=== audio_fifo_i2s ===
audio_fifo_i2s, placed cells, one colour a class:
The bar under the picture is 50 um long. Fill, decap, tap and diode cells in grey.
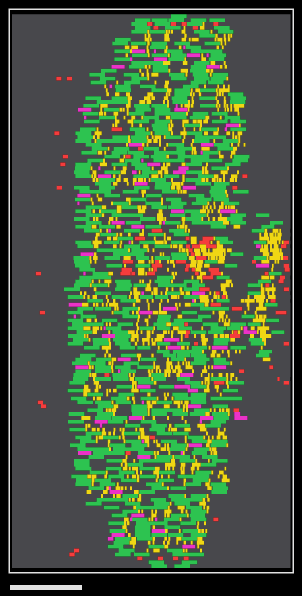
audio_fifo_i2s, gate-type map:
The bar under the picture is 50 um long.
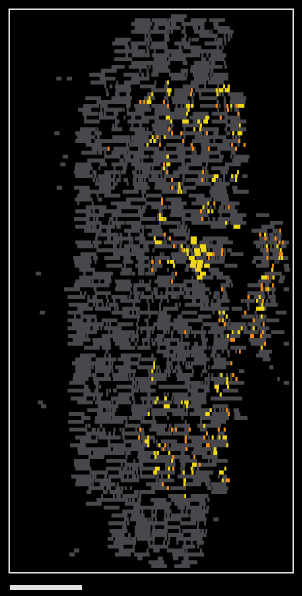
**config.mk**
```make
export PLATFORM = sky130hd
export DESIGN_NAME = audio_fifo_i2s
export DESIGN_NICKNAME = d
export VERILOG_FILES = /design/src/rtl/audio_fifo_i2s.sv
export SDC_FILE = /design/constraint.sdc
export NUM_CORES = 1
export LEC_CHECK = 0
export ABC_AREA = 1
export CORE_ASPECT_RATIO = 2
export CORE_UTILIZATION = 31
export DETAILED_ROUTE_END_ITERATION = 7
export SETUP_SLACK_MARGIN = 0.5
export SYNTH_ARGS = -nofsm -noshare
export SYNTH_HDL_FRONTEND = slang
export SYNTH_SLANG_ARGS = --single-unit
```
**constraint.sdc**
```tcl
create_clock -name CLK -period 3.8 [get_ports CLK]
set_clock_uncertainty 0.15 [all_clocks]
set_input_delay 0.57 -clock CLK [delete_from_list [all_inputs] [get_ports CLK]]
set_output_delay 0.57 -clock CLK [all_outputs]
set_load 0.01 [all_outputs]
```
**src/rtl/audio_fifo_i2s.sv**
```systemverilog
// audio_fifo_i2s: stereo frame FIFO feeding a free-running I2S serializer, 64 BCLK slots per frame.
// Optional macro UNDERRUN_HOLD_EN: an underrun frame repeats the last popped frame instead of silence.
module audio_fifo_i2s #(
   parameter int DEPTH    = 16,
   parameter int BCLK_DIV = 4
) (
   input  logic                     CLK,
   input  logic                     RESET_N,
   input  logic                     ENABLE,
   input  logic                     LD_FIFO,
   input  logic [31:0]              TONE,
   output logic                     FIFO_FULL,
   output logic [$clog2(DEPTH):0]   LEVEL,
   output logic                     BCLK,
   output logic                     LRCLK,
   output logic                     DACDAT,
   output logic                     UNDERRUN
);
   localparam int AW = $clog2(DEPTH);
   localparam int LW = AW + 1;
   localparam int DW = $clog2(BCLK_DIV);

   typedef enum logic {IDLE = 1'b0, RUN = 1'b1} state_t;

   logic [31:0]   mem_q [DEPTH];

   logic [DW-1:0] div_q, div_d;
   logic          bclk_q, bclk_d;
   logic [5:0]    slot_q, slot_d;
   state_t        state_q, state_d;
   logic          lrclk_q, lrclk_d;
   logic          dacdat_q, dacdat_d;
   logic          underrun_q, underrun_d;
   logic [31:0]   shreg_q, shreg_d;
   logic [AW-1:0] wr_ptr_q, wr_ptr_d;
   logic [AW-1:0] rd_ptr_q, rd_ptr_d;
   logic [LW-1:0] level_q, level_d;
   logic          full_q, full_d;
`ifdef UNDERRUN_HOLD_EN
   logic [31:0]   last_q, last_d;
`endif

   logic          tc_s, fall_s, wrap_s, pop_s, wr_s, rd_s;
   logic [31:0]   frame_s;

   // Next-state logic for divider, slot counter, FSM, FIFO bookkeeping and serializer.
   always_comb begin
      tc_s   = (div_q == DW'(BCLK_DIV - 1));
      fall_s = tc_s && bclk_q;
      wrap_s = fall_s && (slot_q == 6'd63);

      if (tc_s) begin
         div_d  = '0;
         bclk_d = ~bclk_q;
      end else begin
         div_d  = div_q + DW'(1);
         bclk_d = bclk_q;
      end

      if (fall_s) begin
         slot_d = slot_q + 6'd1;
      end else begin
         slot_d = slot_q;
      end

      // Mode changes only at the frame wrap so a started frame always finishes.
      state_d = state_q;
      if (wrap_s) begin
         case (state_q)
            IDLE: begin
               if (ENABLE && (level_q >= LW'(DEPTH / 2))) begin
                  state_d = RUN;
               end else begin
                  state_d = IDLE;
               end
            end
            RUN: begin
               if (!ENABLE) begin
                  state_d = IDLE;
               end else begin
                  state_d = RUN;
               end
            end
            default: state_d = IDLE;
         endcase
      end else begin
         state_d = state_q;
      end

      pop_s      = wrap_s && (state_d == RUN);
      rd_s       = pop_s && (level_q != '0);
      wr_s       = LD_FIFO && !full_q;
      underrun_d = pop_s && (level_q == '0);

`ifdef UNDERRUN_HOLD_EN
      if (rd_s) begin
         frame_s = mem_q[rd_ptr_q];
         last_d  = mem_q[rd_ptr_q];
      end else begin
         frame_s = last_q;
         last_d  = last_q;
      end
`else
      if (rd_s) begin
         frame_s = mem_q[rd_ptr_q];
      end else begin
         frame_s = 32'h0000_0000;
      end
`endif

      if (wr_s) begin
         wr_ptr_d = wr_ptr_q + AW'(1);
      end else begin
         wr_ptr_d = wr_ptr_q;
      end
      if (rd_s) begin
         rd_ptr_d = rd_ptr_q + AW'(1);
      end else begin
         rd_ptr_d = rd_ptr_q;
      end

      case ({wr_s, rd_s})
         2'b10:   level_d = level_q + LW'(1);
         2'b01:   level_d = level_q - LW'(1);
         default: level_d = level_q;
      endcase
      full_d = (level_d == LW'(DEPTH));

      // Slot 0 of each channel is the one-bit I2S delay; 16 sample bits follow MSB first.
      lrclk_d  = lrclk_q;
      dacdat_d = dacdat_q;
      shreg_d  = shreg_q;
      if (fall_s) begin
         if (state_d == RUN) begin
            lrclk_d = slot_d[5];
            if (pop_s) begin
               shreg_d  = frame_s;
               dacdat_d = 1'b0;
            end else if ((slot_d[4:0] >= 5'd1) && (slot_d[4:0] <= 5'd16)) begin
               dacdat_d = shreg_q[31];
               shreg_d  = {shreg_q[30:0], 1'b0};
            end else begin
               dacdat_d = 1'b0;
            end
         end else begin
            lrclk_d  = 1'b0;
            dacdat_d = 1'b0;
         end
      end else begin
         lrclk_d  = lrclk_q;
         dacdat_d = dacdat_q;
      end
   end

   // Frame storage; contents are don't-care after reset so it carries no reset.
   always_ff @(posedge CLK) begin
      if (wr_s) begin
         mem_q[wr_ptr_q] <= TONE;
      end
   end

   // All control state and registered outputs.
   always_ff @(posedge CLK or negedge RESET_N) begin
      if (!RESET_N) begin
         div_q      <= '0;
         bclk_q     <= 1'b0;
         slot_q     <= 6'd0;
         state_q    <= IDLE;
         lrclk_q    <= 1'b0;
         dacdat_q   <= 1'b0;
         underrun_q <= 1'b0;
         shreg_q    <= 32'h0000_0000;
         wr_ptr_q   <= '0;
         rd_ptr_q   <= '0;
         level_q    <= '0;
         full_q     <= 1'b0;
`ifdef UNDERRUN_HOLD_EN
         last_q     <= 32'h0000_0000;
`endif
      end else begin
         div_q      <= div_d;
         bclk_q     <= bclk_d;
         slot_q     <= slot_d;
         state_q    <= state_d;
         lrclk_q    <= lrclk_d;
         dacdat_q   <= dacdat_d;
         underrun_q <= underrun_d;
         shreg_q    <= shreg_d;
         wr_ptr_q   <= wr_ptr_d;
         rd_ptr_q   <= rd_ptr_d;
         level_q    <= level_d;
         full_q     <= full_d;
`ifdef UNDERRUN_HOLD_EN
         last_q     <= last_d;
`endif
      end
   end

   assign FIFO_FULL = full_q;
   assign LEVEL     = level_q;
   assign BCLK      = bclk_q;
   assign LRCLK     = lrclk_q;
   assign DACDAT    = dacdat_q;
   assign UNDERRUN  = underrun_q;

endmodule

```
==> flow_metrics.rpt <==
=== SYNTHESIS / PLACE & ROUTE SUMMARY ===
----------------------------------------------------
[Critical path]
  Launch instance of the worst register-to-register path ........................ div_q[0]
  Critical path peak fanout ........................ 7
  FF-to-FF End ........................ FIFO_FULL

[Logic synthesis]
  Ys flop type ........................ edfxtp_1
  And+or+nand+nor area frac ........................ 22.6%
  Biggest area cells ........................ edfxtp_1 65%, nand2_1 12%, nand3_1 6.6%, dfrtp_1 6.3%, nor2_1 2.4%

[Pwr]
  Switching power of the nets ........................ 3.41 mW
  Gate power share ........................ 9.6%

[Global route]
  Initial antenna violation count ........................ 1
  Global routing usage on met2 ........................ 30.7%

[Final layout]
  ANT cells ........................ 1
  Combinational gate count ........................ 1359
  Post-layout nets ........................ 2230

[Status]
  Result of the run ........................ finished, final reports clean

[Final timing]
  Share of the clock period used by the worst path ........................ 81.0%

[Drt]
  Number of nets still failing antenna checks after routing ........................ 0

----------------------------------------------------
Notes on 'placed cells, one colour a class' of audio_fifo_i2s above:
[yellow] combinational and other logic | cells: 1472
[magenta] clock drivers and dummy loads | cells: 87
[red] remaining buffers and delay cells | cells: 92
[green] sequential cells | cells: 571

Notes on 'gate-type map' of audio_fifo_i2s above:
[orange] inv cells | cells: 113
[yellow] nor cells | cells: 192

## through the flow
stage	util (%)	instances
floorplan	-	2158
global placement	34.0	3142
detailed placement	34.0	3142
CTS	36.0	3230
global route	36.0	3231
finish	36.0	3231
## state kept, by name, indices dropped and copies added, names as in the netlist
name       flops
BCLK           1
mem_q        512
wr_ptr_q       4
div_q          2
LRCLK          1
FIFO_FULL      1
shreg_q       32
UNDERRUN       1
slot_q         6
DACDAT         1
LEVEL          5
rd_ptr_q       4
state_q        1
## timing repair
action,in CTS,in global routing
hold buffers,1,0
hold endpoints to repair,5,0
setup endpoints to repair,0,2
gates resized,0,2

=== game_flow_sequencer ===
game_flow_sequencer, sequential cells grouped by signal name:
The bar under the picture is 20 um long. Other sequential cells in the stronger grey, the rest of the logic in the fainter grey.
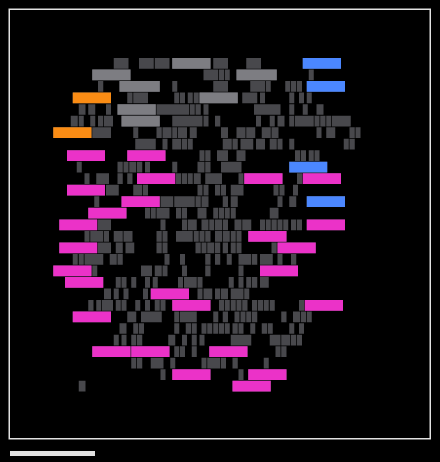
game_flow_sequencer, placed cells, one colour a class:
The bar under the picture is 20 um long. Fill, decap, tap and diode cells in grey.
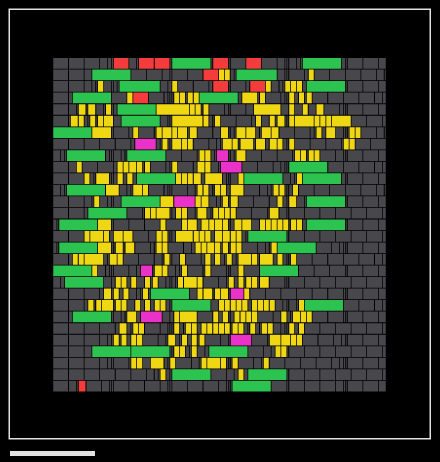
game_flow_sequencer, gate-type map:
The bar under the picture is 20 um long.
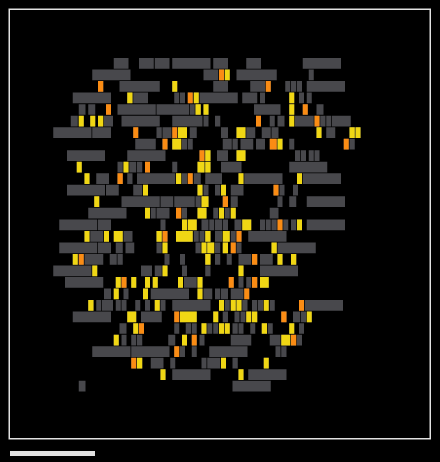
==> src/rtl/game_pkg.sv <==
// Shared screen codes and game-flow sequencer state encoding.
package game_pkg;

   // Router screen codes
   localparam logic [1:0] SCREEN_MENU     = 2'b00;
   localparam logic [1:0] SCREEN_PLAYING  = 2'b01;
   localparam logic [1:0] SCREEN_FINISHED = 2'b10;
   localparam logic [1:0] SCREEN_IDLE     = 2'b11;

   typedef enum logic [1:0] {
      ST_MENU      = 2'd0,
      ST_COUNTDOWN = 2'd1,
      ST_RACE      = 2'd2,
      ST_FINISHED  = 2'd3
   } seq_state_t;

endpackage

==> src/rtl/game_flow_sequencer_sec_tick_prescaler.sv <==
// One-second tick generator: counts 0..TICKS_PER_SEC-1 while enabled and
// strobes tick during the last count of each second.
module sec_tick_prescaler #(
   parameter int TICKS_PER_SEC = 50_000_000
) (
   input  logic clk,
   input  logic rst_n,
   input  logic enable,
   input  logic clear,
   output logic tick
);

   localparam int W = (TICKS_PER_SEC > 1) ? $clog2(TICKS_PER_SEC) : 1;
   localparam logic [W-1:0] LAST = W'(TICKS_PER_SEC - 1);

   logic [W-1:0] cnt_q;

   // Wrap on LAST explicitly; the counter width may exceed the period.
   assign tick = enable && (cnt_q == LAST);

   // Counter held at zero when disabled or cleared, wraps after LAST.
   always_ff @(posedge clk or negedge rst_n) begin
      if (!rst_n)
         cnt_q <= '0;
      else if (clear || !enable || tick)
         cnt_q <= '0;
      else
         cnt_q <= cnt_q + W'(1);
   end

endmodule

==> src/rtl/game_flow_sequencer.sv <==
// Game-flow sequencer: menu -> countdown -> race -> finished -> menu.
// All outputs are registered from the next-state decode so they change on
// the same edge as the state transition.
module game_flow_sequencer
   import game_pkg::*;
#(
   parameter int TICKS_PER_SEC   = 50_000_000,
   parameter int COUNTDOWN_SEC   = 3,
   parameter int FINISH_HOLD_SEC = 10
) (
   input  logic       clk,
   input  logic       rst_n,
   input  logic       start_btn,
   input  logic [1:0] current_screen,
   output logic       is_in_menu,
   output logic       race_enable,
   output logic       clear_positions,
   output logic       countdown_active,
   output logic [1:0] countdown_value
);

   if (COUNTDOWN_SEC < 1 || COUNTDOWN_SEC > 3) begin : g_bad_countdown
      $error("COUNTDOWN_SEC must be in 1..3");
   end
   if (FINISH_HOLD_SEC < 1 || FINISH_HOLD_SEC > 15) begin : g_bad_hold
      $error("FINISH_HOLD_SEC must be in 1..15");
   end

   localparam logic [1:0] CD_INIT   = 2'(COUNTDOWN_SEC);
   localparam logic [3:0] HOLD_LAST = 4'(FINISH_HOLD_SEC - 1);

   seq_state_t state_q, state_d;
   logic       start_q, start_edge;
   logic       sec_tick, presc_en, presc_clr;
   logic [3:0] hold_q, hold_d;
   logic [1:0] cd_val_d;
   logic       clear_d;

   // start_q resets high so a button held through reset is not an edge
   assign start_edge = start_btn & ~start_q;
   assign presc_en   = (state_q == ST_COUNTDOWN) || (state_q == ST_FINISHED);

   sec_tick_prescaler #(.TICKS_PER_SEC(TICKS_PER_SEC)) u_presc (
      .clk    (clk),
      .rst_n  (rst_n),
      .enable (presc_en),
      .clear  (presc_clr),
      .tick   (sec_tick)
   );

   // Next-state and next-output decode
   always_comb begin
      state_d   = state_q;
      hold_d    = hold_q;
      cd_val_d  = countdown_value;
      clear_d   = 1'b0;
      presc_clr = 1'b0;
      case (state_q)
         ST_MENU: begin
            if (start_edge) begin
               state_d   = ST_COUNTDOWN;
               cd_val_d  = CD_INIT;
               clear_d   = 1'b1;
               presc_clr = 1'b1;
            end
         end
         ST_COUNTDOWN: begin
            if (sec_tick) begin
               if (countdown_value == 2'd1) begin
                  state_d  = ST_RACE;
                  cd_val_d = 2'd0;
               end else begin
                  cd_val_d = countdown_value - 2'd1;
               end
            end
         end
         ST_RACE: begin
            if (current_screen == SCREEN_FINISHED) begin
               state_d   = ST_FINISHED;
               hold_d    = 4'd0;
               presc_clr = 1'b1;
            end
         end
         ST_FINISHED: begin
            // Start and hold expiry together still land in MENU only
            if (start_edge || (sec_tick && hold_q == HOLD_LAST)) begin
               state_d = ST_MENU;
               hold_d  = 4'd0;
            end else if (sec_tick) begin
               hold_d = hold_q + 4'd1;
            end
         end
         default: state_d = ST_MENU;
      endcase
   end

   // State, edge detector, hold counter and registered Moore outputs
   always_ff @(posedge clk or negedge rst_n) begin
      if (!rst_n) begin
         state_q          <= ST_MENU;
         start_q          <= 1'b1;
         hold_q           <= 4'd0;
         is_in_menu       <= 1'b1;
         race_enable      <= 1'b0;
         clear_positions  <= 1'b0;
         countdown_active <= 1'b0;
         countdown_value  <= 2'd0;
      end else begin
         state_q          <= state_d;
         start_q          <= start_btn;
         hold_q           <= hold_d;
         is_in_menu       <= (state_d == ST_MENU);
         race_enable      <= (state_d == ST_RACE);
         clear_positions  <= clear_d;
         countdown_active <= (state_d == ST_COUNTDOWN);
         countdown_value  <= cd_val_d;
      end
   end

endmodule

==> config.mk <==
export PLATFORM = sky130hd
export DESIGN_NAME = game_flow_sequencer
export DESIGN_NICKNAME = d
export VERILOG_FILES = /design/src/rtl/game_pkg.sv /design/src/rtl/game_flow_sequencer_sec_tick_prescaler.sv /design/src/rtl/game_flow_sequencer.sv
export SDC_FILE = /design/constraint.sdc
export NUM_CORES = 1
export LEC_CHECK = 0
export ABC_AREA = 1
export CORE_AREA = 10 10 89 91
export CTS_BUF_LIST = sky130_fd_sc_hd__clkbuf_8 sky130_fd_sc_hd__clkbuf_16
export CTS_CLUSTER_SIZE = 16
export DETAILED_ROUTE_END_ITERATION = 10
export DIE_AREA = 0 0 99 101
export HOLD_SLACK_MARGIN = 0.02
export PLACE_DENSITY = 0.56
export SLEW_MARGIN = 25
export SYNTH_ARGS = -nofsm -noshare
export SYNTH_HDL_FRONTEND = slang
export SYNTH_HIERARCHICAL = 1
export SYNTH_SLANG_ARGS = --single-unit
==> constraint.sdc <==
create_clock -name clk -period 2.9 [get_ports clk]
set_input_delay 0.435 -clock clk [delete_from_list [all_inputs] [get_ports clk]]
set_output_delay 0.435 -clock clk [all_outputs]
set_load 0.03 [all_outputs]
==> flow_metrics.rpt <==
=== SYNTHESIS / PLACE & ROUTE SUMMARY ===
----------------------------------------------------
[Status]
  Result of the run ........................ finished, final reports clean

[Pwr]
  Gate power share ........................ 28.9%
  Cell area power density ........................ 574 nW/um^2
  Overall power after layout ........................ 1.53 mW
  Leak ........................ 1.18 nW
  Internal power component ........................ 0.953 mW
  Switching power of the nets ........................ 0.578 mW
  Net Sw Frac ........................ 37.7%

[Logic synthesis]
  Distinct cell type count of the synthesized netlist ........................ 32
  Biggest area cells ........................ dfrtp_1 38%, nand2_1 16%, nor2_1 12%, inv_1 5.3%, nand3_1 3.9%
  Register share after synthesis ........................ 40.6%
  Top cell area share ........................ 38.4%
  Mean instance size in the synthesized netlist ........................ 7.07 um^2
  Aoi share ........................ 2.28%

[Drt]
  WL per Instance ........................ 11.7 um
  Via density per instance ........................ 4.65
  Number of nets still failing antenna checks after routing ........................ 0
  Vias ........................ 2013

[Final timing]
  Maximum clock frequency ........................ 471 MHz
  Fin Setup TNS ........................ 0 ns
  Transition time at the pin with the least slew margin ........................ 0.879 ns
  Setup repair after global routing missed its margin ........................ no
  Slew Limit Headroom ........................ 41.4%
  Hold slack ........................ 0.250 ns
  Setup violation total in the final timing report ........................ 0
  Post-route setup slack ........................ 0.775 ns

[Floorplanning]
  Core utilization at floorplan ........................ 38.8%
  Chip Area ........................ 10000 um^2

[Placed design]
  Setup slack after placement ........................ 0.760 ns
  Total of buffers placed on input and output ports ........................ 10

[CTS]
  Count of hold-fix buffers inserted at cts ........................ 0
  Clock tree buffer depth ........................ 2
  Post-CTS resize count ........................ 0
  Number of setup buffers added after CTS ........................ 0
  Inserted Clock Buffers ........................ 5
  Cell chosen for the clock root ........................ clkbuf_8
  Clock tree from TritonCTS ........................ done

[Final layout]
  Final core area utilization ........................ 43.0%
  Count of inverters other than clock inverters in the layout ........................ 38
  Max reg flops ........................ 26
  Post-layout nets ........................ 364
  Area taken by multi-input logic gates ........................ 1260 um^2
  Fraction of standard cell area that is sequential ........................ 36.7%
  Area growth syn-to-layout ........................ 10.7%
  Area taken by flip-flops and latches ........................ 978 um^2
  Number of sequential cells in the layout ........................ 39
  Fill cell instance count of the final layout ........................ 639

[Critical path]
  Crit path to ........................ countdown_active
  Cell-by-cell listing of the critical path ........................ ha_1 -> inv_1 -> nor2_4 -> nand3_1 -> nor2_1 -> nand2_2 -> clkinv_1 -> nand2_2 -> nand3_4 -> nand2_1 -> nor2_1 -> nor2_1
  Required time worst endpoint ........................ 3.10 ns
  Arrival time worst endpoint ........................ 2.32 ns
  Element type at the critical path end ........................ register
  Reg2reg setup slack ........................ 0.78 ns
  Slowest library cell on the worst path ........................ nor2_1
  Launch instance of the worst register-to-register path ........................ u_presc/cnt_q[0]

[Flow run]
  Number of violations of the max-capacitance limit ........................ 0

----------------------------------------------------
## Picture notes: 'sequential cells grouped by signal name' of game_flow_sequencer
[orange] `countdown_value` | sequential cells: 2
[magenta] `u_presc/cnt_q` | sequential cells: 26
[blue] `hold_q` | sequential cells: 4
not coloured: 7

## Picture notes: 'placed cells, one colour a class' of game_flow_sequencer
[green] sequential cells | cells: 39
[yellow] combinational and other logic | cells: 299
[red] remaining buffers and delay cells | cells: 10
[magenta] clock drivers and dummy loads | cells: 8

## Picture notes: 'gate-type map' of game_flow_sequencer
[yellow] nor cells | cells: 97
[orange] inv cells | cells: 38

power by group through the flow:
| stage | Sequential, mW | Clock, mW | Combinational (mW) |
|---|---|---|---|
| after floorplan | 0.759 | 0 | 0.290 |
| after global placement | 0.712 | 0 | 0.454 |
| after detailed placement | 0.715 | 0 | 0.451 |
| after CTS | 0.703 | 0.403 | 0.453 |
| after global routing | 0.718 | 0.426 | 0.500 |
| final | 0.704 | 0.384 | 0.443 |
metal layers:
metal  GRT usage, %  vias up  share of wire, %
li1               -     1065                 -
met3           2.26        6               3.2
met5              0        -                 0
met1           13.6      917                49
met4           3.86        0               1.3
met2           16.6       25                46

=== led_tick_ctrl ===
led_tick_ctrl, placed cells, one colour a class:
The bar under the picture is 20 um long. Fill, decap, tap and diode cells in grey.
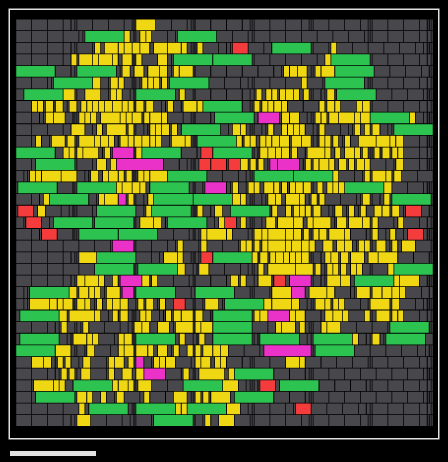
led_tick_ctrl, M4 wires:
The bar under the picture is 20 um long.
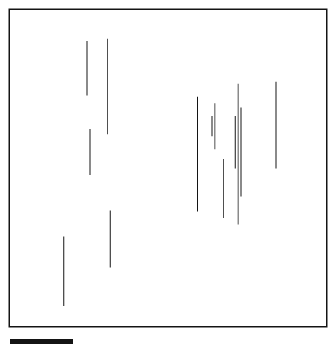
## src/rtl/led_tick_ctrl.sv

```systemverilog
// Run/stop and single-step controller producing a step-enable tick for an LED shifter.
// Buttons are synchronized and debounced; speed is latched at run entry and on each tick.

module led_tick_debounce #(
  parameter int unsigned DEB_LEN = 1_000_000
) (
  input  logic clk,
  input  logic rs,
  input  logic btn,
  output logic press_c
);

  localparam int unsigned DW = (DEB_LEN > 2) ? $clog2(DEB_LEN) : 1;

  logic          s1;
  logic          s2;
  logic          db;
  logic          db_d;
  logic [DW-1:0] cnt;

  // Two-flop synchronizer, stability counter and debounced level.
  always_ff @(posedge clk or posedge rs) begin
    if (rs) begin
      s1   <= 1'b0;
      s2   <= 1'b0;
      db   <= 1'b0;
      db_d <= 1'b0;
      cnt  <= '0;
    end else begin
      s1   <= btn;
      s2   <= s1;
      db_d <= db;
      if (s2 == db) begin
        cnt <= '0;
      end else if (cnt == DW'(DEB_LEN - 1)) begin
        db  <= s2;
        cnt <= '0;
      end else begin
        cnt <= cnt + DW'(1);
      end
    end
  end

  // Press event is the cycle after the debounced level rises; releases are silent.
  assign press_c = db & ~db_d;

endmodule

module led_tick_ctrl #(
  parameter int unsigned DIV0    = 12_500_000,
  parameter int unsigned DEB_LEN = 1_000_000
) (
  input  logic       clk,
  input  logic       rs,
  input  logic       btn_run,
  input  logic       btn_step,
  input  logic [1:0] spd,
  output logic       tick,
  output logic       running,
  output logic [1:0] spd_q
);

  localparam int unsigned CW = $clog2(DIV0);

  typedef enum logic {
    ST_STOP = 1'b0,
    ST_RUN  = 1'b1
  } state_t;

  state_t          state_q;
  state_t          state_nx;
  logic            tick_nx;
  logic            running_nx;
  logic [1:0]      spd_nx;
  logic [CW-1:0]   cnt_q;
  logic [CW-1:0]   cnt_nx;
  logic            run_ev_c;
  logic            step_ev_c;

  led_tick_debounce #(.DEB_LEN(DEB_LEN)) u_db_run (
    .clk     (clk),
    .rs      (rs),
    .btn     (btn_run),
    .press_c (run_ev_c)
  );

  led_tick_debounce #(.DEB_LEN(DEB_LEN)) u_db_step (
    .clk     (clk),
    .rs      (rs),
    .btn     (btn_step),
    .press_c (step_ev_c)
  );

  // Reload value P-1 for a given speed code; DIV0 >= 8 keeps P >= 1.
  function automatic logic [CW-1:0] period_m1(input logic [1:0] s);
    return CW'(DIV0 >> s) - CW'(1);
  endfunction

  always_ff @(posedge clk or posedge rs) begin
    if (rs) begin
      state_q <= ST_STOP;
      tick    <= 1'b0;
      running <= 1'b0;
      spd_q   <= 2'b00;
      cnt_q   <= '0;
    end else begin
      state_q <= state_nx;
      tick    <= tick_nx;
      running <= running_nx;
      spd_q   <= spd_nx;
      cnt_q   <= cnt_nx;
    end
  end

  // Run press beats a simultaneous step; stopping suppresses a tick due this cycle.
  always_comb begin
    state_nx = state_q;
    tick_nx  = 1'b0;
    spd_nx   = spd_q;
    cnt_nx   = cnt_q;
    case (state_q)
      ST_STOP: begin
        if (run_ev_c) begin
          state_nx = ST_RUN;
          spd_nx   = spd;
          cnt_nx   = period_m1(spd);
        end else if (step_ev_c) begin
          tick_nx = 1'b1;
        end
      end
      ST_RUN: begin
        if (run_ev_c) begin
          state_nx = ST_STOP;
        end else if (cnt_q == '0) begin
          tick_nx = 1'b1;
          spd_nx  = spd;
          cnt_nx  = period_m1(spd);
        end else begin
          cnt_nx = cnt_q - CW'(1);
        end
      end
    endcase
    running_nx = (state_nx == ST_RUN);
  end

endmodule
```

## config.mk

```make
export PLATFORM = sky130hd
export DESIGN_NAME = led_tick_ctrl
export DESIGN_NICKNAME = d
export VERILOG_FILES = /design/src/rtl/led_tick_ctrl.sv
export SDC_FILE = /design/constraint.sdc
export NUM_CORES = 1
export LEC_CHECK = 0
export ABC_AREA = 1
export CORE_UTILIZATION = 47
export DETAILED_ROUTE_END_ITERATION = 10
export PLACE_DENSITY = 0.68
export SLEW_MARGIN = 20
export SYNTH_ARGS = -nofsm -noshare
export SYNTH_HDL_FRONTEND = slang
export SYNTH_SLANG_ARGS = --single-unit
```

## constraint.sdc

```tcl
create_clock -name clk -period 2.5 [get_ports clk]
set_input_delay 0.5 -clock clk [delete_from_list [all_inputs] [get_ports clk]]
set_output_delay 0.5 -clock clk [all_outputs]
set_load 0.005 [all_outputs]
```

==> flow_metrics.rpt <==
=== SYNTHESIS / PLACE & ROUTE SUMMARY ===
----------------------------------------------------
[Status]
  Result of the run ........................ finished, final reports clean

[Logic synthesis]
  Main logic family after synthesis ........................ simple AND/OR/NAND/NOR gates
  Top cell area share ........................ 42.1%
  Share of synthesized registers carrying an async set or reset ........................ 100%
  Register share after synthesis ........................ 42.1%
  Floorplan Nets ........................ 584
  Biggest area cells ........................ dfrtp_1 42%, nand2_1 9.1%, nor2_1 7.3%, inv_1 5.3%, nand3_1 4.7%
  Yosys stat area ........................ 4520 um^2
  Ys flop type ........................ dfrtp_1
  Mux share ........................ 0%
  Post-synthesis cell area ........................ 4520 um^2

[CTS]
  Number of setup buffers added after CTS ........................ 0
  Clock tree buffer depth ........................ 2
  Clock tree from TritonCTS ........................ done
  Count of hold-fix buffers inserted at cts ........................ 0
  Total number of clock tree sinks ........................ 76

[Global route]
  Global routing usage on met2 ........................ 35.4%
  GR Layer Usage met1 ........................ 30.0%
  Initial antenna violation count ........................ 0

[Hold path]
  Hold Crit Class ........................ register to register
  End point of the worst hold path ........................ u_db_step.s2

[Drt]
  Iter 0 DRT Violations ........................ 140
  DR WL met2 ........................ 4670 um
  DR WL met3 ........................ 443 um
  Total wire length ........................ 10100 um
  DRT met1 WL ........................ 4740 um
  Highest metal layer used by the detailed router ........................ met4
  Via density per instance ........................ 5.22
  Drt drc ........................ 0

[Critical path]
  Arrival time worst endpoint ........................ 2.18 ns
  Cell-by-cell listing of the critical path ........................ ha_1 -> nand3_2 -> nor2_2 -> nand2_2 -> inv_1 -> nand3_1 -> nand2_1 -> a21oi_1 -> o21a_1
  Slowest library cell on the worst path ........................ dfrtp_1
  Cell depth of the worst setup path ........................ 9
  Required time worst endpoint ........................ 2.74 ns
  Longest individual stage delay on the worst path ........................ 0.40 ns
  Buf/Inv on CP ........................ 1

[Final timing]
  Maximum clock frequency ........................ 517 MHz
  Setup violation total in the final timing report ........................ 0
  Number of hold violations in the final report ........................ 0
  Pins over their slew limit ........................ 0
  Share of the clock period used by the worst path ........................ 77.3%
  Fin Setup TNS ........................ 0 ns

[Floorplanning]
  Number of well-tap cells placed ........................ 129
  Core region area ........................ 9280 um^2
  Core utilization at floorplan ........................ 48.7%
  Count of standard-cell rows ........................ 35

[Pwr]
  Top contributor to total power ........................ registers
  Combinational power ........................ 0.0819 mW
  Overall power after layout ........................ 2.37 mW

[Final layout]
  Final core area utilization ........................ 53.8%
  Cell kind with the greatest summed area ........................ multi-input combinational cells
  Area growth syn-to-layout ........................ 10.6%
  Area taken by multi-input logic gates ........................ 2320 um^2
  Fill cell instance count of the final layout ........................ 912

[Placed design]
  Sum of net half-perimeters after detailed placement ........................ 7640 um

----------------------------------------------------
Notes on 'placed cells, one colour a class' of led_tick_ctrl above:
[green] sequential cells | cells: 76
[magenta] clock drivers and dummy loads | cells: 16
[yellow] combinational and other logic | cells: 490
[red] remaining buffers and delay cells | cells: 16

Notes on 'M4 wires' of led_tick_ctrl above:
share of all routed wire: 2.9%
longest straight run: 44.2 um
nets with wire on the layer: 11

## cells in the mapped netlist (3+ instances only)
cell / n
nand2_4: 3
dfrtp_1: 76
nor2_1: 88
nand2_2: 9
nor2_2: 12
o21ai_0: 12
nor4_1: 3
xor2_1: 24
nand4_1: 16
nand2_1: 110
nand3_1: 42
nor2_4: 6
o21ai_1: 9
ha_1: 6
xnor2_1: 6
nor3b_2: 3
a21oi_1: 22
nand3_2: 4
nor3_1: 14
nor3_2: 6
inv_1: 64
## registers in the layout, indices dropped and copies added (netlist names), 2 cells and up
signal,cells
u_db_step.cnt,20
cnt_q,24
spd_q,2
u_db_run.cnt,20

=== setpoint_scheduler_flat ===
setpoint_scheduler_flat, signal wires by layer:
The bar under the picture is 50 um long.
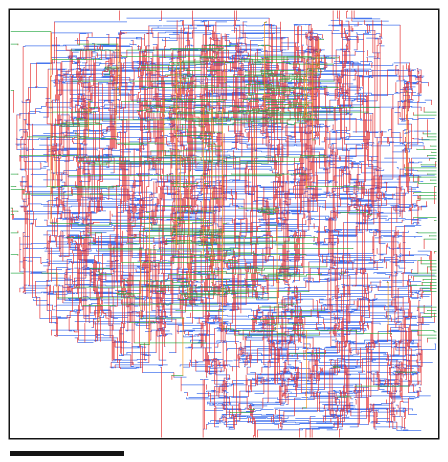
setpoint_scheduler_flat, gate-type map:
The bar under the picture is 50 um long.
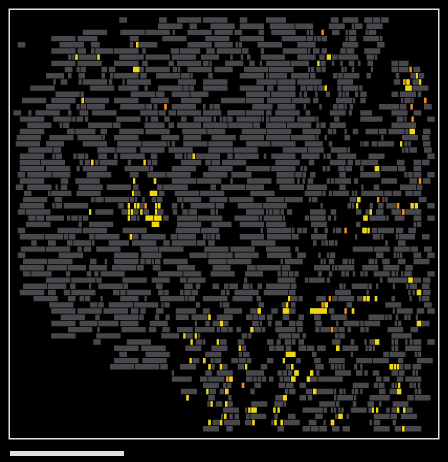
**config.mk**
```make
export PLATFORM = sky130hd
export DESIGN_NAME = setpoint_scheduler_flat
export DESIGN_NICKNAME = d
export VERILOG_FILES = /design/src/rtl/setpoint_scheduler_if.sv /design/src/rtl/setpoint_scheduler.sv /design/src/flat_wrapper.sv
export SDC_FILE = /design/constraint.sdc
export NUM_CORES = 1
export LEC_CHECK = 0
export CELL_PAD_IN_SITES_DETAIL_PLACEMENT = 0
export CELL_PAD_IN_SITES_GLOBAL_PLACEMENT = 2
export CORE_UTILIZATION = 45
export DETAILED_ROUTE_END_ITERATION = 16
export PLACE_DENSITY = 0.86
export SYNTH_ARGS = -nofsm -noshare
export SYNTH_HDL_FRONTEND = slang
export SYNTH_SLANG_ARGS = --single-unit
```
**constraint.sdc**
```tcl
create_clock -name clk -period 11.8 [get_ports clk]
set_clock_uncertainty 0.2 [all_clocks]
set_input_delay 1.77 -clock clk [delete_from_list [all_inputs] [get_ports clk]]
set_output_delay 1.77 -clock clk [all_outputs]
set_load 0.01 [all_outputs]
```
**src/rtl/setpoint_scheduler_if.sv**
```systemverilog
// Command/status bundle between the UART command decoder (master) and the
// setpoint scheduler (slave). Also carries the scheduler FSM state for observation.
interface setpoint_scheduler_if #(
  parameter int DW = 14,
  parameter int AW = 4,
  parameter int CW = 24
);
  logic          wr_en;
  logic [AW-1:0] wr_addr;
  logic [DW-1:0] wr_data;
  logic          dwell_wr;
  logic [CW-1:0] dwell;
  logic          len_wr;
  logic [AW:0]   len;
  logic          loop;
  logic          start;
  logic          abort;
  logic [DW-1:0] setpoint;
  logic          setpoint_stb;
  logic [AW-1:0] index;
  logic          busy;
  logic          done;
  logic          wr_err;
  logic [1:0]    state;

  modport master (
    output wr_en, wr_addr, wr_data, dwell_wr, dwell, len_wr, len, loop, start, abort,
    input  setpoint, setpoint_stb, index, busy, done, wr_err, state
  );

  modport slave (
    input  wr_en, wr_addr, wr_data, dwell_wr, dwell, len_wr, len, loop, start, abort,
    output setpoint, setpoint_stb, index, busy, done, wr_err, state
  );
endinterface

```
**src/rtl/setpoint_scheduler.sv**
```systemverilog
// Table-driven setpoint sequencer feeding the PID loop, one entry per dwell period.
// Optional SETPOINT_CLAMP_EN: table writes above 10000 are stored as 10000.
module setpoint_scheduler #(
  parameter int DW            = 14,
  parameter int AW            = 4,
  parameter int CW            = 24,
  parameter int DEFAULT_DWELL = 5_000_000,
  parameter int DEFAULT_LEN   = 14
) (
  input logic                 clk,
  input logic                 rst,
  setpoint_scheduler_if.slave bus
);

  localparam logic [1:0] IDLE   = 2'd0;
  localparam logic [1:0] LOAD   = 2'd1;
  localparam logic [1:0] DWELL  = 2'd2;
  localparam logic [1:0] FINISH = 2'd3;
  localparam int DEPTH = 1 << AW;
  localparam logic [DW-1:0] SP_MAX = DW'(10000);

  logic [1:0]    state;
  logic [DW-1:0] mem [DEPTH];
  logic [CW-1:0] dwell_q, cnt;
  logic [AW:0]   len_q;
  logic [AW-1:0] idx, next_idx;
  logic [DW-1:0] next_sp, sp_q, wr_val;
  logic          stb_q, done_q, err_q;
  logic          idle, cfg_wr, last, expire;

  assign idle     = (state == IDLE);
  assign cfg_wr   = bus.wr_en | bus.dwell_wr | bus.len_wr;
  assign last     = ({1'b0, idx} == len_q - (AW+1)'(1));
  assign next_idx = last ? '0 : idx + AW'(1);
  assign expire   = (cnt == dwell_q - CW'(1));

`ifdef SETPOINT_CLAMP_EN
  assign wr_val = (bus.wr_data > SP_MAX) ? SP_MAX : bus.wr_data;
`else
  assign wr_val = bus.wr_data;
`endif

  // Table has no reset so it maps onto RAM; contents survive rst.
  always_ff @(posedge clk) begin
    if (!rst && idle && bus.wr_en) mem[bus.wr_addr] <= wr_val;
  end

  always_ff @(posedge clk) begin
    if (rst) begin
      state   <= IDLE;
      dwell_q <= CW'(DEFAULT_DWELL);
      len_q   <= (AW+1)'(DEFAULT_LEN);
      idx     <= '0;
      cnt     <= '0;
      next_sp <= '0;
      sp_q    <= '0;
      stb_q   <= 1'b0;
      done_q  <= 1'b0;
      err_q   <= 1'b0;
    end else begin
      stb_q  <= 1'b0;
      done_q <= 1'b0;
      err_q  <= cfg_wr && !idle;
      // Abort outranks every other event, including a coinciding dwell expiry.
      if (!idle && bus.abort) begin
        state <= IDLE;
        sp_q  <= '0;
        stb_q <= 1'b1;
        idx   <= '0;
      end else begin
        case (state)
          IDLE: begin
            if (bus.dwell_wr) dwell_q <= (bus.dwell < CW'(2)) ? CW'(2) : bus.dwell;
            if (bus.len_wr)   len_q   <= (bus.len > (AW+1)'(DEPTH)) ? (AW+1)'(DEPTH) : bus.len;
            if (bus.start && !bus.abort && len_q != '0) begin
              state <= LOAD;
              idx   <= '0;
            end
          end
          LOAD: begin
            sp_q  <= mem[idx];
            stb_q <= 1'b1;
            cnt   <= '0;
            state <= DWELL;
          end
          DWELL: begin
            // Prefetch keeps the table read off the expiry path.
            next_sp <= mem[next_idx];
            if (expire) begin
              cnt <= '0;
              if (last && !bus.loop) begin
                state  <= FINISH;
                sp_q   <= '0;
                stb_q  <= 1'b1;
                done_q <= 1'b1;
              end else begin
                idx   <= next_idx;
                sp_q  <= next_sp;
                stb_q <= 1'b1;
              end
            end else begin
              cnt <= cnt + CW'(1);
            end
          end
          default: state <= IDLE;
        endcase
      end
    end
  end

  assign bus.setpoint     = sp_q;
  assign bus.setpoint_stb = stb_q;
  assign bus.index        = idx;
  assign bus.busy         = !idle;
  assign bus.done         = done_q;
  assign bus.wr_err       = err_q;
  assign bus.state        = state;

endmodule

```
**src/flat_wrapper.sv**
```systemverilog
// flat-port wrapper written by rule: the top's interface ports become plain ports
module setpoint_scheduler_flat 
#(
  parameter int DW            = 14,
  parameter int AW            = 4,
  parameter int CW            = 24,
  parameter int DEFAULT_DWELL = 5_000_000,
  parameter int DEFAULT_LEN   = 14
)
  (clk, rst, bus_wr_en, bus_wr_addr, bus_wr_data, bus_dwell_wr, bus_dwell, bus_len_wr, bus_len, bus_loop, bus_start, bus_abort, bus_setpoint, bus_setpoint_stb, bus_index, bus_busy, bus_done, bus_wr_err, bus_state);
  setpoint_scheduler_if #(.DW(DW), .AW(AW), .CW(CW)) bus_i ();
  input logic clk;
  input logic rst;
  input wire logic [$bits(bus_i.wr_en)-1:0] bus_wr_en;
  input wire logic [$bits(bus_i.wr_addr)-1:0] bus_wr_addr;
  input wire logic [$bits(bus_i.wr_data)-1:0] bus_wr_data;
  input wire logic [$bits(bus_i.dwell_wr)-1:0] bus_dwell_wr;
  input wire logic [$bits(bus_i.dwell)-1:0] bus_dwell;
  input wire logic [$bits(bus_i.len_wr)-1:0] bus_len_wr;
  input wire logic [$bits(bus_i.len)-1:0] bus_len;
  input wire logic [$bits(bus_i.loop)-1:0] bus_loop;
  input wire logic [$bits(bus_i.start)-1:0] bus_start;
  input wire logic [$bits(bus_i.abort)-1:0] bus_abort;
  output wire logic [$bits(bus_i.setpoint)-1:0] bus_setpoint;
  output wire logic [$bits(bus_i.setpoint_stb)-1:0] bus_setpoint_stb;
  output wire logic [$bits(bus_i.index)-1:0] bus_index;
  output wire logic [$bits(bus_i.busy)-1:0] bus_busy;
  output wire logic [$bits(bus_i.done)-1:0] bus_done;
  output wire logic [$bits(bus_i.wr_err)-1:0] bus_wr_err;
  output wire logic [$bits(bus_i.state)-1:0] bus_state;
  assign bus_i.wr_en = bus_wr_en;
  assign bus_i.wr_addr = bus_wr_addr;
  assign bus_i.wr_data = bus_wr_data;
  assign bus_i.dwell_wr = bus_dwell_wr;
  assign bus_i.dwell = bus_dwell;
  assign bus_i.len_wr = bus_len_wr;
  assign bus_i.len = bus_len;
  assign bus_i.loop = bus_loop;
  assign bus_i.start = bus_start;
  assign bus_i.abort = bus_abort;
  assign bus_setpoint = bus_i.setpoint;
  assign bus_setpoint_stb = bus_i.setpoint_stb;
  assign bus_index = bus_i.index;
  assign bus_busy = bus_i.busy;
  assign bus_done = bus_i.done;
  assign bus_wr_err = bus_i.wr_err;
  assign bus_state = bus_i.state;
  setpoint_scheduler #(.DW(DW), .AW(AW), .CW(CW), .DEFAULT_DWELL(DEFAULT_DWELL), .DEFAULT_LEN(DEFAULT_LEN)) u_core (.clk(clk), .rst(rst), .bus(bus_i));
endmodule
```
==> flow_metrics.rpt <==
=== SYNTHESIS / PLACE & ROUTE SUMMARY ===
----------------------------------------------------
[Floorplanning]
  Number of well-tap cells placed ........................ 448
  Die Y ........................ 188 um
  Count of standard-cell rows ........................ 67
  I/O pin count ........................ 79
  Width of the chip ........................ 188 um

[CTS]
  Number of setup buffers added after CTS ........................ 0
  Count of hold-fix buffers inserted at cts ........................ 0
  H-tree depth ........................ 2

[Critical path]
  Reg2reg setup slack ........................ 7.55 ns
  Launch instance of the worst register-to-register path ........................ u_core.dwell_q[0]
  Cell with the most instances on the worst path ........................ buf_4
  Longest individual stage delay on the worst path ........................ 0.96 ns
  Cell-by-cell listing of the critical path ........................ clkdlybuf4s50_1 -> buf_4 -> inv_1 -> buf_4 -> nand3_1 -> or3_1 -> nor2_1

[Pwr]
  Top contributor to total power ........................ registers
  Combinational power ........................ 0.446 mW
  Relative contribution of sequential cells to total power ........................ 45.9%

[Logic synthesis]
  Cell with the most instances after synthesis ........................ edfxtp_1
  Biggest area cells ........................ edfxtp_1 43%, dfxtp_1 12%, mux4_2 11%, nand2_1 4.1%, mux2i_1 2.3%
  And+or+nand+nor area frac ........................ 11.5%
  Post-synthesis cell area ........................ 15600 um^2
  Post-synth top area cell ........................ edfxtp_1

[Final timing]
  Min cycle time layout ........................ 4.58 ns

[Final layout]
  Fraction of standard cell area that is sequential ........................ 47.7%
  Fin cells ........................ 1812
  Max reg flops ........................ 224
  Cell kind with the greatest summed area ........................ sequential cells
  Fill cell instance count of the final layout ........................ 2818

[Flow run]
  Number of violations of the max-capacitance limit ........................ 0

[Status]
  Result of the run ........................ finished, final reports clean

[Global route]
  Via count of the first global-routing pass ........................ 10870

[Drt]
  DRT met1 WL ........................ 20200 um
  Via density per instance ........................ 6.21
  Iter 0 DRT Violations ........................ 1292
  DR WL met2 ........................ 20100 um
  Vias ........................ 11258

[Placed design]
  Sum of net half-perimeters after detailed placement ........................ 30800 um

----------------------------------------------------
About 'signal wires by layer' of setpoint_scheduler_flat:
[red] metal 2 | wire length: 20.1 mm
[blue] metal 1 | wire length: 20.2 mm
[orange] metal 4 | wire length: 1080 um
[green] metal 3 | wire length: 4680 um

About 'gate-type map' of setpoint_scheduler_flat:
[yellow] nor cells | cells: 110 | where: all over the die
[orange] inv cells | cells: 19

-- per-stage QoR --
stage | util [%] | cell area (um^2) | hold WS (ns) | setup slack, ns | total power [mW]
floorplan | - | 15600 | 0.248 | 7.84 | 1.60
global placement | 50.0 | 16900 | 0.248 | 6.71 | 1.77
detailed placement | 50.0 | 16900 | 0.258 | 6.63 | 1.78
CTS | 53.4 | 18000 | 0.266 | 7.21 | 2.86
global route | 53.4 | 18000 | 0.290 | 7.02 | 2.96
finish | 53.4 | 18000 | 0.259 | 7.22 | 2.85

=== serial_adder ===
serial_adder, placement view:
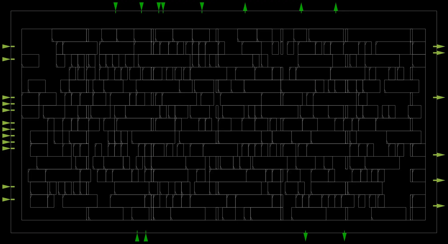
serial_adder, placed cells, one colour a class:
The bar under the picture is 20 um long. Fill, decap, tap and diode cells in grey.
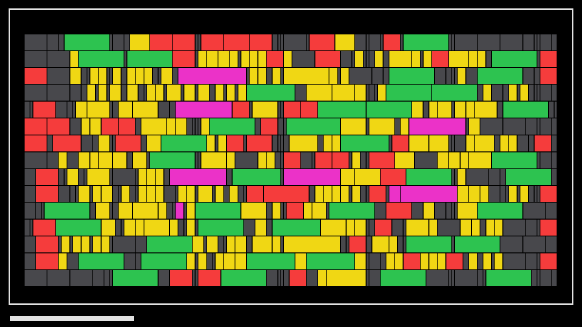
serial_adder, sequential cells grouped by signal name:
The bar under the picture is 20 um long. Other sequential cells in the stronger grey, the rest of the logic in the fainter grey.
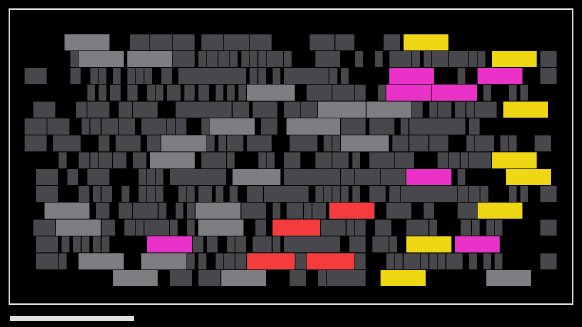
`src/rtl/serial_adder.sv`:
```
// ---------------------------------------------------------------------------
// serial_adder
//
// Bit-serial adder. It accepts two WIDTH-bit operands on a start request. It
// then adds them one bit per clock, LSB first, using a single full adder and
// a carry flip-flop. When every bit has been processed it publishes the
// registered result on sum/carry and pulses done for one cycle.
//
// Ports
//   clk    in   1      clock, all state updates on the rising edge
//   rst    in   1      synchronous, active-high reset
//   start  in   1      begin an addition (honoured only in IDLE)
//   a      in   WIDTH  first operand, captured when start is accepted
//   b      in   WIDTH  second operand, captured when start is accepted
//   busy   out  1      high exactly while bits are being processed (RUN)
//   done   out  1      one-cycle pulse marking a new valid result (DONE)
//   sum    out  WIDTH  registered result, a+b modulo 2^WIDTH
//   carry  out  1      registered carry-out of the most significant bit
//
// State | meaning
// ------+---------------------------------------------------------------
// IDLE  | waiting for start; sum/carry hold the last completed result
// RUN   | one bit per edge; operands shift right, sum bits shift in MSB
// DONE  | result just published; done high; returns to IDLE next edge
// ---------------------------------------------------------------------------
module serial_adder #(
    parameter int WIDTH = 8
) (
    input  logic             clk,
    input  logic             rst,
    input  logic             start,
    input  logic [WIDTH-1:0] a,
    input  logic [WIDTH-1:0] b,
    output logic             busy,
    output logic             done,
    output logic [WIDTH-1:0] sum,
    output logic             carry
);

    // The counter must be able to hold WIDTH itself, so it never wraps.
    localparam int CW = $clog2(WIDTH + 1);
    localparam logic [CW-1:0] LAST_BIT = CW'(WIDTH - 1);

    typedef enum logic [1:0] {
        IDLE = 2'd0,
        RUN  = 2'd1,
        DONE = 2'd2
    } state_t;

    state_t           state_q;
    logic [WIDTH-1:0] a_q;
    logic [WIDTH-1:0] b_q;
    logic [WIDTH-1:0] res_q;
    logic [WIDTH-1:0] sum_q;
    logic             c_q;
    logic             carry_q;
    logic             busy_q;
    logic             done_q;
    logic [CW-1:0]    cnt_q;

    logic             ha1_s;
    logic             ha1_c;
    logic             ha2_c;
    logic             fa_s;
    logic             fa_c;
    logic [WIDTH-1:0] a_d;
    logic [WIDTH-1:0] b_d;
    logic [WIDTH-1:0] res_d;
    logic [CW-1:0]    cnt_d;

    // Full adder from two half-adder stages plus an OR on the carries.
    always_comb begin
        ha1_s = a_q[0] ^ b_q[0];
        ha1_c = a_q[0] & b_q[0];
        fa_s  = ha1_s ^ c_q;
        ha2_c = ha1_s & c_q;
        fa_c  = ha1_c | ha2_c;
    end

    // Shift paths. The result register fills from the MSB, so after WIDTH
    // shifts bit 0 of the sum has arrived at bit 0. Indexing rather than
    // concatenation keeps this legal for WIDTH=1.
    always_comb begin
        a_d             = a_q >> 1;
        b_d             = b_q >> 1;
        res_d           = res_q >> 1;
        res_d[WIDTH-1]  = fa_s;
        cnt_d           = cnt_q + CW'(1);
    end

    always_ff @(posedge clk) begin
        if (rst) begin
            state_q <= IDLE;
            a_q     <= '0;
            b_q     <= '0;
            res_q   <= '0;
            sum_q   <= '0;
            c_q     <= 1'b0;
            carry_q <= 1'b0;
            busy_q  <= 1'b0;
            done_q  <= 1'b0;
            cnt_q   <= '0;
        end else begin
            case (state_q)
                IDLE: begin
                    done_q <= 1'b0;
                    if (start) begin
                        a_q     <= a;
                        b_q     <= b;
                        res_q   <= '0;
                        c_q     <= 1'b0;
                        cnt_q   <= '0;
                        busy_q  <= 1'b1;
                        state_q <= RUN;
                    end
                end
                RUN: begin
                    a_q   <= a_d;
                    b_q   <= b_d;
                    res_q <= res_d;
                    c_q   <= fa_c;
                    cnt_q <= cnt_d;
                    // Only the completed word ever reaches sum.
                    if (cnt_q == LAST_BIT) begin
                        sum_q   <= res_d;
                        carry_q <= fa_c;
                        busy_q  <= 1'b0;
                        done_q  <= 1'b1;
                        state_q <= DONE;
                    end
                end
                DONE: begin
                    busy_q  <= 1'b0;
                    done_q  <= 1'b0;
                    state_q <= IDLE;
                end
                default: begin
                    busy_q  <= 1'b0;
                    done_q  <= 1'b0;
                    state_q <= IDLE;
                end
            endcase
        end
    end

    assign busy  = busy_q;
    assign done  = done_q;
    assign sum   = sum_q;
    assign carry = carry_q;

endmodule

```
`config.mk`:
```
export PLATFORM = sky130hd
export DESIGN_NAME = serial_adder
export DESIGN_NICKNAME = d
export VERILOG_FILES = /design/src/rtl/serial_adder.sv
export SDC_FILE = /design/constraint.sdc
export NUM_CORES = 1
export LEC_CHECK = 0
export ABC_AREA = 1
export CAP_MARGIN = 15
export CORE_ASPECT_RATIO = 0.5
export CORE_MARGIN = 2
export CORE_UTILIZATION = 46
export CTS_BUF_LIST = sky130_fd_sc_hd__clkbuf_16
export CTS_CLUSTER_DIAMETER = 150
export DETAILED_ROUTE_END_ITERATION = 10
export PLACE_DENSITY_LB_ADDON = 0.05
export SLEW_MARGIN = 20
export SYNTH_ARGS = -nofsm -noshare
export SYNTH_HDL_FRONTEND = slang
export SYNTH_SLANG_ARGS = --single-unit
```
`constraint.sdc`:
```
create_clock -name clk -period 1.1 [get_ports clk]
set_input_delay 0.22 -clock clk [delete_from_list [all_inputs] [get_ports clk]]
set_output_delay 0.22 -clock clk [all_outputs]
set_load 0.03 [all_outputs]
```
==> flow_metrics.rpt <==
=== SYNTHESIS / PLACE & ROUTE SUMMARY ===
----------------------------------------------------
[Drt]
  Drt pass-1 iters ........................ 4
  DR WL met2 ........................ 2190 um
  Number of nets still failing antenna checks after routing ........................ 0

[Final layout]
  Area growth syn-to-layout ........................ 49.4%
  Final-layout clock buffer total ........................ 5
  Count of inverters other than clock inverters in the layout ........................ 23
  Combinational share of cell area ........................ 36.8%
  Ratio of cells with drive above 1 in the final layout ........................ 33.9%

[Status]
  Result of the run ........................ finished with violations
  Failing checks ........................ negative setup slack

[Pwr]
  Internal power component ........................ 2.82 mW
  Net Sw Frac ........................ 24.3%

[Logic synthesis]
  And+or+nand+nor area frac ........................ 37.5%
  Aoi share ........................ 6.00%

[Final timing]
  Post-route setup slack ........................ -0.0710 ns
  Setup violation total in the final timing report ........................ 9

[CTS]
  Count of hold-fix buffers inserted at cts ........................ 0
  Total number of clock tree sinks ........................ 40

[Critical path]
  Worst-case reg-to-reg path depth ........................ 5

[Floorplanning]
  Chip Area ........................ 4300 um^2

[Flow run]
  Number of violations of the max-capacitance limit ........................ 0

----------------------------------------------------
## Picture notes: 'placement view' of serial_adder
final core area utilization: 73.7%
fill cell instance count of the final layout: 265
fin cells: 346

## Picture notes: 'placed cells, one colour a class' of serial_adder
[green] sequential cells | cells: 40
[red] remaining buffers and delay cells | cells: 55
[yellow] combinational and other logic | cells: 192
[magenta] clock drivers and dummy loads | cells: 8

## Picture notes: 'sequential cells grouped by signal name' of serial_adder
[yellow] `sum` | sequential cells: 8
[red] `cnt_q` | sequential cells: 4 | where: bottom centre
[magenta] `res_q` | sequential cells: 7
not coloured: 21

==> per-stage QoR <==
step                      setup TNS (ns)  std cells
after CTS                         -0.127        341
after global placement             -8.89        333
after floorplan                 -0.00460        241
after detailed placement           -9.40        333
after global routing               -1.56        346
final                             -0.182        346
==> synth_stat cells, types with 2 or more instances <==
master   count  area (um^2)
a21oi_1      2         10.0
buf_2        7         35.0
dfxtp_1     40          801
inv_1       20         75.1
inv_2        3         11.3
nand2_1     59          221
nand2_2      2         12.5
nand3_1     40          200
nor2_1      44          165
nor2_2       4         25.0
o21ai_0      3         15.0
o21ai_2      7         61.3

=== fir_mac_sequencer ===
fir_mac_sequencer, gate-type map:
The bar under the picture is 50 um long.
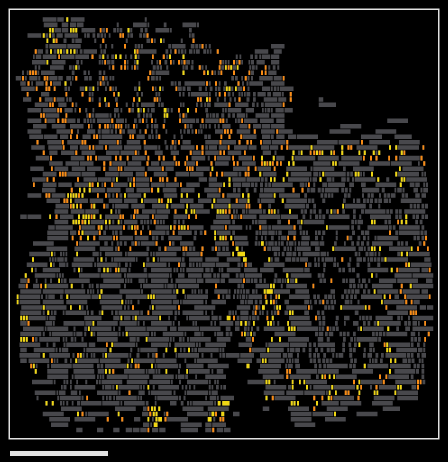
File: config.mk
export PLATFORM = sky130hd
export DESIGN_NAME = fir_mac_sequencer
export DESIGN_NICKNAME = d
export VERILOG_FILES = /design/src/rtl/fir_mac_sequencer.sv
export SDC_FILE = /design/constraint.sdc
export NUM_CORES = 1
export LEC_CHECK = 0
export ABC_AREA = 1
export CAP_MARGIN = 0
export CORE_MARGIN = 2
export CORE_UTILIZATION = 50
export DETAILED_ROUTE_END_ITERATION = 16
export PLACE_DENSITY = 0.77
export RECOVER_POWER = 25
export SLEW_MARGIN = 20
export SYNTH_ARGS = -nofsm -noshare
export SYNTH_HDL_FRONTEND = slang
export SYNTH_SLANG_ARGS = --single-unit
File: constraint.sdc
create_clock -name clk -period 20.1 [get_ports clk]
set_input_delay 3.015 -clock clk [delete_from_list [all_inputs] [get_ports clk]]
set_output_delay 3.015 -clock clk [all_outputs]
set_load 0.005 [all_outputs]
File: src/rtl/fir_mac_sequencer.sv
// rtl/fir_mac_sequencer.sv - time-multiplexed symmetric FIR: one pre-adder, one multiplier, one accumulator
// Define FIR_SATURATE_EN to clamp the output instead of two's-complement wrapping.
module fir_mac_sequencer #(
   parameter int DW        = 8,
   parameter int TAPS      = 15,
   parameter int CW        = 17,
   parameter int OUT_SHIFT = 21
) (
   input  logic                          clk,
   input  logic                          rst,
   input  logic                          in_valid,
   input  logic signed [DW-1:0]          in_data,
   output logic                          in_ready,
   input  logic                          coef_we,
   input  logic [$clog2((TAPS+1)/2)-1:0] coef_addr,
   input  logic signed [CW-1:0]          coef_wdata,
   output logic                          coef_err,
   output logic                          out_valid,
   output logic signed [DW-1:0]          out_data,
   output logic                          overrun
);
   localparam int NC    = (TAPS+1)/2;
   localparam int AW    = $clog2(NC);
   localparam int PW    = $clog2(TAPS);
   localparam int MW    = DW+1+CW;
   localparam int ACC_W = DW+1+CW+$clog2(NC);

   typedef enum logic [1:0] {IDLE, MAC, DONE} state_t;

   state_t                  state;
   logic signed [DW-1:0]    ring [TAPS];
   logic signed [CW-1:0]    coef [NC];
   logic [PW-1:0]           wr_ptr;
   logic [PW-1:0]           ia;
   logic [PW-1:0]           ib;
   logic [AW-1:0]           step;
   logic signed [ACC_W-1:0] acc;
   logic signed [DW:0]      pre;
   logic signed [MW-1:0]    prod;
   logic signed [DW-1:0]    y;

   function automatic logic signed [CW-1:0] default_coef(input int i);
      case (i)
         0:       default_coef = CW'(5241);
         1:       default_coef = CW'(8226);
         2:       default_coef = CW'(16590);
         3:       default_coef = CW'(28678);
         4:       default_coef = CW'(42095);
         5:       default_coef = CW'(54183);
         6:       default_coef = CW'(62549);
         7:       default_coef = CW'(65535);
         default: default_coef = '0;
      endcase
   endfunction

   function automatic logic [PW-1:0] ptr_inc(input logic [PW-1:0] p);
      return (p == PW'(TAPS-1)) ? '0 : p + PW'(1);
   endfunction

   function automatic logic [PW-1:0] ptr_dec(input logic [PW-1:0] p);
      return (p == '0) ? PW'(TAPS-1) : p - PW'(1);
   endfunction

   assign in_ready = (state == IDLE);

   // ia walks back from the newest sample, ib forward from the oldest; they meet at the centre tap.
   always_comb begin
      pre = (DW+1)'(ring[ia]);
      if (step != AW'(NC-1))
         pre = pre + (DW+1)'(ring[ib]);
      prod = MW'(pre) * MW'(coef[step]);
   end

`ifdef FIR_SATURATE_EN
   localparam logic signed [ACC_W-1:0] Y_MAX = ACC_W'((2**(DW-1))-1);
   localparam logic signed [ACC_W-1:0] Y_MIN = ~Y_MAX;
   logic signed [ACC_W-1:0] shifted;
   always_comb begin
      shifted = acc >>> OUT_SHIFT;
      if (shifted > Y_MAX)
         y = Y_MAX[DW-1:0];
      else if (shifted < Y_MIN)
         y = Y_MIN[DW-1:0];
      else
         y = shifted[DW-1:0];
   end
`else
   assign y = acc[OUT_SHIFT+DW-1:OUT_SHIFT];
`endif

   always_ff @(posedge clk) begin
      if (rst) begin
         state     <= IDLE;
         wr_ptr    <= '0;
         ia        <= '0;
         ib        <= '0;
         step      <= '0;
         acc       <= '0;
         out_valid <= 1'b0;
         out_data  <= '0;
         coef_err  <= 1'b0;
         overrun   <= 1'b0;
         for (int i = 0; i < TAPS; i++) ring[i] <= '0;
         for (int i = 0; i < NC; i++) coef[i] <= default_coef(i);
      end else begin
         out_valid <= 1'b0;
         coef_err  <= 1'b0;
         overrun   <= in_valid && (state != IDLE);
         if (coef_we) begin
            if (state == IDLE && int'(coef_addr) < NC)
               coef[coef_addr] <= coef_wdata;
            else
               coef_err <= 1'b1;
         end
         case (state)
            IDLE: begin
               if (in_valid) begin
                  ring[wr_ptr] <= in_data;
                  ia           <= wr_ptr;
                  ib           <= ptr_inc(wr_ptr);
                  wr_ptr       <= ptr_inc(wr_ptr);
                  acc          <= '0;
                  step         <= '0;
                  state        <= MAC;
               end
            end
            MAC: begin
               acc  <= acc + ACC_W'(prod);
               ia   <= ptr_dec(ia);
               ib   <= ptr_inc(ib);
               step <= step + AW'(1);
               if (step == AW'(NC-1))
                  state <= DONE;
            end
            DONE: begin
               out_data  <= y;
               out_valid <= 1'b1;
               state     <= IDLE;
            end
            default: state <= IDLE;
         endcase
      end
   end
endmodule

==> flow_metrics.rpt <==
=== SYNTHESIS / PLACE & ROUTE SUMMARY ===
----------------------------------------------------
[CTS]
  Total number of clock tree sinks ........................ 332
  Cell chosen for the clock root ........................ clkbuf_16
  Late-Pin Clk Latency ........................ 0.59 ns
  H-tree depth ........................ 2
  Register clock-pin slew on the reported worst setup and hold paths ........................ 0.06 ns
  Count of hold-fix buffers inserted at cts ........................ 0

[Critical path]
  Slowest library cell on the worst path ........................ buf_4
  Arrival time worst endpoint ........................ 8.63 ns
  Element type at the critical path end ........................ register
  Kind of critical path ........................ register to register
  Crit path to ........................ acc[19]
  CP Launch Type ........................ register
  Cell with the most instances on the worst path ........................ nand2_1
  Required time worst endpoint ........................ 20.42 ns

[Final layout]
  Count of inverters other than clock inverters in the layout ........................ 448
  Ratio of cells with drive above 1 in the final layout ........................ 3.82%
  Number of sequential cells in the layout ........................ 332
  Combinational gate count ........................ 1841
  Fill cell instance count of the final layout ........................ 4142
  Fin cells ........................ 3347

[Logic synthesis]
  Mean instance size in the synthesized netlist ........................ 8.39 um^2
  Count of flip-flops with a built-in enable after synthesis ........................ 264
  Flip-flop and latch count after synthesis ........................ 332
  Most used standard cells in the synthesized netlist ........................ 617 x nand2_1, 438 x inv_1, 341 x nor2_1
  Aoi share ........................ 10.1%
  Gate Count Post-Synth ........................ 2739
  Main logic family after synthesis ........................ simple AND/OR/NAND/NOR gates
  Yosys stat area ........................ 23000 um^2
  Yosys synthesis warning count ........................ 0
  Ys flop type ........................ edfxtp_1
  Share of synthesized registers carrying an async set or reset ........................ 0%
  Post-synth top area cell ........................ edfxtp_1

[Floorplanning]
  Chip Area ........................ 47700 um^2
  Count of standard-cell rows ........................ 78
  Core utilization at floorplan ........................ 50.6%
  Core region area ........................ 45400 um^2
  Width of the chip ........................ 218 um
  Number of well-tap cells placed ........................ 600
  I/O pin count ........................ 44

[Drt]
  DR WL met2 ........................ 30200 um
  DR WL met3 ........................ 4840 um
  WL per Instance ........................ 18.8 um
  Vias ........................ 18985
  Number of nets still failing antenna checks after routing ........................ 0

[Placed design]
  Sum of net half-perimeters after detailed placement ........................ 44200 um
  Total placed cells including tap cells ........................ 3279
  Setup slack after placement ........................ 12.07 ns

[Status]
  Result of the run ........................ finished with violations
  Failing checks ........................ max-capacitance violations, max-slew violations

[Global route]
  Met3 layer usage reported by global route ........................ 4.29%
  Global routing usage on met2 ........................ 44.8%
  Global-route wire length before repair ........................ 101000 um
  Layer carrying the most global-route usage ........................ met2

[Final timing]
  Pins over their slew limit ........................ 77
  Fin Setup TNS ........................ 0 ns
  Setup repair after global routing missed its margin ........................ no
  Min cycle time layout ........................ 8.31 ns
  Share of the clock period used by the worst path ........................ 41.3%
  Number of hold violations in the final report ........................ 0
  Maximum clock frequency ........................ 120 MHz
  Hold slack ........................ 0.475 ns

[Flow run]
  Number of violations of the max-capacitance limit ........................ 2

----------------------------------------------------
About 'gate-type map' of fir_mac_sequencer:
[orange] inv cells | cells: 448 | where: all over the die
[yellow] nor cells | cells: 358 | where: all over the die

## flip-flops by register name, indices dropped and copies added, names as in the netlist, named ones only
| register | count |
|---|---|
| out_valid | 1 |
| out_data | 8 |
| acc | 29 |
| coef_err | 1 |
| ring | 128 |
| overrun | 1 |
| state | 2 |
| ib | 4 |
| step | 3 |
| coef | 136 |
| ia | 4 |
| wr_ptr | 4 |
## critical path: cells and delay by family (launching register included)
family / cells / cell delay, ns
simple gates: 17 / 2.33
buf+inv: 6 / 1.36
compound gates: 5 / 0.79
flops: 1 / 0.33
fa+ha+maj: 7 / 3.15

=== multiplier ===
multiplier, placement view:
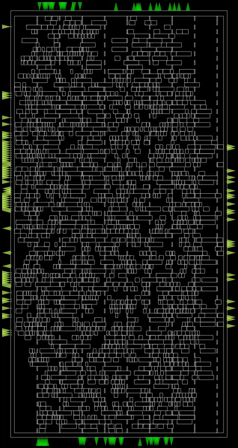
multiplier, gate-type map:
The bar under the picture is 50 um long.
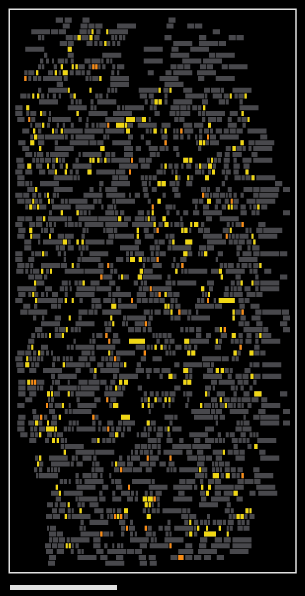
multiplier, M4 wires:
The bar under the picture is 50 um long.
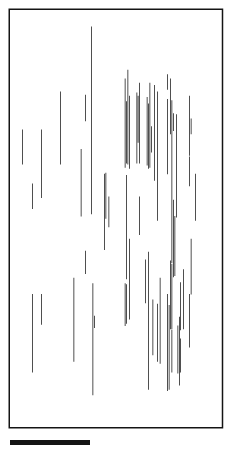
$ cat config.mk
export PLATFORM = sky130hd
export DESIGN_NAME = multiplier
export DESIGN_NICKNAME = d
export VERILOG_FILES = /design/src/rtl/multiplier_pkg.sv /design/src/rtl/multiplier.sv
export SDC_FILE = /design/constraint.sdc
export NUM_CORES = 1
export LEC_CHECK = 0
export CORE_ASPECT_RATIO = 2
export CORE_MARGIN = 2
export CORE_UTILIZATION = 40
export DETAILED_ROUTE_END_ITERATION = 6
export PLACE_DENSITY_LB_ADDON = 0.15
export SYNTH_ARGS = -nofsm -noshare
export SYNTH_HDL_FRONTEND = slang
export SYNTH_SLANG_ARGS = --single-unit
$ cat constraint.sdc
create_clock -name clock -period 16.1 [get_ports clock]
set_input_delay 4.025 -clock clock [delete_from_list [all_inputs] [get_ports clock]]
set_output_delay 4.025 -clock clock [all_outputs]
set_load 0.02 [all_outputs]
$ cat src/rtl/multiplier_pkg.sv
// Shared encodings for the iterative execute-stage arithmetic units.
// Sign codes are common with the divider; state codes belong to the multiplier FSM.
package multiplier_pkg;

    localparam logic SIGN_POSITIVE = 1'b0;
    localparam logic SIGN_NEGATIVE = 1'b1;

    typedef enum logic [1:0] {
        MUL_IDLE   = 2'd0,
        MUL_RUN    = 2'd1,
        MUL_FINISH = 2'd2
    } mul_state_e;

    // 0x80000000 maps to 2^31, which still fits the 32-bit unsigned result.
    function automatic logic [31:0] magnitude(input logic [31:0] value, input logic is_signed);
        return (is_signed && value[31]) ? (32'd0 - value) : value;
    endfunction

endpackage

$ cat src/rtl/multiplier.sv
// Iterative 32x32->64 shift-add multiplier retiring one multiplier bit per falling edge.
// Serves MUL/MULH/MULHSU/MULHU through per-operand signedness flags.
module multiplier
    import multiplier_pkg::*;
(
    input  logic        clock,
    input  logic        reset,
    input  logic        start,
    input  logic        a_signed,
    input  logic        b_signed,
    input  logic [31:0] a,
    input  logic [31:0] b,
    output logic [31:0] result_low,
    output logic [31:0] result_high,
    output logic        busy,
    output logic        done
);

    mul_state_e  state_r, state_s;
    logic [63:0] acc_r, acc_s;
    logic [63:0] mcand_r, mcand_s;
    logic [31:0] mplier_r, mplier_s;
    logic [4:0]  count_r, count_s;
    logic        sign_r, sign_s;
    logic        busy_r, busy_s;
    logic        done_r, done_s;

    // Next-state and datapath update for the accept / run / finish sequence.
    always_comb begin
        state_s  = state_r;
        acc_s    = acc_r;
        mcand_s  = mcand_r;
        mplier_s = mplier_r;
        count_s  = count_r;
        sign_s   = sign_r;
        busy_s   = busy_r;
        done_s   = 1'b0;
        case (state_r)
            MUL_IDLE: begin
                if (start) begin
                    mcand_s  = {32'd0, magnitude(a, a_signed)};
                    mplier_s = magnitude(b, b_signed);
                    sign_s   = ((a_signed && a[31]) ^ (b_signed && b[31])) ? SIGN_NEGATIVE
                                                                          : SIGN_POSITIVE;
                    acc_s    = 64'd0;
                    count_s  = 5'd0;
                    busy_s   = 1'b1;
                    state_s  = MUL_RUN;
                end else begin
                    state_s  = MUL_IDLE;
                end
            end
            MUL_RUN: begin
                if (mplier_r[0]) begin
                    acc_s = acc_r + mcand_r;
                end else begin
                    acc_s = acc_r;
                end
                mcand_s  = mcand_r << 1;
                mplier_s = mplier_r >> 1;
                count_s  = count_r + 5'd1;
                if (count_r == 5'd31) begin
                    state_s = MUL_FINISH;
                end else begin
                    state_s = MUL_RUN;
                end
            end
            MUL_FINISH: begin
                if (sign_r == SIGN_NEGATIVE) begin
                    acc_s = 64'd0 - acc_r;
                end else begin
                    acc_s = acc_r;
                end
                busy_s  = 1'b0;
                done_s  = 1'b1;
                state_s = MUL_IDLE;
            end
            default: begin
                busy_s  = 1'b0;
                state_s = MUL_IDLE;
            end
        endcase
    end

    // State registers; reset aborts any operation in flight without producing a result.
    always_ff @(negedge clock or posedge reset) begin
        if (reset) begin
            state_r  <= MUL_IDLE;
            acc_r    <= 64'd0;
            mcand_r  <= 64'd0;
            mplier_r <= 32'd0;
            count_r  <= 5'd0;
            sign_r   <= SIGN_POSITIVE;
            busy_r   <= 1'b0;
            done_r   <= 1'b0;
        end else begin
            state_r  <= state_s;
            acc_r    <= acc_s;
            mcand_r  <= mcand_s;
            mplier_r <= mplier_s;
            count_r  <= count_s;
            sign_r   <= sign_s;
            busy_r   <= busy_s;
            done_r   <= done_s;
        end
    end

    // Partial sums are visible while running; consumers qualify with busy/done.
    assign result_low  = acc_r[31:0];
    assign result_high = acc_r[63:32];
    assign busy        = busy_r;
    assign done        = done_r;

endmodule

==> flow_metrics.rpt <==
=== SYNTHESIS / PLACE & ROUTE SUMMARY ===
----------------------------------------------------
[Critical path]
  Cell depth of the worst setup path ........................ 12
  Kind of critical path ........................ input port to register
  Reg2reg setup slack ........................ 11.64 ns
  Cell type group with the largest total delay on the critical path ........................ simple AND/OR/NAND/NOR gates
  Crit path to ........................ mcand_r[29]
  Arrival time worst endpoint ........................ 7.21 ns

[Global route]
  Layer carrying the most global-route usage ........................ met2
  Pin count of the biggest net entering global routing ........................ 171

[Drt]
  WL per Instance ........................ 19.9 um
  Via density per instance ........................ 5.89
  Number of nets still failing antenna checks after routing ........................ 0
  Drt pass-1 iters ........................ 6
  DR WL met3 ........................ 1590 um

[Final layout]
  Combinational share of cell area ........................ 54.6%
  Signal buffers ........................ 153
  Layout non-clock buf frac ........................ 9.62%

[Floorplanning]
  Core region area ........................ 32800 um^2

[CTS]
  Register clock-pin slew on the reported worst setup and hold paths ........................ 0.05 ns

[Status]
  Result of the run ........................ finished, final reports clean

----------------------------------------------------
Notes on 'placement view' of multiplier above:
fill cell instance count of the final layout: 3226
count of standard-cell rows: 94
number of well-tap cells placed: 432

Notes on 'gate-type map' of multiplier above:
[orange] inv cells | cells: 53
[yellow] nor cells | cells: 249 | where: all over the die

Notes on 'M4 wires' of multiplier above:
nets with wire on the layer: 55
main direction: vertical
share of all routed wire: 5.8%
wire length on this layer: 2560 um

synthesized netlist by cell type (all sizes together), types with 6 or more instances:
cell      n
xnor2    63
nor4     22
inv      53
o22ai     6
nand3    24
a21o     37
xor2     49
o31ai    18
o21bai   11
o21a     10
nand2b   10
nor3     51
nand4    26
o221ai   10
o41ai     9
mux2i     7
a32oi    18
clkbuf   84
dfrtn   170
a31oi    14
nor2b     8
nor2    158
a22o     37
nand2   184
buf      17
o21ai   215
or3      33
a21oi   185
a22oi    15
or4      15
nor3b     9
ha       72

=== bod_adc_frontend ===
bod_adc_frontend, gate-type map:
The bar under the picture is 50 um long.
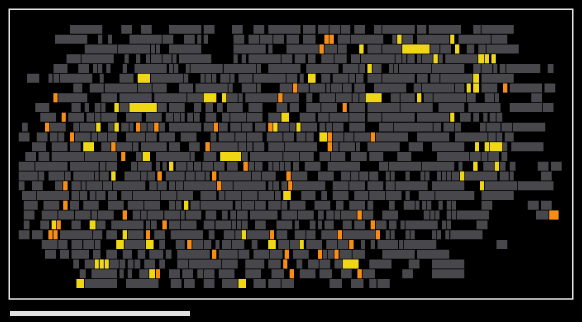
bod_adc_frontend, signal wires by layer:
The bar under the picture is 50 um long.
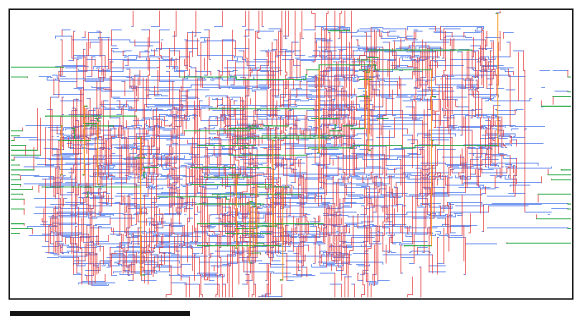
<file path="src/rtl/bod_pkg.sv">
// Shared types and constants for the brownout-detection ADC front end.
// Pure declarations: no latency, no flow control.
// No backpressure: nothing here holds state.
package bod_pkg;

    localparam int ADC_W_DEFAULT = 20;
    localparam int HYST_W        = 12;

    typedef enum logic [2:0] {
        IDLE,
        CONVST,
        WAIT,
        SHIFT,
        UPDATE
    } bod_state_t;

endpackage

</file>
<file path="src/rtl/bod_adc_frontend_cmp.sv">
// Hysteretic threshold comparator: set below thresh, clear at or above thresh + hyst.
// Flag updates on the clock edge where upd_en is high and holds otherwise.
// No backpressure: evaluated once per update strobe.
module bod_hyst_cmp
    import bod_pkg::*;
#(
    parameter int W = ADC_W_DEFAULT
) (
    input  logic              clk,
    input  logic              rst,
    input  logic              upd_en,
    input  logic [W-1:0]      sample,
    input  logic [W-1:0]      thresh,
    input  logic [HYST_W-1:0] hyst,
    output logic              flag
);

    // One extra bit so a clear level beyond full scale stays unreachable instead of wrapping.
    logic [W:0] clr_lvl;

    assign clr_lvl = {1'b0, thresh} + {{(W + 1 - HYST_W){1'b0}}, hyst};

    always_ff @(posedge clk or posedge rst) begin
        if (rst) begin
            flag <= 1'b0;
        end else if (upd_en) begin
            if (sample < thresh) begin
                flag <= 1'b1;
            end else if ({1'b0, sample} >= clr_lvl) begin
                flag <= 1'b0;
            end
        end
    end

endmodule

</file>
<file path="src/rtl/bod_adc_frontend.sv">
// Periodic serial-ADC reader producing adc_in plus warning/critical brownout flags.
// Latency: tick to sample_valid is 2 + CONV_CYCLES + 2*CLK_DIV*ADC_W cycles.
// No backpressure: a period tick arriving while busy is dropped and latched in overrun.
module bod_adc_frontend
    import bod_pkg::*;
#(
    parameter int ADC_W         = ADC_W_DEFAULT,
    parameter int CLK_DIV       = 2,
    parameter int CONV_CYCLES   = 8,
    parameter int SAMPLE_PERIOD = 1000
) (
    input  logic              clk,
    input  logic              rst,
    input  logic [ADC_W-1:0]  warn_thresh,
    input  logic [ADC_W-1:0]  crit_thresh,
    input  logic [HYST_W-1:0] hyst,
    input  logic              adc_sdo,
    output logic              adc_convst,
    output logic              adc_cs_n,
    output logic              adc_sclk,
    output logic [ADC_W-1:0]  adc_in,
    output logic              sample_valid,
    output logic              BOD_out1,
    output logic              BOD_out2,
    output logic              busy,
    output logic              overrun
);

    localparam int PW = $clog2(SAMPLE_PERIOD);
    localparam int WW = (CONV_CYCLES > 1) ? $clog2(CONV_CYCLES) : 1;
    localparam int DW = (CLK_DIV > 1) ? $clog2(CLK_DIV) : 1;
    localparam int BW = (ADC_W > 1) ? $clog2(ADC_W) : 1;

    bod_state_t       state;
    bod_state_t       state_nxt;
    logic [PW-1:0]    period_cnt;
    logic [WW-1:0]    wait_cnt;
    logic [DW-1:0]    div_cnt;
    logic [BW-1:0]    bit_cnt;
    logic [ADC_W-1:0] shreg;
    logic             tick;
    logic             sclk_edge;
    logic             last_bit;
    logic             upd_en;

    assign tick      = (period_cnt == PW'(SAMPLE_PERIOD - 1));
    assign sclk_edge = (div_cnt == DW'(CLK_DIV - 1));
    assign last_bit  = (bit_cnt == BW'(ADC_W - 1));
    assign upd_en    = (state_nxt == UPDATE);

    always_ff @(posedge clk or posedge rst) begin
        if (rst) begin
            state <= IDLE;
        end else begin
            state <= state_nxt;
        end
    end

    always_comb begin
        state_nxt = state;
        case (state)
            IDLE:    if (tick) state_nxt = CONVST;
            CONVST:  state_nxt = WAIT;
            WAIT:    if (wait_cnt == WW'(CONV_CYCLES - 1)) state_nxt = SHIFT;
            // The last falling SCLK edge ends the read, so SCLK is already low in UPDATE.
            SHIFT:   if (sclk_edge && adc_sclk && last_bit) state_nxt = UPDATE;
            UPDATE:  state_nxt = IDLE;
            default: state_nxt = IDLE;
        endcase
    end

    always_ff @(posedge clk or posedge rst) begin
        if (rst) begin
            period_cnt <= '0;
            overrun    <= 1'b0;
            wait_cnt   <= '0;
        end else begin
            if (tick) begin
                period_cnt <= '0;
            end else begin
                period_cnt <= period_cnt + 1'b1;
            end
            if (tick && (state != IDLE)) begin
                overrun <= 1'b1;
            end
            if (state == WAIT) begin
                wait_cnt <= wait_cnt + 1'b1;
            end else begin
                wait_cnt <= '0;
            end
        end
    end

    // Data is captured on the same clk edge that raises SCLK, MSB first.
    always_ff @(posedge clk or posedge rst) begin
        if (rst) begin
            div_cnt  <= '0;
            bit_cnt  <= '0;
            adc_sclk <= 1'b0;
            shreg    <= '0;
        end else if (state == SHIFT) begin
            if (sclk_edge) begin
                div_cnt  <= '0;
                adc_sclk <= ~adc_sclk;
                if (!adc_sclk) begin
                    shreg <= {shreg[ADC_W-2:0], adc_sdo};
                end else begin
                    bit_cnt <= bit_cnt + 1'b1;
                end
            end else begin
                div_cnt <= div_cnt + 1'b1;
            end
        end else begin
            div_cnt  <= '0;
            bit_cnt  <= '0;
            adc_sclk <= 1'b0;
        end
    end

    always_ff @(posedge clk or posedge rst) begin
        if (rst) begin
            adc_convst   <= 1'b0;
            adc_cs_n     <= 1'b1;
            sample_valid <= 1'b0;
            busy         <= 1'b0;
            adc_in       <= '0;
        end else begin
            adc_convst   <= (state_nxt == CONVST);
            adc_cs_n     <= (state_nxt != SHIFT);
            sample_valid <= upd_en;
            busy         <= (state_nxt != IDLE);
            if (upd_en) begin
                adc_in <= shreg;
            end
        end
    end

    bod_hyst_cmp #(.W(ADC_W)) u_warn_cmp (
        .clk    (clk),
        .rst    (rst),
        .upd_en (upd_en),
        .sample (shreg),
        .thresh (warn_thresh),
        .hyst   (hyst),
        .flag   (BOD_out1)
    );

    bod_hyst_cmp #(.W(ADC_W)) u_crit_cmp (
        .clk    (clk),
        .rst    (rst),
        .upd_en (upd_en),
        .sample (shreg),
        .thresh (crit_thresh),
        .hyst   (hyst),
        .flag   (BOD_out2)
    );

endmodule

</file>
<file path="config.mk">
export PLATFORM = sky130hd
export DESIGN_NAME = bod_adc_frontend
export DESIGN_NICKNAME = d
export VERILOG_FILES = /design/src/rtl/bod_pkg.sv /design/src/rtl/bod_adc_frontend_cmp.sv /design/src/rtl/bod_adc_frontend.sv
export SDC_FILE = /design/constraint.sdc
export NUM_CORES = 1
export LEC_CHECK = 0
export CAP_MARGIN = 20
export CORE_ASPECT_RATIO = 0.5
export CORE_MARGIN = 2
export CORE_UTILIZATION = 51
export CTS_BUF_LIST = sky130_fd_sc_hd__clkbuf_4 sky130_fd_sc_hd__clkbuf_8 sky130_fd_sc_hd__clkbuf_16
export DETAILED_ROUTE_END_ITERATION = 8
export GPL_TIMING_DRIVEN = 0
export PLACE_DENSITY = 0.78
export SETUP_SLACK_MARGIN = 0.02
export SKIP_LAST_GASP = 1
export SLEW_MARGIN = 30
export SYNTH_ARGS = -nofsm -noshare
export SYNTH_HDL_FRONTEND = slang
export SYNTH_SLANG_ARGS = --single-unit
</file>
<file path="constraint.sdc">
create_clock -name clk -period 1.9 [get_ports clk]
set_input_delay 0.19 -clock clk [delete_from_list [all_inputs] [get_ports clk]]
set_output_delay 0.19 -clock clk [all_outputs]
set_load 0.1 [all_outputs]
</file>
==> flow_metrics.rpt <==
=== SYNTHESIS / PLACE & ROUTE SUMMARY ===
----------------------------------------------------
[Critical path]
  Critical path peak fanout ........................ 4
  Kind of critical path ........................ input port to register
  CP Launch Type ........................ input port
  Element type at the critical path end ........................ register
  Reg2reg setup slack ........................ -0.58 ns
  Buf/Inv on CP ........................ 2
  Crit path to ........................ u_crit_cmp.flag
  CP Launch Point ........................ hyst[5]

[Final layout]
  Cell kind with the greatest summed area ........................ multi-input combinational cells
  ANT cells ........................ 0
  Number of sequential cells in the layout ........................ 70
  Combinational share of cell area ........................ 55.4%
  Fill cell instance count of the final layout ........................ 813
  Combinational gate count ........................ 532
  Signal buffers ........................ 120
  Final core area utilization ........................ 71.3%
  Fraction of standard cell area that is sequential ........................ 22.1%
  Count of inverters other than clock inverters in the layout ........................ 51

[Logic synthesis]
  Ys flop type ........................ dfrtp_1
  Parity-gate share of the synthesized area counting xor and xnor cells ........................ 6.66%
  Cell with the most instances after synthesis ........................ ha_1
  Top cell area share ........................ 29.2%
  And+or+nand+nor area frac ........................ 17.6%
  Post-synthesis adder-cell area fraction ........................ 23.1%
  Most used standard cells in the synthesized netlist ........................ 106 x ha_1, 99 x nand2_1, 69 x dfrtp_1
  Register share after synthesis ........................ 29.6%
  Count of flip-flops with a built-in enable after synthesis ........................ 0
  Aoi share ........................ 15.5%
  Yosys stat area ........................ 5920 um^2

[Drt]
  Vias ........................ 5386
  Total wire length ........................ 16200 um
  Via density per instance ........................ 5.77
  WL per Instance ........................ 17.3 um

[Pwr]
  Worst IR Drop VDD ........................ 0.364 mV
  Power share of the clock group ........................ 42.2%
  Net Sw Frac ........................ 28.7%
  Gate power share ........................ 24.2%
  Overall power after layout ........................ 4.44 mW

[CTS]
  Late-Pin Clk Latency ........................ 0.34 ns
  Total number of clock tree sinks ........................ 70
  Inserted Clock Buffers ........................ 9
  Cell chosen for the clock root ........................ clkbuf_16

[Final timing]
  Share of the clock period used by the worst path ........................ 161%
  Post-route setup slack ........................ -1.16 ns
  Min cycle time layout ........................ 3.06 ns
  Hold slack ........................ 0.233 ns
  Pins over their slew limit ........................ 0
  Setup repair after global routing missed its margin ........................ yes
  Slew Limit Headroom ........................ 34.9%
  Setup violation total in the final timing report ........................ 2

[Flow run]
  Stage-log warning count ........................ 29

[Floorplanning]
  Chip Area ........................ 12500 um^2
  Core region area ........................ 11100 um^2

[Global route]
  GRT overflow ........................ 0
  Initial antenna violation count ........................ 0

[Placed design]
  Sum of net half-perimeters after detailed placement ........................ 11500 um

[Status]
  Failing checks ........................ negative setup slack
  Result of the run ........................ finished with violations

----------------------------------------------------
Notes on 'gate-type map' of bod_adc_frontend above:
[yellow] nor cells | cells: 57 | where: all over the die
[orange] inv cells | cells: 51

Notes on 'signal wires by layer' of bod_adc_frontend above:
[red] metal 2 | wire length: 7720 um
[green] metal 3 | wire length: 832 um
[orange] metal 4 | wire length: 356 um
[blue] metal 1 | wire length: 7280 um

==> state kept, by name (all words and copies together), names as in the netlist, 3 cells and up <==
signal,cells
period_cnt,10
shreg,20
wait_cnt,3
bit_cnt,5
state,3
adc_in,20
==> routing by layer <==
| layer | vias to the layer above | routed length (um) | GRT usage, % |
|---|---|---|---|
| met5 | - | 0 | 0 |
| met2 | 154 | 7720 | 44.8 |
| li1 | 2616 | - | - |
| met3 | 35 | 832 | 4.59 |
| met4 | 0 | 356 | 7.25 |
| met1 | 2581 | 7280 | 33.4 |

=== truth_table_sweeper ===
File: config.mk
export PLATFORM = sky130hd
export DESIGN_NAME = truth_table_sweeper
export DESIGN_NICKNAME = d
export VERILOG_FILES = /design/src/rtl/sweep_pkg.sv /design/src/rtl/sweep_timer.sv /design/src/rtl/truth_table_sweeper.sv
export SDC_FILE = /design/constraint.sdc
export NUM_CORES = 1
export LEC_CHECK = 0
export ABC_AREA = 0
export CAP_MARGIN = 5
export CORE_MARGIN = 2
export CORE_UTILIZATION = 50
export CTS_CLUSTER_DIAMETER = 200
export DETAILED_ROUTE_END_ITERATION = 12
export GPL_ROUTABILITY_DRIVEN = 1
export PLACE_DENSITY = 0.69
export SYNTH_ARGS = -nofsm -noshare
export SYNTH_HDL_FRONTEND = slang
export SYNTH_HIERARCHICAL = 1
export SYNTH_SLANG_ARGS = --single-unit
File: constraint.sdc
create_clock -name clk -period 4.5 [get_ports clk]
set_clock_uncertainty 0.1 [all_clocks]
set_input_delay 1.35 -clock clk [delete_from_list [all_inputs] [get_ports clk]]
set_output_delay 1.35 -clock clk [all_outputs]
set_load 0.1 [all_outputs]
File: src/rtl/sweep_pkg.sv
// Shared types and constants for the truth-table sweeper.
// The counter-width helper keeps a one-cycle dwell legal with a 1-bit counter.
package sweep_pkg;

    typedef enum logic [1:0] {IDLE, DRIVE, SAMPLE, DONE} sweep_state_t;

    localparam int N_COMB = 8;
    localparam int IDX_W  = 3;
    localparam logic [IDX_W-1:0] LAST_IDX = IDX_W'(N_COMB - 1);

    function automatic int cnt_width(input int div);
        return (div > 1) ? $clog2(div) : 1;
    endfunction

endpackage

File: src/rtl/sweep_timer.sv
// Loadable dwell down-counter.
// It holds at zero rather than wrapping, so zero stays asserted until the next load.
module sweep_timer #(
    parameter int W = 2
) (
    input  logic         clk,
    input  logic         rst_n,
    input  logic         load,
    input  logic [W-1:0] load_val,
    input  logic         en,
    output logic         zero
);

    logic [W-1:0] r_cnt;

    always_ff @(posedge clk or negedge rst_n) begin
        if (!rst_n) begin
            r_cnt <= '0;
        end else if (load) begin
            r_cnt <= load_val;
        end else if (en && (r_cnt != '0)) begin
            r_cnt <= r_cnt - 1'b1;
        end
    end

    assign zero = (r_cnt == '0);

endmodule

File: src/rtl/truth_table_sweeper.sv
// Walks {a,b,c} through 000..111 and captures the gate block's x/y1 outputs into truth tables.
//   state  | meaning
//   IDLE   | waiting for start after reset
//   DRIVE  | abc held, dwell running (auto) or waiting for step (manual)
//   SAMPLE | capture x_in/y_in into the table bit selected by abc
//   DONE   | sweep complete, tables held until the next start
module truth_table_sweeper
    import sweep_pkg::*;
#(
    parameter int TICK_DIV = 50_000_000
) (
    input  logic             clk,
    input  logic             rst_n,
    input  logic             start,
    input  logic             step_mode,
    input  logic             step,
    output logic [IDX_W-1:0] abc,
    input  logic             x_in,
    input  logic             y_in,
    output logic [N_COMB-1:0] x_table,
    output logic [N_COMB-1:0] y_table,
    output logic             busy,
    output logic             done
);

    localparam int CNT_W = cnt_width(TICK_DIV);
    localparam logic [CNT_W-1:0] DWELL_LOAD = CNT_W'(TICK_DIV - 1);

    sweep_state_t      r_state;
    sweep_state_t      w_next;
    logic [IDX_W-1:0]  r_abc;
    logic [N_COMB-1:0] r_x_table;
    logic [N_COMB-1:0] r_y_table;
    logic              w_last;
    logic              w_launch;
    logic              w_load;
    logic              w_en;
    logic              w_zero;
    logic              w_capture;
    logic              w_busy;
    logic              w_done;

    assign w_last = (r_abc == LAST_IDX);

    sweep_timer #(.W(CNT_W)) u_timer (
        .clk      (clk),
        .rst_n    (rst_n),
        .load     (w_load),
        .load_val (DWELL_LOAD),
        .en       (w_en),
        .zero     (w_zero)
    );

    always_ff @(posedge clk or negedge rst_n) begin
        if (!rst_n) begin
            r_state <= IDLE;
        end else begin
            r_state <= w_next;
        end
    end

    always_comb begin
        w_next = r_state;
        case (r_state)
            IDLE, DONE: if (start) w_next = DRIVE;
            DRIVE:      if (step_mode ? step : w_zero) w_next = SAMPLE;
            SAMPLE:     w_next = w_last ? DONE : DRIVE;
            default:    w_next = IDLE;
        endcase
    end

    always_comb begin
        w_launch  = start && ((r_state == IDLE) || (r_state == DONE));
        w_capture = (r_state == SAMPLE);
        w_load    = w_launch || (w_capture && !w_last);
        w_en      = (r_state == DRIVE) && !step_mode;
        w_busy    = (r_state == DRIVE) || (r_state == SAMPLE);
        w_done    = (r_state == DONE);
    end

    // abc only moves on the SAMPLE-to-DRIVE edge, giving the gate block a full dwell to settle
    always_ff @(posedge clk or negedge rst_n) begin
        if (!rst_n) begin
            r_abc     <= '0;
            r_x_table <= '0;
            r_y_table <= '0;
        end else if (w_launch) begin
            r_abc     <= '0;
            r_x_table <= '0;
            r_y_table <= '0;
        end else if (w_capture) begin
            r_x_table[r_abc] <= x_in;
            r_y_table[r_abc] <= y_in;
            if (!w_last) r_abc <= r_abc + 1'b1;
        end
    end

    assign abc     = r_abc;
    assign x_table = r_x_table;
    assign y_table = r_y_table;
    assign busy    = w_busy;
    assign done    = w_done;

endmodule

truth_table_sweeper, placed cells, one colour a class:
The bar under the picture is 20 um long. Fill, decap, tap and diode cells in grey.
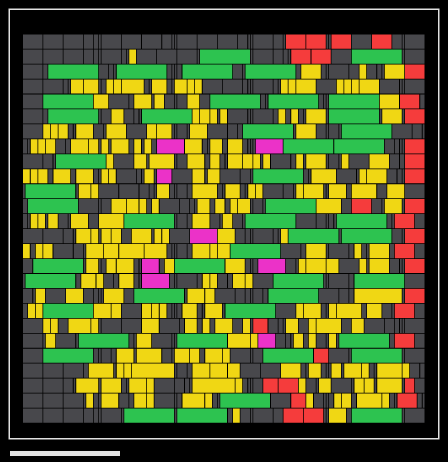
[yellow] combinational and other logic | cells: 233
[magenta] clock drivers and dummy loads | cells: 8
[red] remaining buffers and delay cells | cells: 30
[green] sequential cells | cells: 47

==> flow_metrics.rpt <==
=== SYNTHESIS / PLACE & ROUTE SUMMARY ===
----------------------------------------------------
[Status]
  Result of the run ........................ finished, final reports clean

[Pwr]
  Flop+latch power ........................ 0.754 mW
  Relative contribution of sequential cells to total power ........................ 40.4%
  Top contributor to total power ........................ combinational logic
  Gate power share ........................ 45.7%
  Internal power component ........................ 0.985 mW

[Global route]
  Via count of the first global-routing pass ........................ 1882
  Pin count of the biggest net entering global routing ........................ 48
  GR Layer Usage met1 ........................ 23.0%

[Final layout]
  Cell kind with the greatest summed area ........................ multi-input combinational cells
  Ratio of cells with drive above 1 in the final layout ........................ 9.75%
  ANT cells ........................ 0
  Post-layout nets ........................ 330

[Drt]
  Total wire length ........................ 5000 um
  DR WL met2 ........................ 2410 um
  Number of nets still failing antenna checks after routing ........................ 0

[Final timing]
  Share of the clock period used by the worst path ........................ 78.6%
  Transition time at the pin with the least slew margin ........................ 1.03 ns
  Slew Limit Headroom ........................ 31.0%

[Critical path]
  Launch instance of the worst register-to-register path ........................ u_timer/r_cnt[0]
  Element type at the critical path end ........................ output port
  CP Launch Type ........................ register
  Arrival time worst endpoint ........................ 2.09 ns

[CTS]
  Total number of clock tree sinks ........................ 47

[Logic synthesis]
  Gate Count Post-Synth ........................ 273

[Floorplanning]
  Core utilization at floorplan ........................ 52.7%

----------------------------------------------------
## cells by family (layout without fill, tap and decap cells)
group                    after synthesis  after routing  synth area share, %
flip-flops                            47             47                 43.1
AND/OR/NAND/NOR                      104            104                 23.8
AND-OR/OR-AND                         48             48                 11.6
adder cells (fa/ha/maj)                6              6                 2.75
multiplexers                          23             23                 8.67
buffers and inverters                 26             47                 4.31
other                                  2             26                0.275
XOR/XNOR                              17             17                 5.46
## state kept, by name, indices dropped and copies added (netlist names)
name,flops
y_table,8
abc,3
u_timer/r_cnt,26
x_table,8
r_state,2

=== muldiv_ctrl ===
===== src/rtl/muldiv_ctrl.sv =====
// -----------------------------------------------------------------------------
// muldiv_ctrl
//
// Execute-stage initiator for an iterative HI/LO multiply/divide unit.
// Decodes MIPS R-type funct codes (MFHI/MTHI/MFLO/MTLO/MULT/MULTU/DIV/DIVU).
// Drives the unit's en/op/operand interface and follows the unit's busy flag.
// MULT/DIV issue without blocking the pipeline. Any later HI/LO access stalls
// until the unit has finished.
//
// Ports
//   i_clk           clock
//   i_rst           synchronous reset, active-high
//   i_valid         decoded instruction valid this cycle
//   i_funct         MIPS R-type funct field
//   i_rs_data       rs operand
//   i_rt_data       rt operand
//   i_flush         pipeline flush, drops the current request
//   o_stall         hold the instruction (inputs stay stable while high)
//   o_result        MFHI/MFLO data (pass-through of i_md_dout)
//   o_result_valid  o_result valid this cycle
//   o_div_zero_exc  one-cycle divide-by-zero trap pulse
//   o_md_err        sticky: unit never went busy, or stayed busy too long
//   o_md_en         unit enable
//   o_md_op         unit op: 100 MULT, 101 MULTU, 110 DIV, 111 DIVU,
//                            000 rd HI, 010 rd LO, 001 wr HI, 011 wr LO
//   o_md_a/o_md_b   unit operands (rs/rt)
//   o_md_arst_n     unit async reset, registered ~i_rst
//   i_md_busy       unit busy, rises the cycle after an issue
//   i_md_div_zero   unit flag: DIV/DIVU presented with b == 0
//   i_md_dout       unit HI/LO read data, selected by o_md_op[1]
// -----------------------------------------------------------------------------
module muldiv_ctrl #(
   parameter int DATA_WIDTH = 32,
   parameter int TIMEOUT    = 128,
   parameter int CNT_WIDTH  = 8
) (
   input  logic                  i_clk,
   input  logic                  i_rst,
   input  logic                  i_valid,
   input  logic [5:0]            i_funct,
   input  logic [DATA_WIDTH-1:0] i_rs_data,
   input  logic [DATA_WIDTH-1:0] i_rt_data,
   input  logic                  i_flush,
   output logic                  o_stall,
   output logic [DATA_WIDTH-1:0] o_result,
   output logic                  o_result_valid,
   output logic                  o_div_zero_exc,
   output logic                  o_md_err,
   output logic                  o_md_en,
   output logic [2:0]            o_md_op,
   output logic [DATA_WIDTH-1:0] o_md_a,
   output logic [DATA_WIDTH-1:0] o_md_b,
   output logic                  o_md_arst_n,
   input  logic                  i_md_busy,
   input  logic                  i_md_div_zero,
   input  logic [DATA_WIDTH-1:0] i_md_dout
);

   localparam logic [5:0] F_MFHI  = 6'h10;
   localparam logic [5:0] F_MTHI  = 6'h11;
   localparam logic [5:0] F_MFLO  = 6'h12;
   localparam logic [5:0] F_MTLO  = 6'h13;
   localparam logic [5:0] F_MULT  = 6'h18;
   localparam logic [5:0] F_MULTU = 6'h19;
   localparam logic [5:0] F_DIV   = 6'h1A;
   localparam logic [5:0] F_DIVU  = 6'h1B;

   localparam logic [2:0] OP_RD_HI = 3'b000;
   localparam logic [2:0] OP_WR_HI = 3'b001;
   localparam logic [2:0] OP_RD_LO = 3'b010;
   localparam logic [2:0] OP_WR_LO = 3'b011;
   localparam logic [2:0] OP_MULT  = 3'b100;
   localparam logic [2:0] OP_MULTU = 3'b101;
   localparam logic [2:0] OP_DIV   = 3'b110;
   localparam logic [2:0] OP_DIVU  = 3'b111;

   typedef enum logic [1:0] {
      S_IDLE,
      S_START,
      S_RUN
   } state_t;

   state_t               state, state_nxt;
   logic [CNT_WIDTH-1:0] cnt, cnt_nxt;
   logic                 err_set;
   logic                 exc_nxt;

   logic                 is_mf, is_mt, is_arith, is_div;
   logic [2:0]           op_dec;
   logic                 md_req;

   // Operands and read data are plain pass-throughs; the unit selects HI/LO
   // from o_md_op[1], so o_result is correct in the same cycle as MF*.
   assign o_md_a   = i_rs_data;
   assign o_md_b   = i_rt_data;
   assign o_result = i_md_dout;

   // Funct decode.
   // NOTE: every signal written in an always_comb gets a default first, so no
   // path leaves it unassigned and no latch is inferred.
   always_comb begin
      is_mf    = 1'b0;
      is_mt    = 1'b0;
      is_arith = 1'b0;
      is_div   = 1'b0;
      op_dec   = OP_RD_HI;
      case (i_funct)
         F_MFHI:  begin is_mf = 1'b1; op_dec = OP_RD_HI; end
         F_MFLO:  begin is_mf = 1'b1; op_dec = OP_RD_LO; end
         F_MTHI:  begin is_mt = 1'b1; op_dec = OP_WR_HI; end
         F_MTLO:  begin is_mt = 1'b1; op_dec = OP_WR_LO; end
         F_MULT:  begin is_arith = 1'b1; op_dec = OP_MULT;  end
         F_MULTU: begin is_arith = 1'b1; op_dec = OP_MULTU; end
         F_DIV:   begin is_arith = 1'b1; is_div = 1'b1; op_dec = OP_DIV;  end
         F_DIVU:  begin is_arith = 1'b1; is_div = 1'b1; op_dec = OP_DIVU; end
         default: ;
      endcase
   end

   // A request that may touch the unit this cycle. Flush and reset both
   // suppress it, which zeroes every combinational output below.
   assign md_req = i_valid & ~i_flush & ~i_rst & (is_mf | is_mt | is_arith);

   // Next-state and output logic.
   always_comb begin
      state_nxt      = state;
      cnt_nxt        = cnt;
      err_set        = 1'b0;
      o_stall        = 1'b0;
      o_md_en        = 1'b0;
      o_result_valid = 1'b0;
      // op stays decoded even while stalled, keeping the read select valid.
      o_md_op        = md_req ? op_dec : OP_RD_HI;

      case (state)
         S_IDLE: begin
            if (md_req) begin
               if (is_mf) o_result_valid = 1'b1;
               else       o_md_en        = 1'b1;
               // A divide by zero is refused by the unit: it never goes busy.
               if (is_arith && !(is_div && i_md_div_zero)) state_nxt = S_START;
            end
         end

         S_START: begin
            o_stall = md_req;
            if (i_md_busy) begin
               state_nxt = S_RUN;
            end else begin
               err_set   = 1'b1;
               state_nxt = S_IDLE;
            end
         end

         S_RUN: begin
            o_stall = md_req;
            if (!i_md_busy) begin
               state_nxt = S_IDLE;
               cnt_nxt   = '0;
            end else if (cnt == CNT_WIDTH'(TIMEOUT - 1)) begin
               err_set   = 1'b1;
               state_nxt = S_IDLE;
               cnt_nxt   = '0;
            end else begin
               cnt_nxt = cnt + 1'b1;
            end
         end

         default: state_nxt = S_IDLE;
      endcase
   end

   // The trap is suppressed for one cycle after a pulse so it can never stay
   // high two cycles in a row.
   assign exc_nxt = o_md_en & is_div & i_md_div_zero & ~o_div_zero_exc;

   // NOTE: sequential state uses non-blocking assignments so every register
   // samples pre-edge values regardless of statement order.
   always_ff @(posedge i_clk) begin
      // Delayed one cycle so the unit is cleared after the controller is idle.
      o_md_arst_n <= ~i_rst;
      if (i_rst) begin
         state          <= S_IDLE;
         cnt            <= '0;
         o_div_zero_exc <= 1'b0;
         o_md_err       <= 1'b0;
      end else begin
         state          <= state_nxt;
         cnt            <= cnt_nxt;
         o_div_zero_exc <= exc_nxt;
         if (err_set) o_md_err <= 1'b1;
      end
   end

endmodule


===== config.mk =====
export PLATFORM = sky130hd
export DESIGN_NAME = muldiv_ctrl
export DESIGN_NICKNAME = d
export VERILOG_FILES = /design/src/rtl/muldiv_ctrl.sv
export SDC_FILE = /design/constraint.sdc
export NUM_CORES = 1
export LEC_CHECK = 0
export CORE_AREA = 2 2 83 85
export CTS_CLUSTER_DIAMETER = 30
export CTS_CLUSTER_SIZE = 28
export DETAILED_ROUTE_END_ITERATION = 10
export DIE_AREA = 0 0 85 87
export PLACE_DENSITY = 0.78
export REMOVE_ABC_BUFFERS = 1
export SLEW_MARGIN = 20
export SYNTH_ARGS = -nofsm -noshare
export SYNTH_HDL_FRONTEND = slang
export SYNTH_SLANG_ARGS = --single-unit

===== constraint.sdc =====
create_clock -name i_clk -period 3.9 [get_ports i_clk]
set_input_delay 0.78 -clock i_clk [delete_from_list [all_inputs] [get_ports i_clk]]
set_output_delay 0.78 -clock i_clk [all_outputs]
set_load 0.01 [all_outputs]

muldiv_ctrl, placed cells, one colour a class:
The bar under the picture is 20 um long. Fill, decap, tap and diode cells in grey.
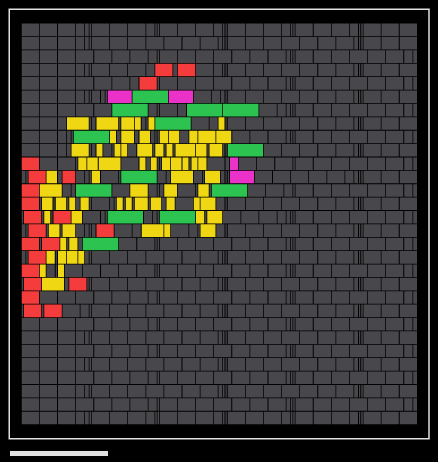
[red] remaining buffers and delay cells | cells: 21
[green] sequential cells | cells: 13
[yellow] combinational and other logic | cells: 71
[magenta] clock drivers and dummy loads | cells: 4

muldiv_ctrl, sequential cells grouped by signal name:
The bar under the picture is 20 um long. Other sequential cells in the stronger grey, the rest of the logic in the fainter grey.
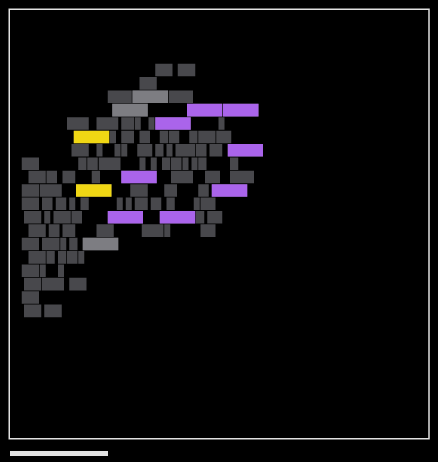
[purple] `cnt` | sequential cells: 8
[yellow] `state` | sequential cells: 2
not coloured: 3

muldiv_ctrl, gate-type map:
The bar under the picture is 20 um long.
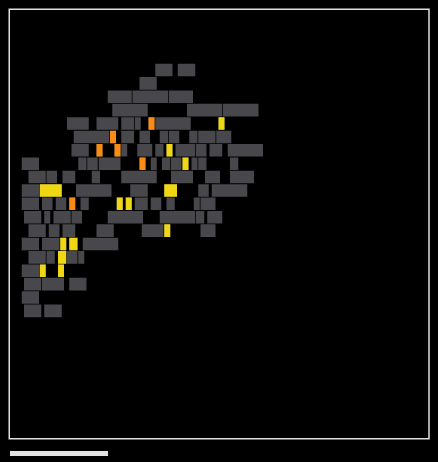
[yellow] nor cells | cells: 13
[orange] inv cells | cells: 6

==> flow_metrics.rpt <==
=== SYNTHESIS / PLACE & ROUTE SUMMARY ===
----------------------------------------------------
[Global route]
  GR Layer Usage met1 ........................ 5.53%
  Layer carrying the most global-route usage ........................ met2

[CTS]
  Cell chosen for the clock root ........................ clkbuf_8
  Number of setup buffers added after CTS ........................ 0
  H-tree depth ........................ 1
  Register clock-pin slew on the reported worst setup and hold paths ........................ 0.06 ns

[Final timing]
  Number of hold violations in the final report ........................ 0
  Pins over their slew limit ........................ 0
  Post-route setup slack ........................ 0.634 ns

[Critical path]
  Longest individual stage delay on the worst path ........................ 0.57 ns
  Cell-by-cell listing of the critical path ........................ clkdlybuf4s50_1 -> nor3b_2 -> and3_1 -> nand2_1 -> nor3_1 -> clkdlybuf4s50_1
  Critical path peak fanout ........................ 4
  Slowest library cell on the worst path ........................ clkdlybuf4s50_1

[Logic synthesis]
  Aoi share ........................ 9.67%
  Ys flop type ........................ dfxtp_1

[Pwr]
  Gate power share ........................ 13.4%

[Final layout]
  Highest-count logic cell in the final layout ........................ clkdlybuf4s50_1

[Flow run]
  Stage-log warning count ........................ 27

[Floorplanning]
  Core utilization at floorplan ........................ 22.1%
  Count of standard-cell rows ........................ 30
  Width of the chip ........................ 85 um

[Drt]
  Drt pass-1 iters ........................ 4
  DRT met1 WL ........................ 799 um
  Iter 0 DRT Violations ........................ 35

[Status]
  Result of the run ........................ finished, final reports clean

----------------------------------------------------
## final cells by class
type	count	area, um^2
Clock buffer	3	41.3
Clock inverter	1	5.00
Fill cell	726	5500
Inverter	6	22.5
Multi-Input combinational cell	65	433
Sequential cell	13	260
Tap cell	80	100
Timing Repair Buffer	21	208
## worst paths after layout
kind	startpoint	end	slack, ns	depth (start not counted)
max	i_rst	o_result_valid	0.63	6
min	o_md_err	o_md_err	0.48	1
max reg2reg	cnt[0]	cnt[5]	2.26	5
min reg2reg	o_md_err	o_md_err	0.48	1

=== order_book_update_flat ===
===== src/rtl/order_book_update_pkg.sv =====
// Shared types for the order-book update engine: opcodes, response status codes,
// the packed entry layout and the memory request bundle.
package order_book_pkg;

  localparam int ADDR_W_DEF  = 10;
  localparam int ID_W_DEF    = 32;
  localparam int QTY_W_DEF   = 32;
  localparam int PRICE_W_DEF = 64;
  localparam int CNT_W_DEF   = 16;
  localparam int ENTRY_W     = 1 + ID_W_DEF + QTY_W_DEF + PRICE_W_DEF;

  typedef enum logic [1:0] {
    OP_ADD    = 2'd0,
    OP_CANCEL = 2'd1,
    OP_REDUCE = 2'd2,
    OP_RSVD   = 2'd3
  } op_e;

  typedef enum logic [2:0] {
    ST_OK        = 3'd0,
    ST_COLLISION = 3'd1,
    ST_NOT_FOUND = 3'd2,
    ST_UNDERFLOW = 3'd3,
    ST_BAD_OP    = 3'd4
  } status_e;

  typedef struct packed {
    logic                   valid;
    logic [ID_W_DEF-1:0]    order_id;
    logic [QTY_W_DEF-1:0]   quantity;
    logic [PRICE_W_DEF-1:0] price;
  } entry_t;

  typedef struct packed {
    logic                  wr;
    logic [ADDR_W_DEF-1:0] addr;
    logic [ENTRY_W-1:0]    wr_data;
  } mem_req_t;

endpackage


===== src/rtl/order_book_update_if.sv =====
// Request, entry-memory and response channels of the order-book update engine.
// The slave modport is the engine side, master is the decoder/RAM/consumer side.
interface order_book_update_if #(
  parameter int ADDR_W  = 10,
  parameter int ID_W    = 32,
  parameter int QTY_W   = 32,
  parameter int PRICE_W = 64,
  parameter int CNT_W   = 16
);
  localparam int ENTRY_W = 1 + ID_W + QTY_W + PRICE_W;

  logic               req_valid;
  logic               req_ready;
  logic [1:0]         req_op;
  logic [ID_W-1:0]    req_order_id;
  logic [QTY_W-1:0]   req_quantity;
  logic [PRICE_W-1:0] req_price;

  logic               mem_req_valid;
  logic               mem_req_ready;
  logic               mem_wr;
  logic [ADDR_W-1:0]  mem_addr;
  logic [ENTRY_W-1:0] mem_wr_data;
  logic               mem_rd_valid;
  logic [ENTRY_W-1:0] mem_rd_data;

  logic               resp_valid;
  logic               resp_ready;
  logic [2:0]         resp_status;
  logic [ID_W-1:0]    resp_order_id;
  logic [QTY_W-1:0]   resp_quantity;

  logic [CNT_W-1:0]   cnt_ok;
  logic [CNT_W-1:0]   cnt_err;

  modport slave (
    input  req_valid, req_op, req_order_id, req_quantity, req_price,
    output req_ready,
    output mem_req_valid, mem_wr, mem_addr, mem_wr_data,
    input  mem_req_ready, mem_rd_valid, mem_rd_data,
    output resp_valid, resp_status, resp_order_id, resp_quantity,
    input  resp_ready,
    output cnt_ok, cnt_err
  );

  modport master (
    output req_valid, req_op, req_order_id, req_quantity, req_price,
    input  req_ready,
    input  mem_req_valid, mem_wr, mem_addr, mem_wr_data,
    output mem_req_ready, mem_rd_valid, mem_rd_data,
    input  resp_valid, resp_status, resp_order_id, resp_quantity,
    output resp_ready,
    input  cnt_ok, cnt_err
  );

endinterface


===== src/rtl/order_book_update_sat_counter.sv =====
// Saturating event counter: counts inc pulses and sticks at all-ones.
module sat_counter #(
  parameter int W = 16
) (
  input  logic         clk,
  input  logic         rst_n,
  input  logic         inc,
  output logic [W-1:0] count
);

  // count up on inc until the all-ones ceiling
  always_ff @(posedge clk or negedge rst_n) begin
    if (!rst_n) begin
      count <= {W{1'b0}};
    end else if (inc && (count != {W{1'b1}})) begin
      count <= count + {{(W-1){1'b0}}, 1'b1};
    end else begin
      count <= count;
    end
  end

endmodule


===== src/rtl/order_book_update.sv =====
// Order-book update engine: ADD / CANCEL / REDUCE as a read-check-write on the
// entry RAM slot order_id[ADDR_W-1:0], one request in flight, status per request.
module order_book_update
  import order_book_pkg::*;
#(
  parameter int ADDR_W  = 10,
  parameter int ID_W    = 32,
  parameter int QTY_W   = 32,
  parameter int PRICE_W = 64,
  parameter int CNT_W   = 16
) (
  input  logic                 clk,
  input  logic                 rst_n,
  order_book_update_if.slave   bus
);

  localparam int EW = 1 + ID_W + QTY_W + PRICE_W;

  typedef enum logic [2:0] {
    S_IDLE = 3'd0,
    S_RD   = 3'd1,
    S_WAIT = 3'd2,
    S_EVAL = 3'd3,
    S_WR   = 3'd4,
    S_RESP = 3'd5
  } state_e;

  state_e             state_r;
  op_e                op_r;
  logic [ID_W-1:0]    id_r;
  logic [QTY_W-1:0]   qty_r;
  logic [PRICE_W-1:0] price_r;
  logic [EW-1:0]      entry_r;

  logic               req_ready_r;
  logic               mem_req_valid_r;
  logic               mem_wr_r;
  logic [ADDR_W-1:0]  mem_addr_r;
  logic [EW-1:0]      mem_wr_data_r;
  logic               resp_valid_r;
  status_e            resp_status_r;
  logic [ID_W-1:0]    resp_order_id_r;
  logic [QTY_W-1:0]   resp_quantity_r;

  logic               e_valid_s;
  logic [ID_W-1:0]    e_id_s;
  logic [QTY_W-1:0]   e_qty_s;
  logic [PRICE_W-1:0] e_price_s;
  logic               hit_s;
  logic               wr_need_s;
  logic [EW-1:0]      new_entry_s;
  status_e            eval_status_s;
  logic [QTY_W-1:0]   eval_qty_s;
  logic               inc_ok_s;
  logic               inc_err_s;
  logic [CNT_W-1:0]   cnt_ok_s;
  logic [CNT_W-1:0]   cnt_err_s;

  assign e_valid_s = entry_r[EW-1];
  assign e_id_s    = entry_r[EW-2 -: ID_W];
  assign e_qty_s   = entry_r[QTY_W+PRICE_W-1 -: QTY_W];
  assign e_price_s = entry_r[PRICE_W-1:0];
  assign hit_s     = e_valid_s && (e_id_s == id_r);

  // decide the outcome of the captured request against the entry read back
  always_comb begin
    wr_need_s     = 1'b0;
    new_entry_s   = {EW{1'b0}};
    eval_status_s = ST_BAD_OP;
    eval_qty_s    = {QTY_W{1'b0}};
    case (op_r)
      OP_ADD: begin
        if (!e_valid_s) begin
          wr_need_s     = 1'b1;
          new_entry_s   = {1'b1, id_r, qty_r, price_r};
          eval_status_s = ST_OK;
          eval_qty_s    = qty_r;
        end else begin
          eval_status_s = ST_COLLISION;
        end
      end
      OP_CANCEL: begin
        if (hit_s) begin
          wr_need_s     = 1'b1;
          eval_status_s = ST_OK;
        end else begin
          eval_status_s = ST_NOT_FOUND;
        end
      end
      OP_REDUCE: begin
        if (!hit_s) begin
          eval_status_s = ST_NOT_FOUND;
        end else if (qty_r > e_qty_s) begin
          eval_status_s = ST_UNDERFLOW;
        end else if (qty_r == e_qty_s) begin
          // fully drained: the slot is released rather than kept at zero quantity
          wr_need_s     = 1'b1;
          eval_status_s = ST_OK;
        end else begin
          wr_need_s     = 1'b1;
          new_entry_s   = {1'b1, id_r, e_qty_s - qty_r, e_price_s};
          eval_status_s = ST_OK;
          eval_qty_s    = e_qty_s - qty_r;
        end
      end
      default: begin
        eval_status_s = ST_BAD_OP;
      end
    endcase
  end

  // request FSM; every interface output is a register updated on state entry
  always_ff @(posedge clk or negedge rst_n) begin
    if (!rst_n) begin
      state_r         <= S_IDLE;
      op_r            <= OP_ADD;
      id_r            <= {ID_W{1'b0}};
      qty_r           <= {QTY_W{1'b0}};
      price_r         <= {PRICE_W{1'b0}};
      entry_r         <= {EW{1'b0}};
      req_ready_r     <= 1'b1;
      mem_req_valid_r <= 1'b0;
      mem_wr_r        <= 1'b0;
      mem_addr_r      <= {ADDR_W{1'b0}};
      mem_wr_data_r   <= {EW{1'b0}};
      resp_valid_r    <= 1'b0;
      resp_status_r   <= ST_OK;
      resp_order_id_r <= {ID_W{1'b0}};
      resp_quantity_r <= {QTY_W{1'b0}};
    end else begin
      case (state_r)
        S_IDLE: begin
          if (bus.req_valid && req_ready_r) begin
            op_r        <= op_e'(bus.req_op);
            id_r        <= bus.req_order_id;
            qty_r       <= bus.req_quantity;
            price_r     <= bus.req_price;
            req_ready_r <= 1'b0;
            if (op_e'(bus.req_op) == OP_RSVD) begin
              resp_valid_r    <= 1'b1;
              resp_status_r   <= ST_BAD_OP;
              resp_order_id_r <= bus.req_order_id;
              resp_quantity_r <= {QTY_W{1'b0}};
              state_r         <= S_RESP;
            end else begin
              mem_req_valid_r <= 1'b1;
              mem_wr_r        <= 1'b0;
              mem_addr_r      <= bus.req_order_id[ADDR_W-1:0];
              state_r         <= S_RD;
            end
          end
        end
        S_RD: begin
          if (bus.mem_req_ready) begin
            mem_req_valid_r <= 1'b0;
            state_r         <= S_WAIT;
          end
        end
        S_WAIT: begin
          if (bus.mem_rd_valid) begin
            entry_r <= bus.mem_rd_data;
            state_r <= S_EVAL;
          end
        end
        S_EVAL: begin
          resp_status_r   <= eval_status_s;
          resp_order_id_r <= id_r;
          resp_quantity_r <= eval_qty_s;
          if (wr_need_s) begin
            mem_req_valid_r <= 1'b1;
            mem_wr_r        <= 1'b1;
            mem_wr_data_r   <= new_entry_s;
            state_r         <= S_WR;
          end else begin
            resp_valid_r <= 1'b1;
            state_r      <= S_RESP;
          end
        end
        S_WR: begin
          if (bus.mem_req_ready) begin
            mem_req_valid_r <= 1'b0;
            mem_wr_r        <= 1'b0;
            resp_valid_r    <= 1'b1;
            state_r         <= S_RESP;
          end
        end
        S_RESP: begin
          if (bus.resp_ready) begin
            resp_valid_r <= 1'b0;
            req_ready_r  <= 1'b1;
            state_r      <= S_IDLE;
          end
        end
        default: begin
          state_r         <= S_IDLE;
          req_ready_r     <= 1'b1;
          mem_req_valid_r <= 1'b0;
          mem_wr_r        <= 1'b0;
          resp_valid_r    <= 1'b0;
        end
      endcase
    end
  end

  // statistics pulses on the response handshake
  always_comb begin
    inc_ok_s  = 1'b0;
    inc_err_s = 1'b0;
    if ((state_r == S_RESP) && bus.resp_ready) begin
      inc_ok_s  = (resp_status_r == ST_OK);
      inc_err_s = (resp_status_r != ST_OK);
    end else begin
      inc_ok_s  = 1'b0;
      inc_err_s = 1'b0;
    end
  end

  sat_counter #(.W(CNT_W)) u_cnt_ok (
    .clk   (clk),
    .rst_n (rst_n),
    .inc   (inc_ok_s),
    .count (cnt_ok_s)
  );

  sat_counter #(.W(CNT_W)) u_cnt_err (
    .clk   (clk),
    .rst_n (rst_n),
    .inc   (inc_err_s),
    .count (cnt_err_s)
  );

  assign bus.req_ready     = req_ready_r;
  assign bus.mem_req_valid = mem_req_valid_r;
  assign bus.mem_wr        = mem_wr_r;
  assign bus.mem_addr      = mem_addr_r;
  assign bus.mem_wr_data   = mem_wr_data_r;
  assign bus.resp_valid    = resp_valid_r;
  assign bus.resp_status   = resp_status_r;
  assign bus.resp_order_id = resp_order_id_r;
  assign bus.resp_quantity = resp_quantity_r;
  assign bus.cnt_ok        = cnt_ok_s;
  assign bus.cnt_err       = cnt_err_s;

endmodule


===== src/flat_wrapper.sv =====
// flat-port wrapper written by rule: the top's interface ports become plain ports
module order_book_update_flat import order_book_pkg::*;
#(
  parameter int ADDR_W  = 10,
  parameter int ID_W    = 32,
  parameter int QTY_W   = 32,
  parameter int PRICE_W = 64,
  parameter int CNT_W   = 16
)
  (clk, rst_n, bus_req_valid, bus_req_op, bus_req_order_id, bus_req_quantity, bus_req_price, bus_req_ready, bus_mem_req_valid, bus_mem_wr, bus_mem_addr, bus_mem_wr_data, bus_mem_req_ready, bus_mem_rd_valid, bus_mem_rd_data, bus_resp_valid, bus_resp_status, bus_resp_order_id, bus_resp_quantity, bus_resp_ready, bus_cnt_ok, bus_cnt_err);
  order_book_update_if #(.ADDR_W(ADDR_W), .ID_W(ID_W), .QTY_W(QTY_W), .PRICE_W(PRICE_W), .CNT_W(CNT_W)) bus_i ();
  input  logic clk;
  input  logic rst_n;
  input wire logic [$bits(bus_i.req_valid)-1:0] bus_req_valid;
  input wire logic [$bits(bus_i.req_op)-1:0] bus_req_op;
  input wire logic [$bits(bus_i.req_order_id)-1:0] bus_req_order_id;
  input wire logic [$bits(bus_i.req_quantity)-1:0] bus_req_quantity;
  input wire logic [$bits(bus_i.req_price)-1:0] bus_req_price;
  output wire logic [$bits(bus_i.req_ready)-1:0] bus_req_ready;
  output wire logic [$bits(bus_i.mem_req_valid)-1:0] bus_mem_req_valid;
  output wire logic [$bits(bus_i.mem_wr)-1:0] bus_mem_wr;
  output wire logic [$bits(bus_i.mem_addr)-1:0] bus_mem_addr;
  output wire logic [$bits(bus_i.mem_wr_data)-1:0] bus_mem_wr_data;
  input wire logic [$bits(bus_i.mem_req_ready)-1:0] bus_mem_req_ready;
  input wire logic [$bits(bus_i.mem_rd_valid)-1:0] bus_mem_rd_valid;
  input wire logic [$bits(bus_i.mem_rd_data)-1:0] bus_mem_rd_data;
  output wire logic [$bits(bus_i.resp_valid)-1:0] bus_resp_valid;
  output wire logic [$bits(bus_i.resp_status)-1:0] bus_resp_status;
  output wire logic [$bits(bus_i.resp_order_id)-1:0] bus_resp_order_id;
  output wire logic [$bits(bus_i.resp_quantity)-1:0] bus_resp_quantity;
  input wire logic [$bits(bus_i.resp_ready)-1:0] bus_resp_ready;
  output wire logic [$bits(bus_i.cnt_ok)-1:0] bus_cnt_ok;
  output wire logic [$bits(bus_i.cnt_err)-1:0] bus_cnt_err;
  assign bus_i.req_valid = bus_req_valid;
  assign bus_i.req_op = bus_req_op;
  assign bus_i.req_order_id = bus_req_order_id;
  assign bus_i.req_quantity = bus_req_quantity;
  assign bus_i.req_price = bus_req_price;
  assign bus_req_ready = bus_i.req_ready;
  assign bus_mem_req_valid = bus_i.mem_req_valid;
  assign bus_mem_wr = bus_i.mem_wr;
  assign bus_mem_addr = bus_i.mem_addr;
  assign bus_mem_wr_data = bus_i.mem_wr_data;
  assign bus_i.mem_req_ready = bus_mem_req_ready;
  assign bus_i.mem_rd_valid = bus_mem_rd_valid;
  assign bus_i.mem_rd_data = bus_mem_rd_data;
  assign bus_resp_valid = bus_i.resp_valid;
  assign bus_resp_status = bus_i.resp_status;
  assign bus_resp_order_id = bus_i.resp_order_id;
  assign bus_resp_quantity = bus_i.resp_quantity;
  assign bus_i.resp_ready = bus_resp_ready;
  assign bus_cnt_ok = bus_i.cnt_ok;
  assign bus_cnt_err = bus_i.cnt_err;
  order_book_update #(.ADDR_W(ADDR_W), .ID_W(ID_W), .QTY_W(QTY_W), .PRICE_W(PRICE_W), .CNT_W(CNT_W)) u_core (.clk(clk), .rst_n(rst_n), .bus(bus_i));
endmodule

===== config.mk =====
export PLATFORM = sky130hd
export DESIGN_NAME = order_book_update_flat
export DESIGN_NICKNAME = d
export VERILOG_FILES = /design/src/rtl/order_book_update_pkg.sv /design/src/rtl/order_book_update_if.sv /design/src/rtl/order_book_update_sat_counter.sv /design/src/rtl/order_book_update.sv /design/src/flat_wrapper.sv
export SDC_FILE = /design/constraint.sdc
export NUM_CORES = 1
export LEC_CHECK = 0
export CAP_MARGIN = 25
export CELL_PAD_IN_SITES_DETAIL_PLACEMENT = 0
export CELL_PAD_IN_SITES_GLOBAL_PLACEMENT = 1
export CORE_MARGIN = 3
export CORE_UTILIZATION = 43
export DETAILED_ROUTE_END_ITERATION = 10
export GPL_TIMING_DRIVEN = 0
export HOLD_SLACK_MARGIN = 0.02
export PLACE_DENSITY_LB_ADDON = 0.2
export SYNTH_ARGS = -nofsm -noshare
export SYNTH_HDL_FRONTEND = slang
export SYNTH_SLANG_ARGS = --single-unit

===== constraint.sdc =====
create_clock -name clk -period 8.82 [get_ports clk]
set_clock_uncertainty 0.15 [all_clocks]
set_input_delay 1.323 -clock clk [delete_from_list [all_inputs] [get_ports clk]]
set_output_delay 1.323 -clock clk [all_outputs]
set_load 0.05 [all_outputs]

order_book_update_flat, signal wires by layer:
The bar under the picture is 50 um long.
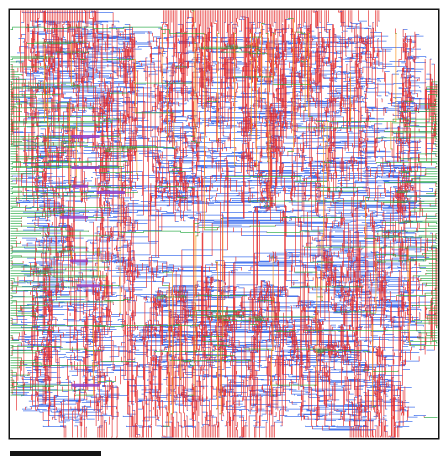
[purple] metal 5 | wire length: 95.7 um
[orange] metal 4 | wire length: 2360 um
[blue] metal 1 | wire length: 30.4 mm
[green] metal 3 | wire length: 5760 um
[red] metal 2 | wire length: 35.8 mm

order_book_update_flat, M4 wires:
The bar under the picture is 50 um long.
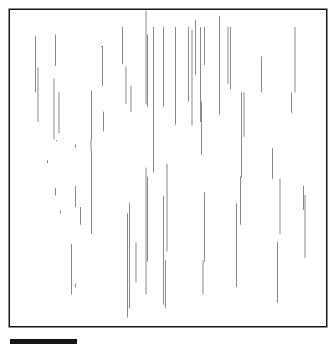
nets with wire on the layer: 38
main direction: vertical
share of all routed wire: 3.2%
longest straight run: 107 um
wire length on this layer: 2360 um

order_book_update_flat, gate-type map:
The bar under the picture is 50 um long.
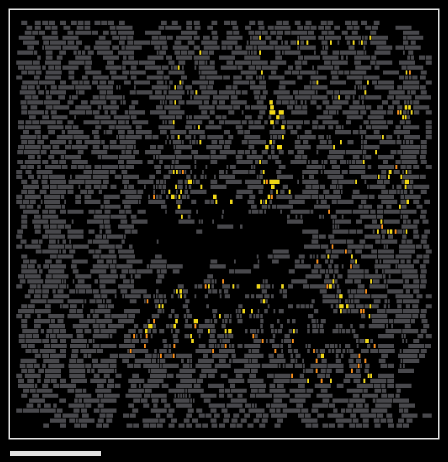
[orange] inv cells | cells: 46
[yellow] nor cells | cells: 128

==> flow_metrics.rpt <==
=== SYNTHESIS / PLACE & ROUTE SUMMARY ===
----------------------------------------------------
[Critical path]
  Reg2reg setup slack ........................ 4.46 ns
  Slowest library cell on the worst path ........................ clkbuf_1
  Buf/Inv on CP ........................ 4

[Hold path]
  End point of the worst hold path ........................ u_core.bus.resp_quantity[5]
  Launch point of the worst hold path ........................ u_core.bus.resp_quantity[5]
  Hold Crit Class ........................ register to register

[Final timing]
  Maximum clock frequency ........................ 229 MHz
  Pins over their slew limit ........................ 0
  Setup repair after global routing missed its margin ........................ no

[Pwr]
  Combinational power ........................ 6.11 mW
  Power share of the clock group ........................ 18.8%
  Internal power component ........................ 7.14 mW

[Placed design]
  Gp weighted congestion ........................ 0.913
  Setup slack after placement ........................ 4.36 ns
  Area after detailed placement ........................ 28400 um^2

[Logic synthesis]
  Mux share ........................ 13.9%
  Aoi share ........................ 12.0%

[Global route]
  Initial antenna violation count ........................ 14
  Layer carrying the most global-route usage ........................ met2

[Drt]
  WL per Instance ........................ 23.7 um

[Status]
  Result of the run ........................ finished, final reports clean

[Floorplanning]
  Core utilization at floorplan ........................ 44.1%
  Width of the chip ........................ 234 um

----------------------------------------------------
## area by class of cell
| class | instances | area, um^2 | area share (%) |
|---|---|---|---|
| well taps | 672 | 841 | 2.78 |
| diodes | 7 | 17.5 | 0.0579 |
| flip-flops and latches | 504 | 12600 | 41.7 |
| multi-input cells | 1199 | 9150 | 30.2 |
| clock inverters | 16 | 259 | 0.856 |
| clock buffers | 83 | 1580 | 5.22 |
| repair buffers | 511 | 5190 | 17.2 |
| plain buffers | 108 | 445 | 1.47 |
| inverters | 46 | 173 | 0.571 |


## Gallery

Gate-type map.
The bar under the picture is 20 um long.
Plate I
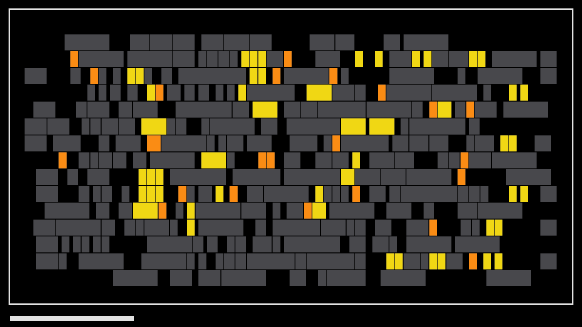
Plate II
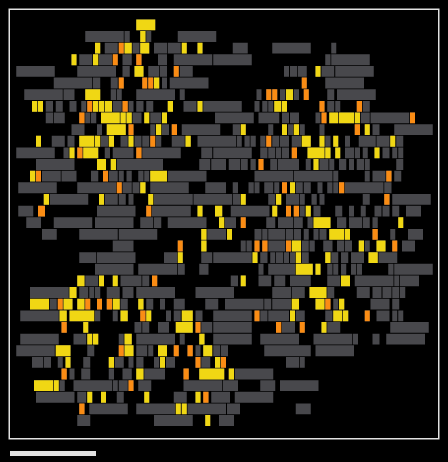
Plate III
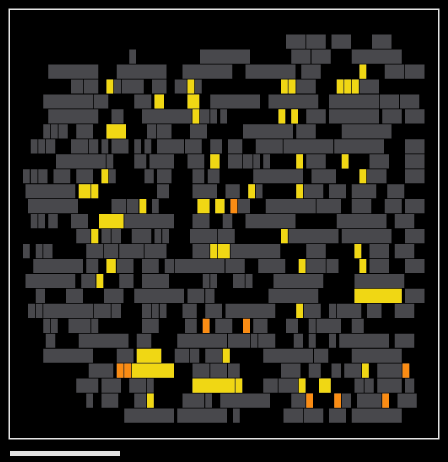
Plate III -> truth_table_sweeper
Plate II -> led_tick_ctrl
Plate I -> serial_adder
Of these, smallest die: Plate I
Of these, most cells: Plate II


## Gallery

Placed cells, one colour a class.
The bar under the picture is 50 um long. Fill, decap, tap and diode cells in grey.
panel A
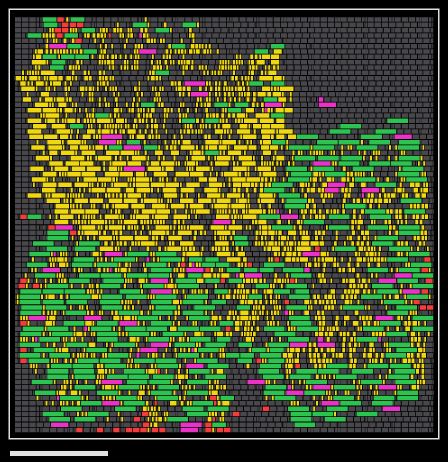
panel B
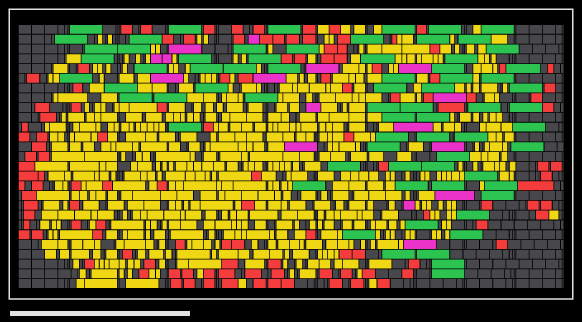
panel C
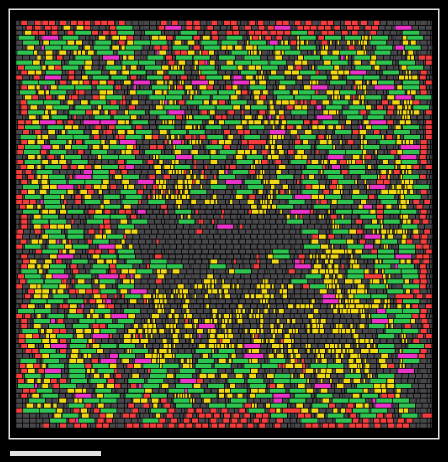
panel D
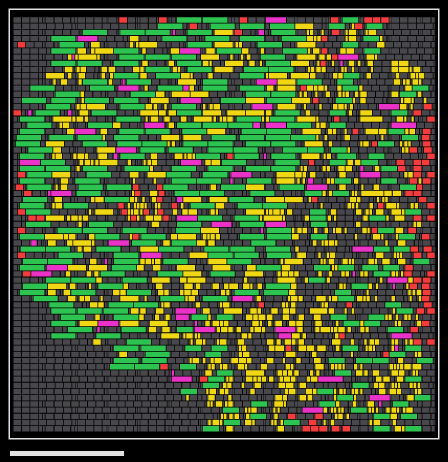
panel E
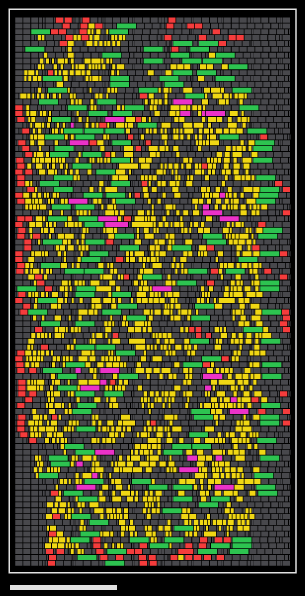
Of these, highest utilization: panel B
| picture | from |
|---|---|
| panel B | bod_adc_frontend |
| panel D | setpoint_scheduler_flat |
| panel E | multiplier |
| panel C | order_book_update_flat |
| panel A | fir_mac_sequencer |

Key to panel D:
[green] sequential cells | cells: 318
[magenta] clock drivers and dummy loads | cells: 67
[red] remaining buffers and delay cells | cells: 111
[yellow] combinational and other logic | cells: 867

No activity file was given, so power comes from the tool's default toggle rates.
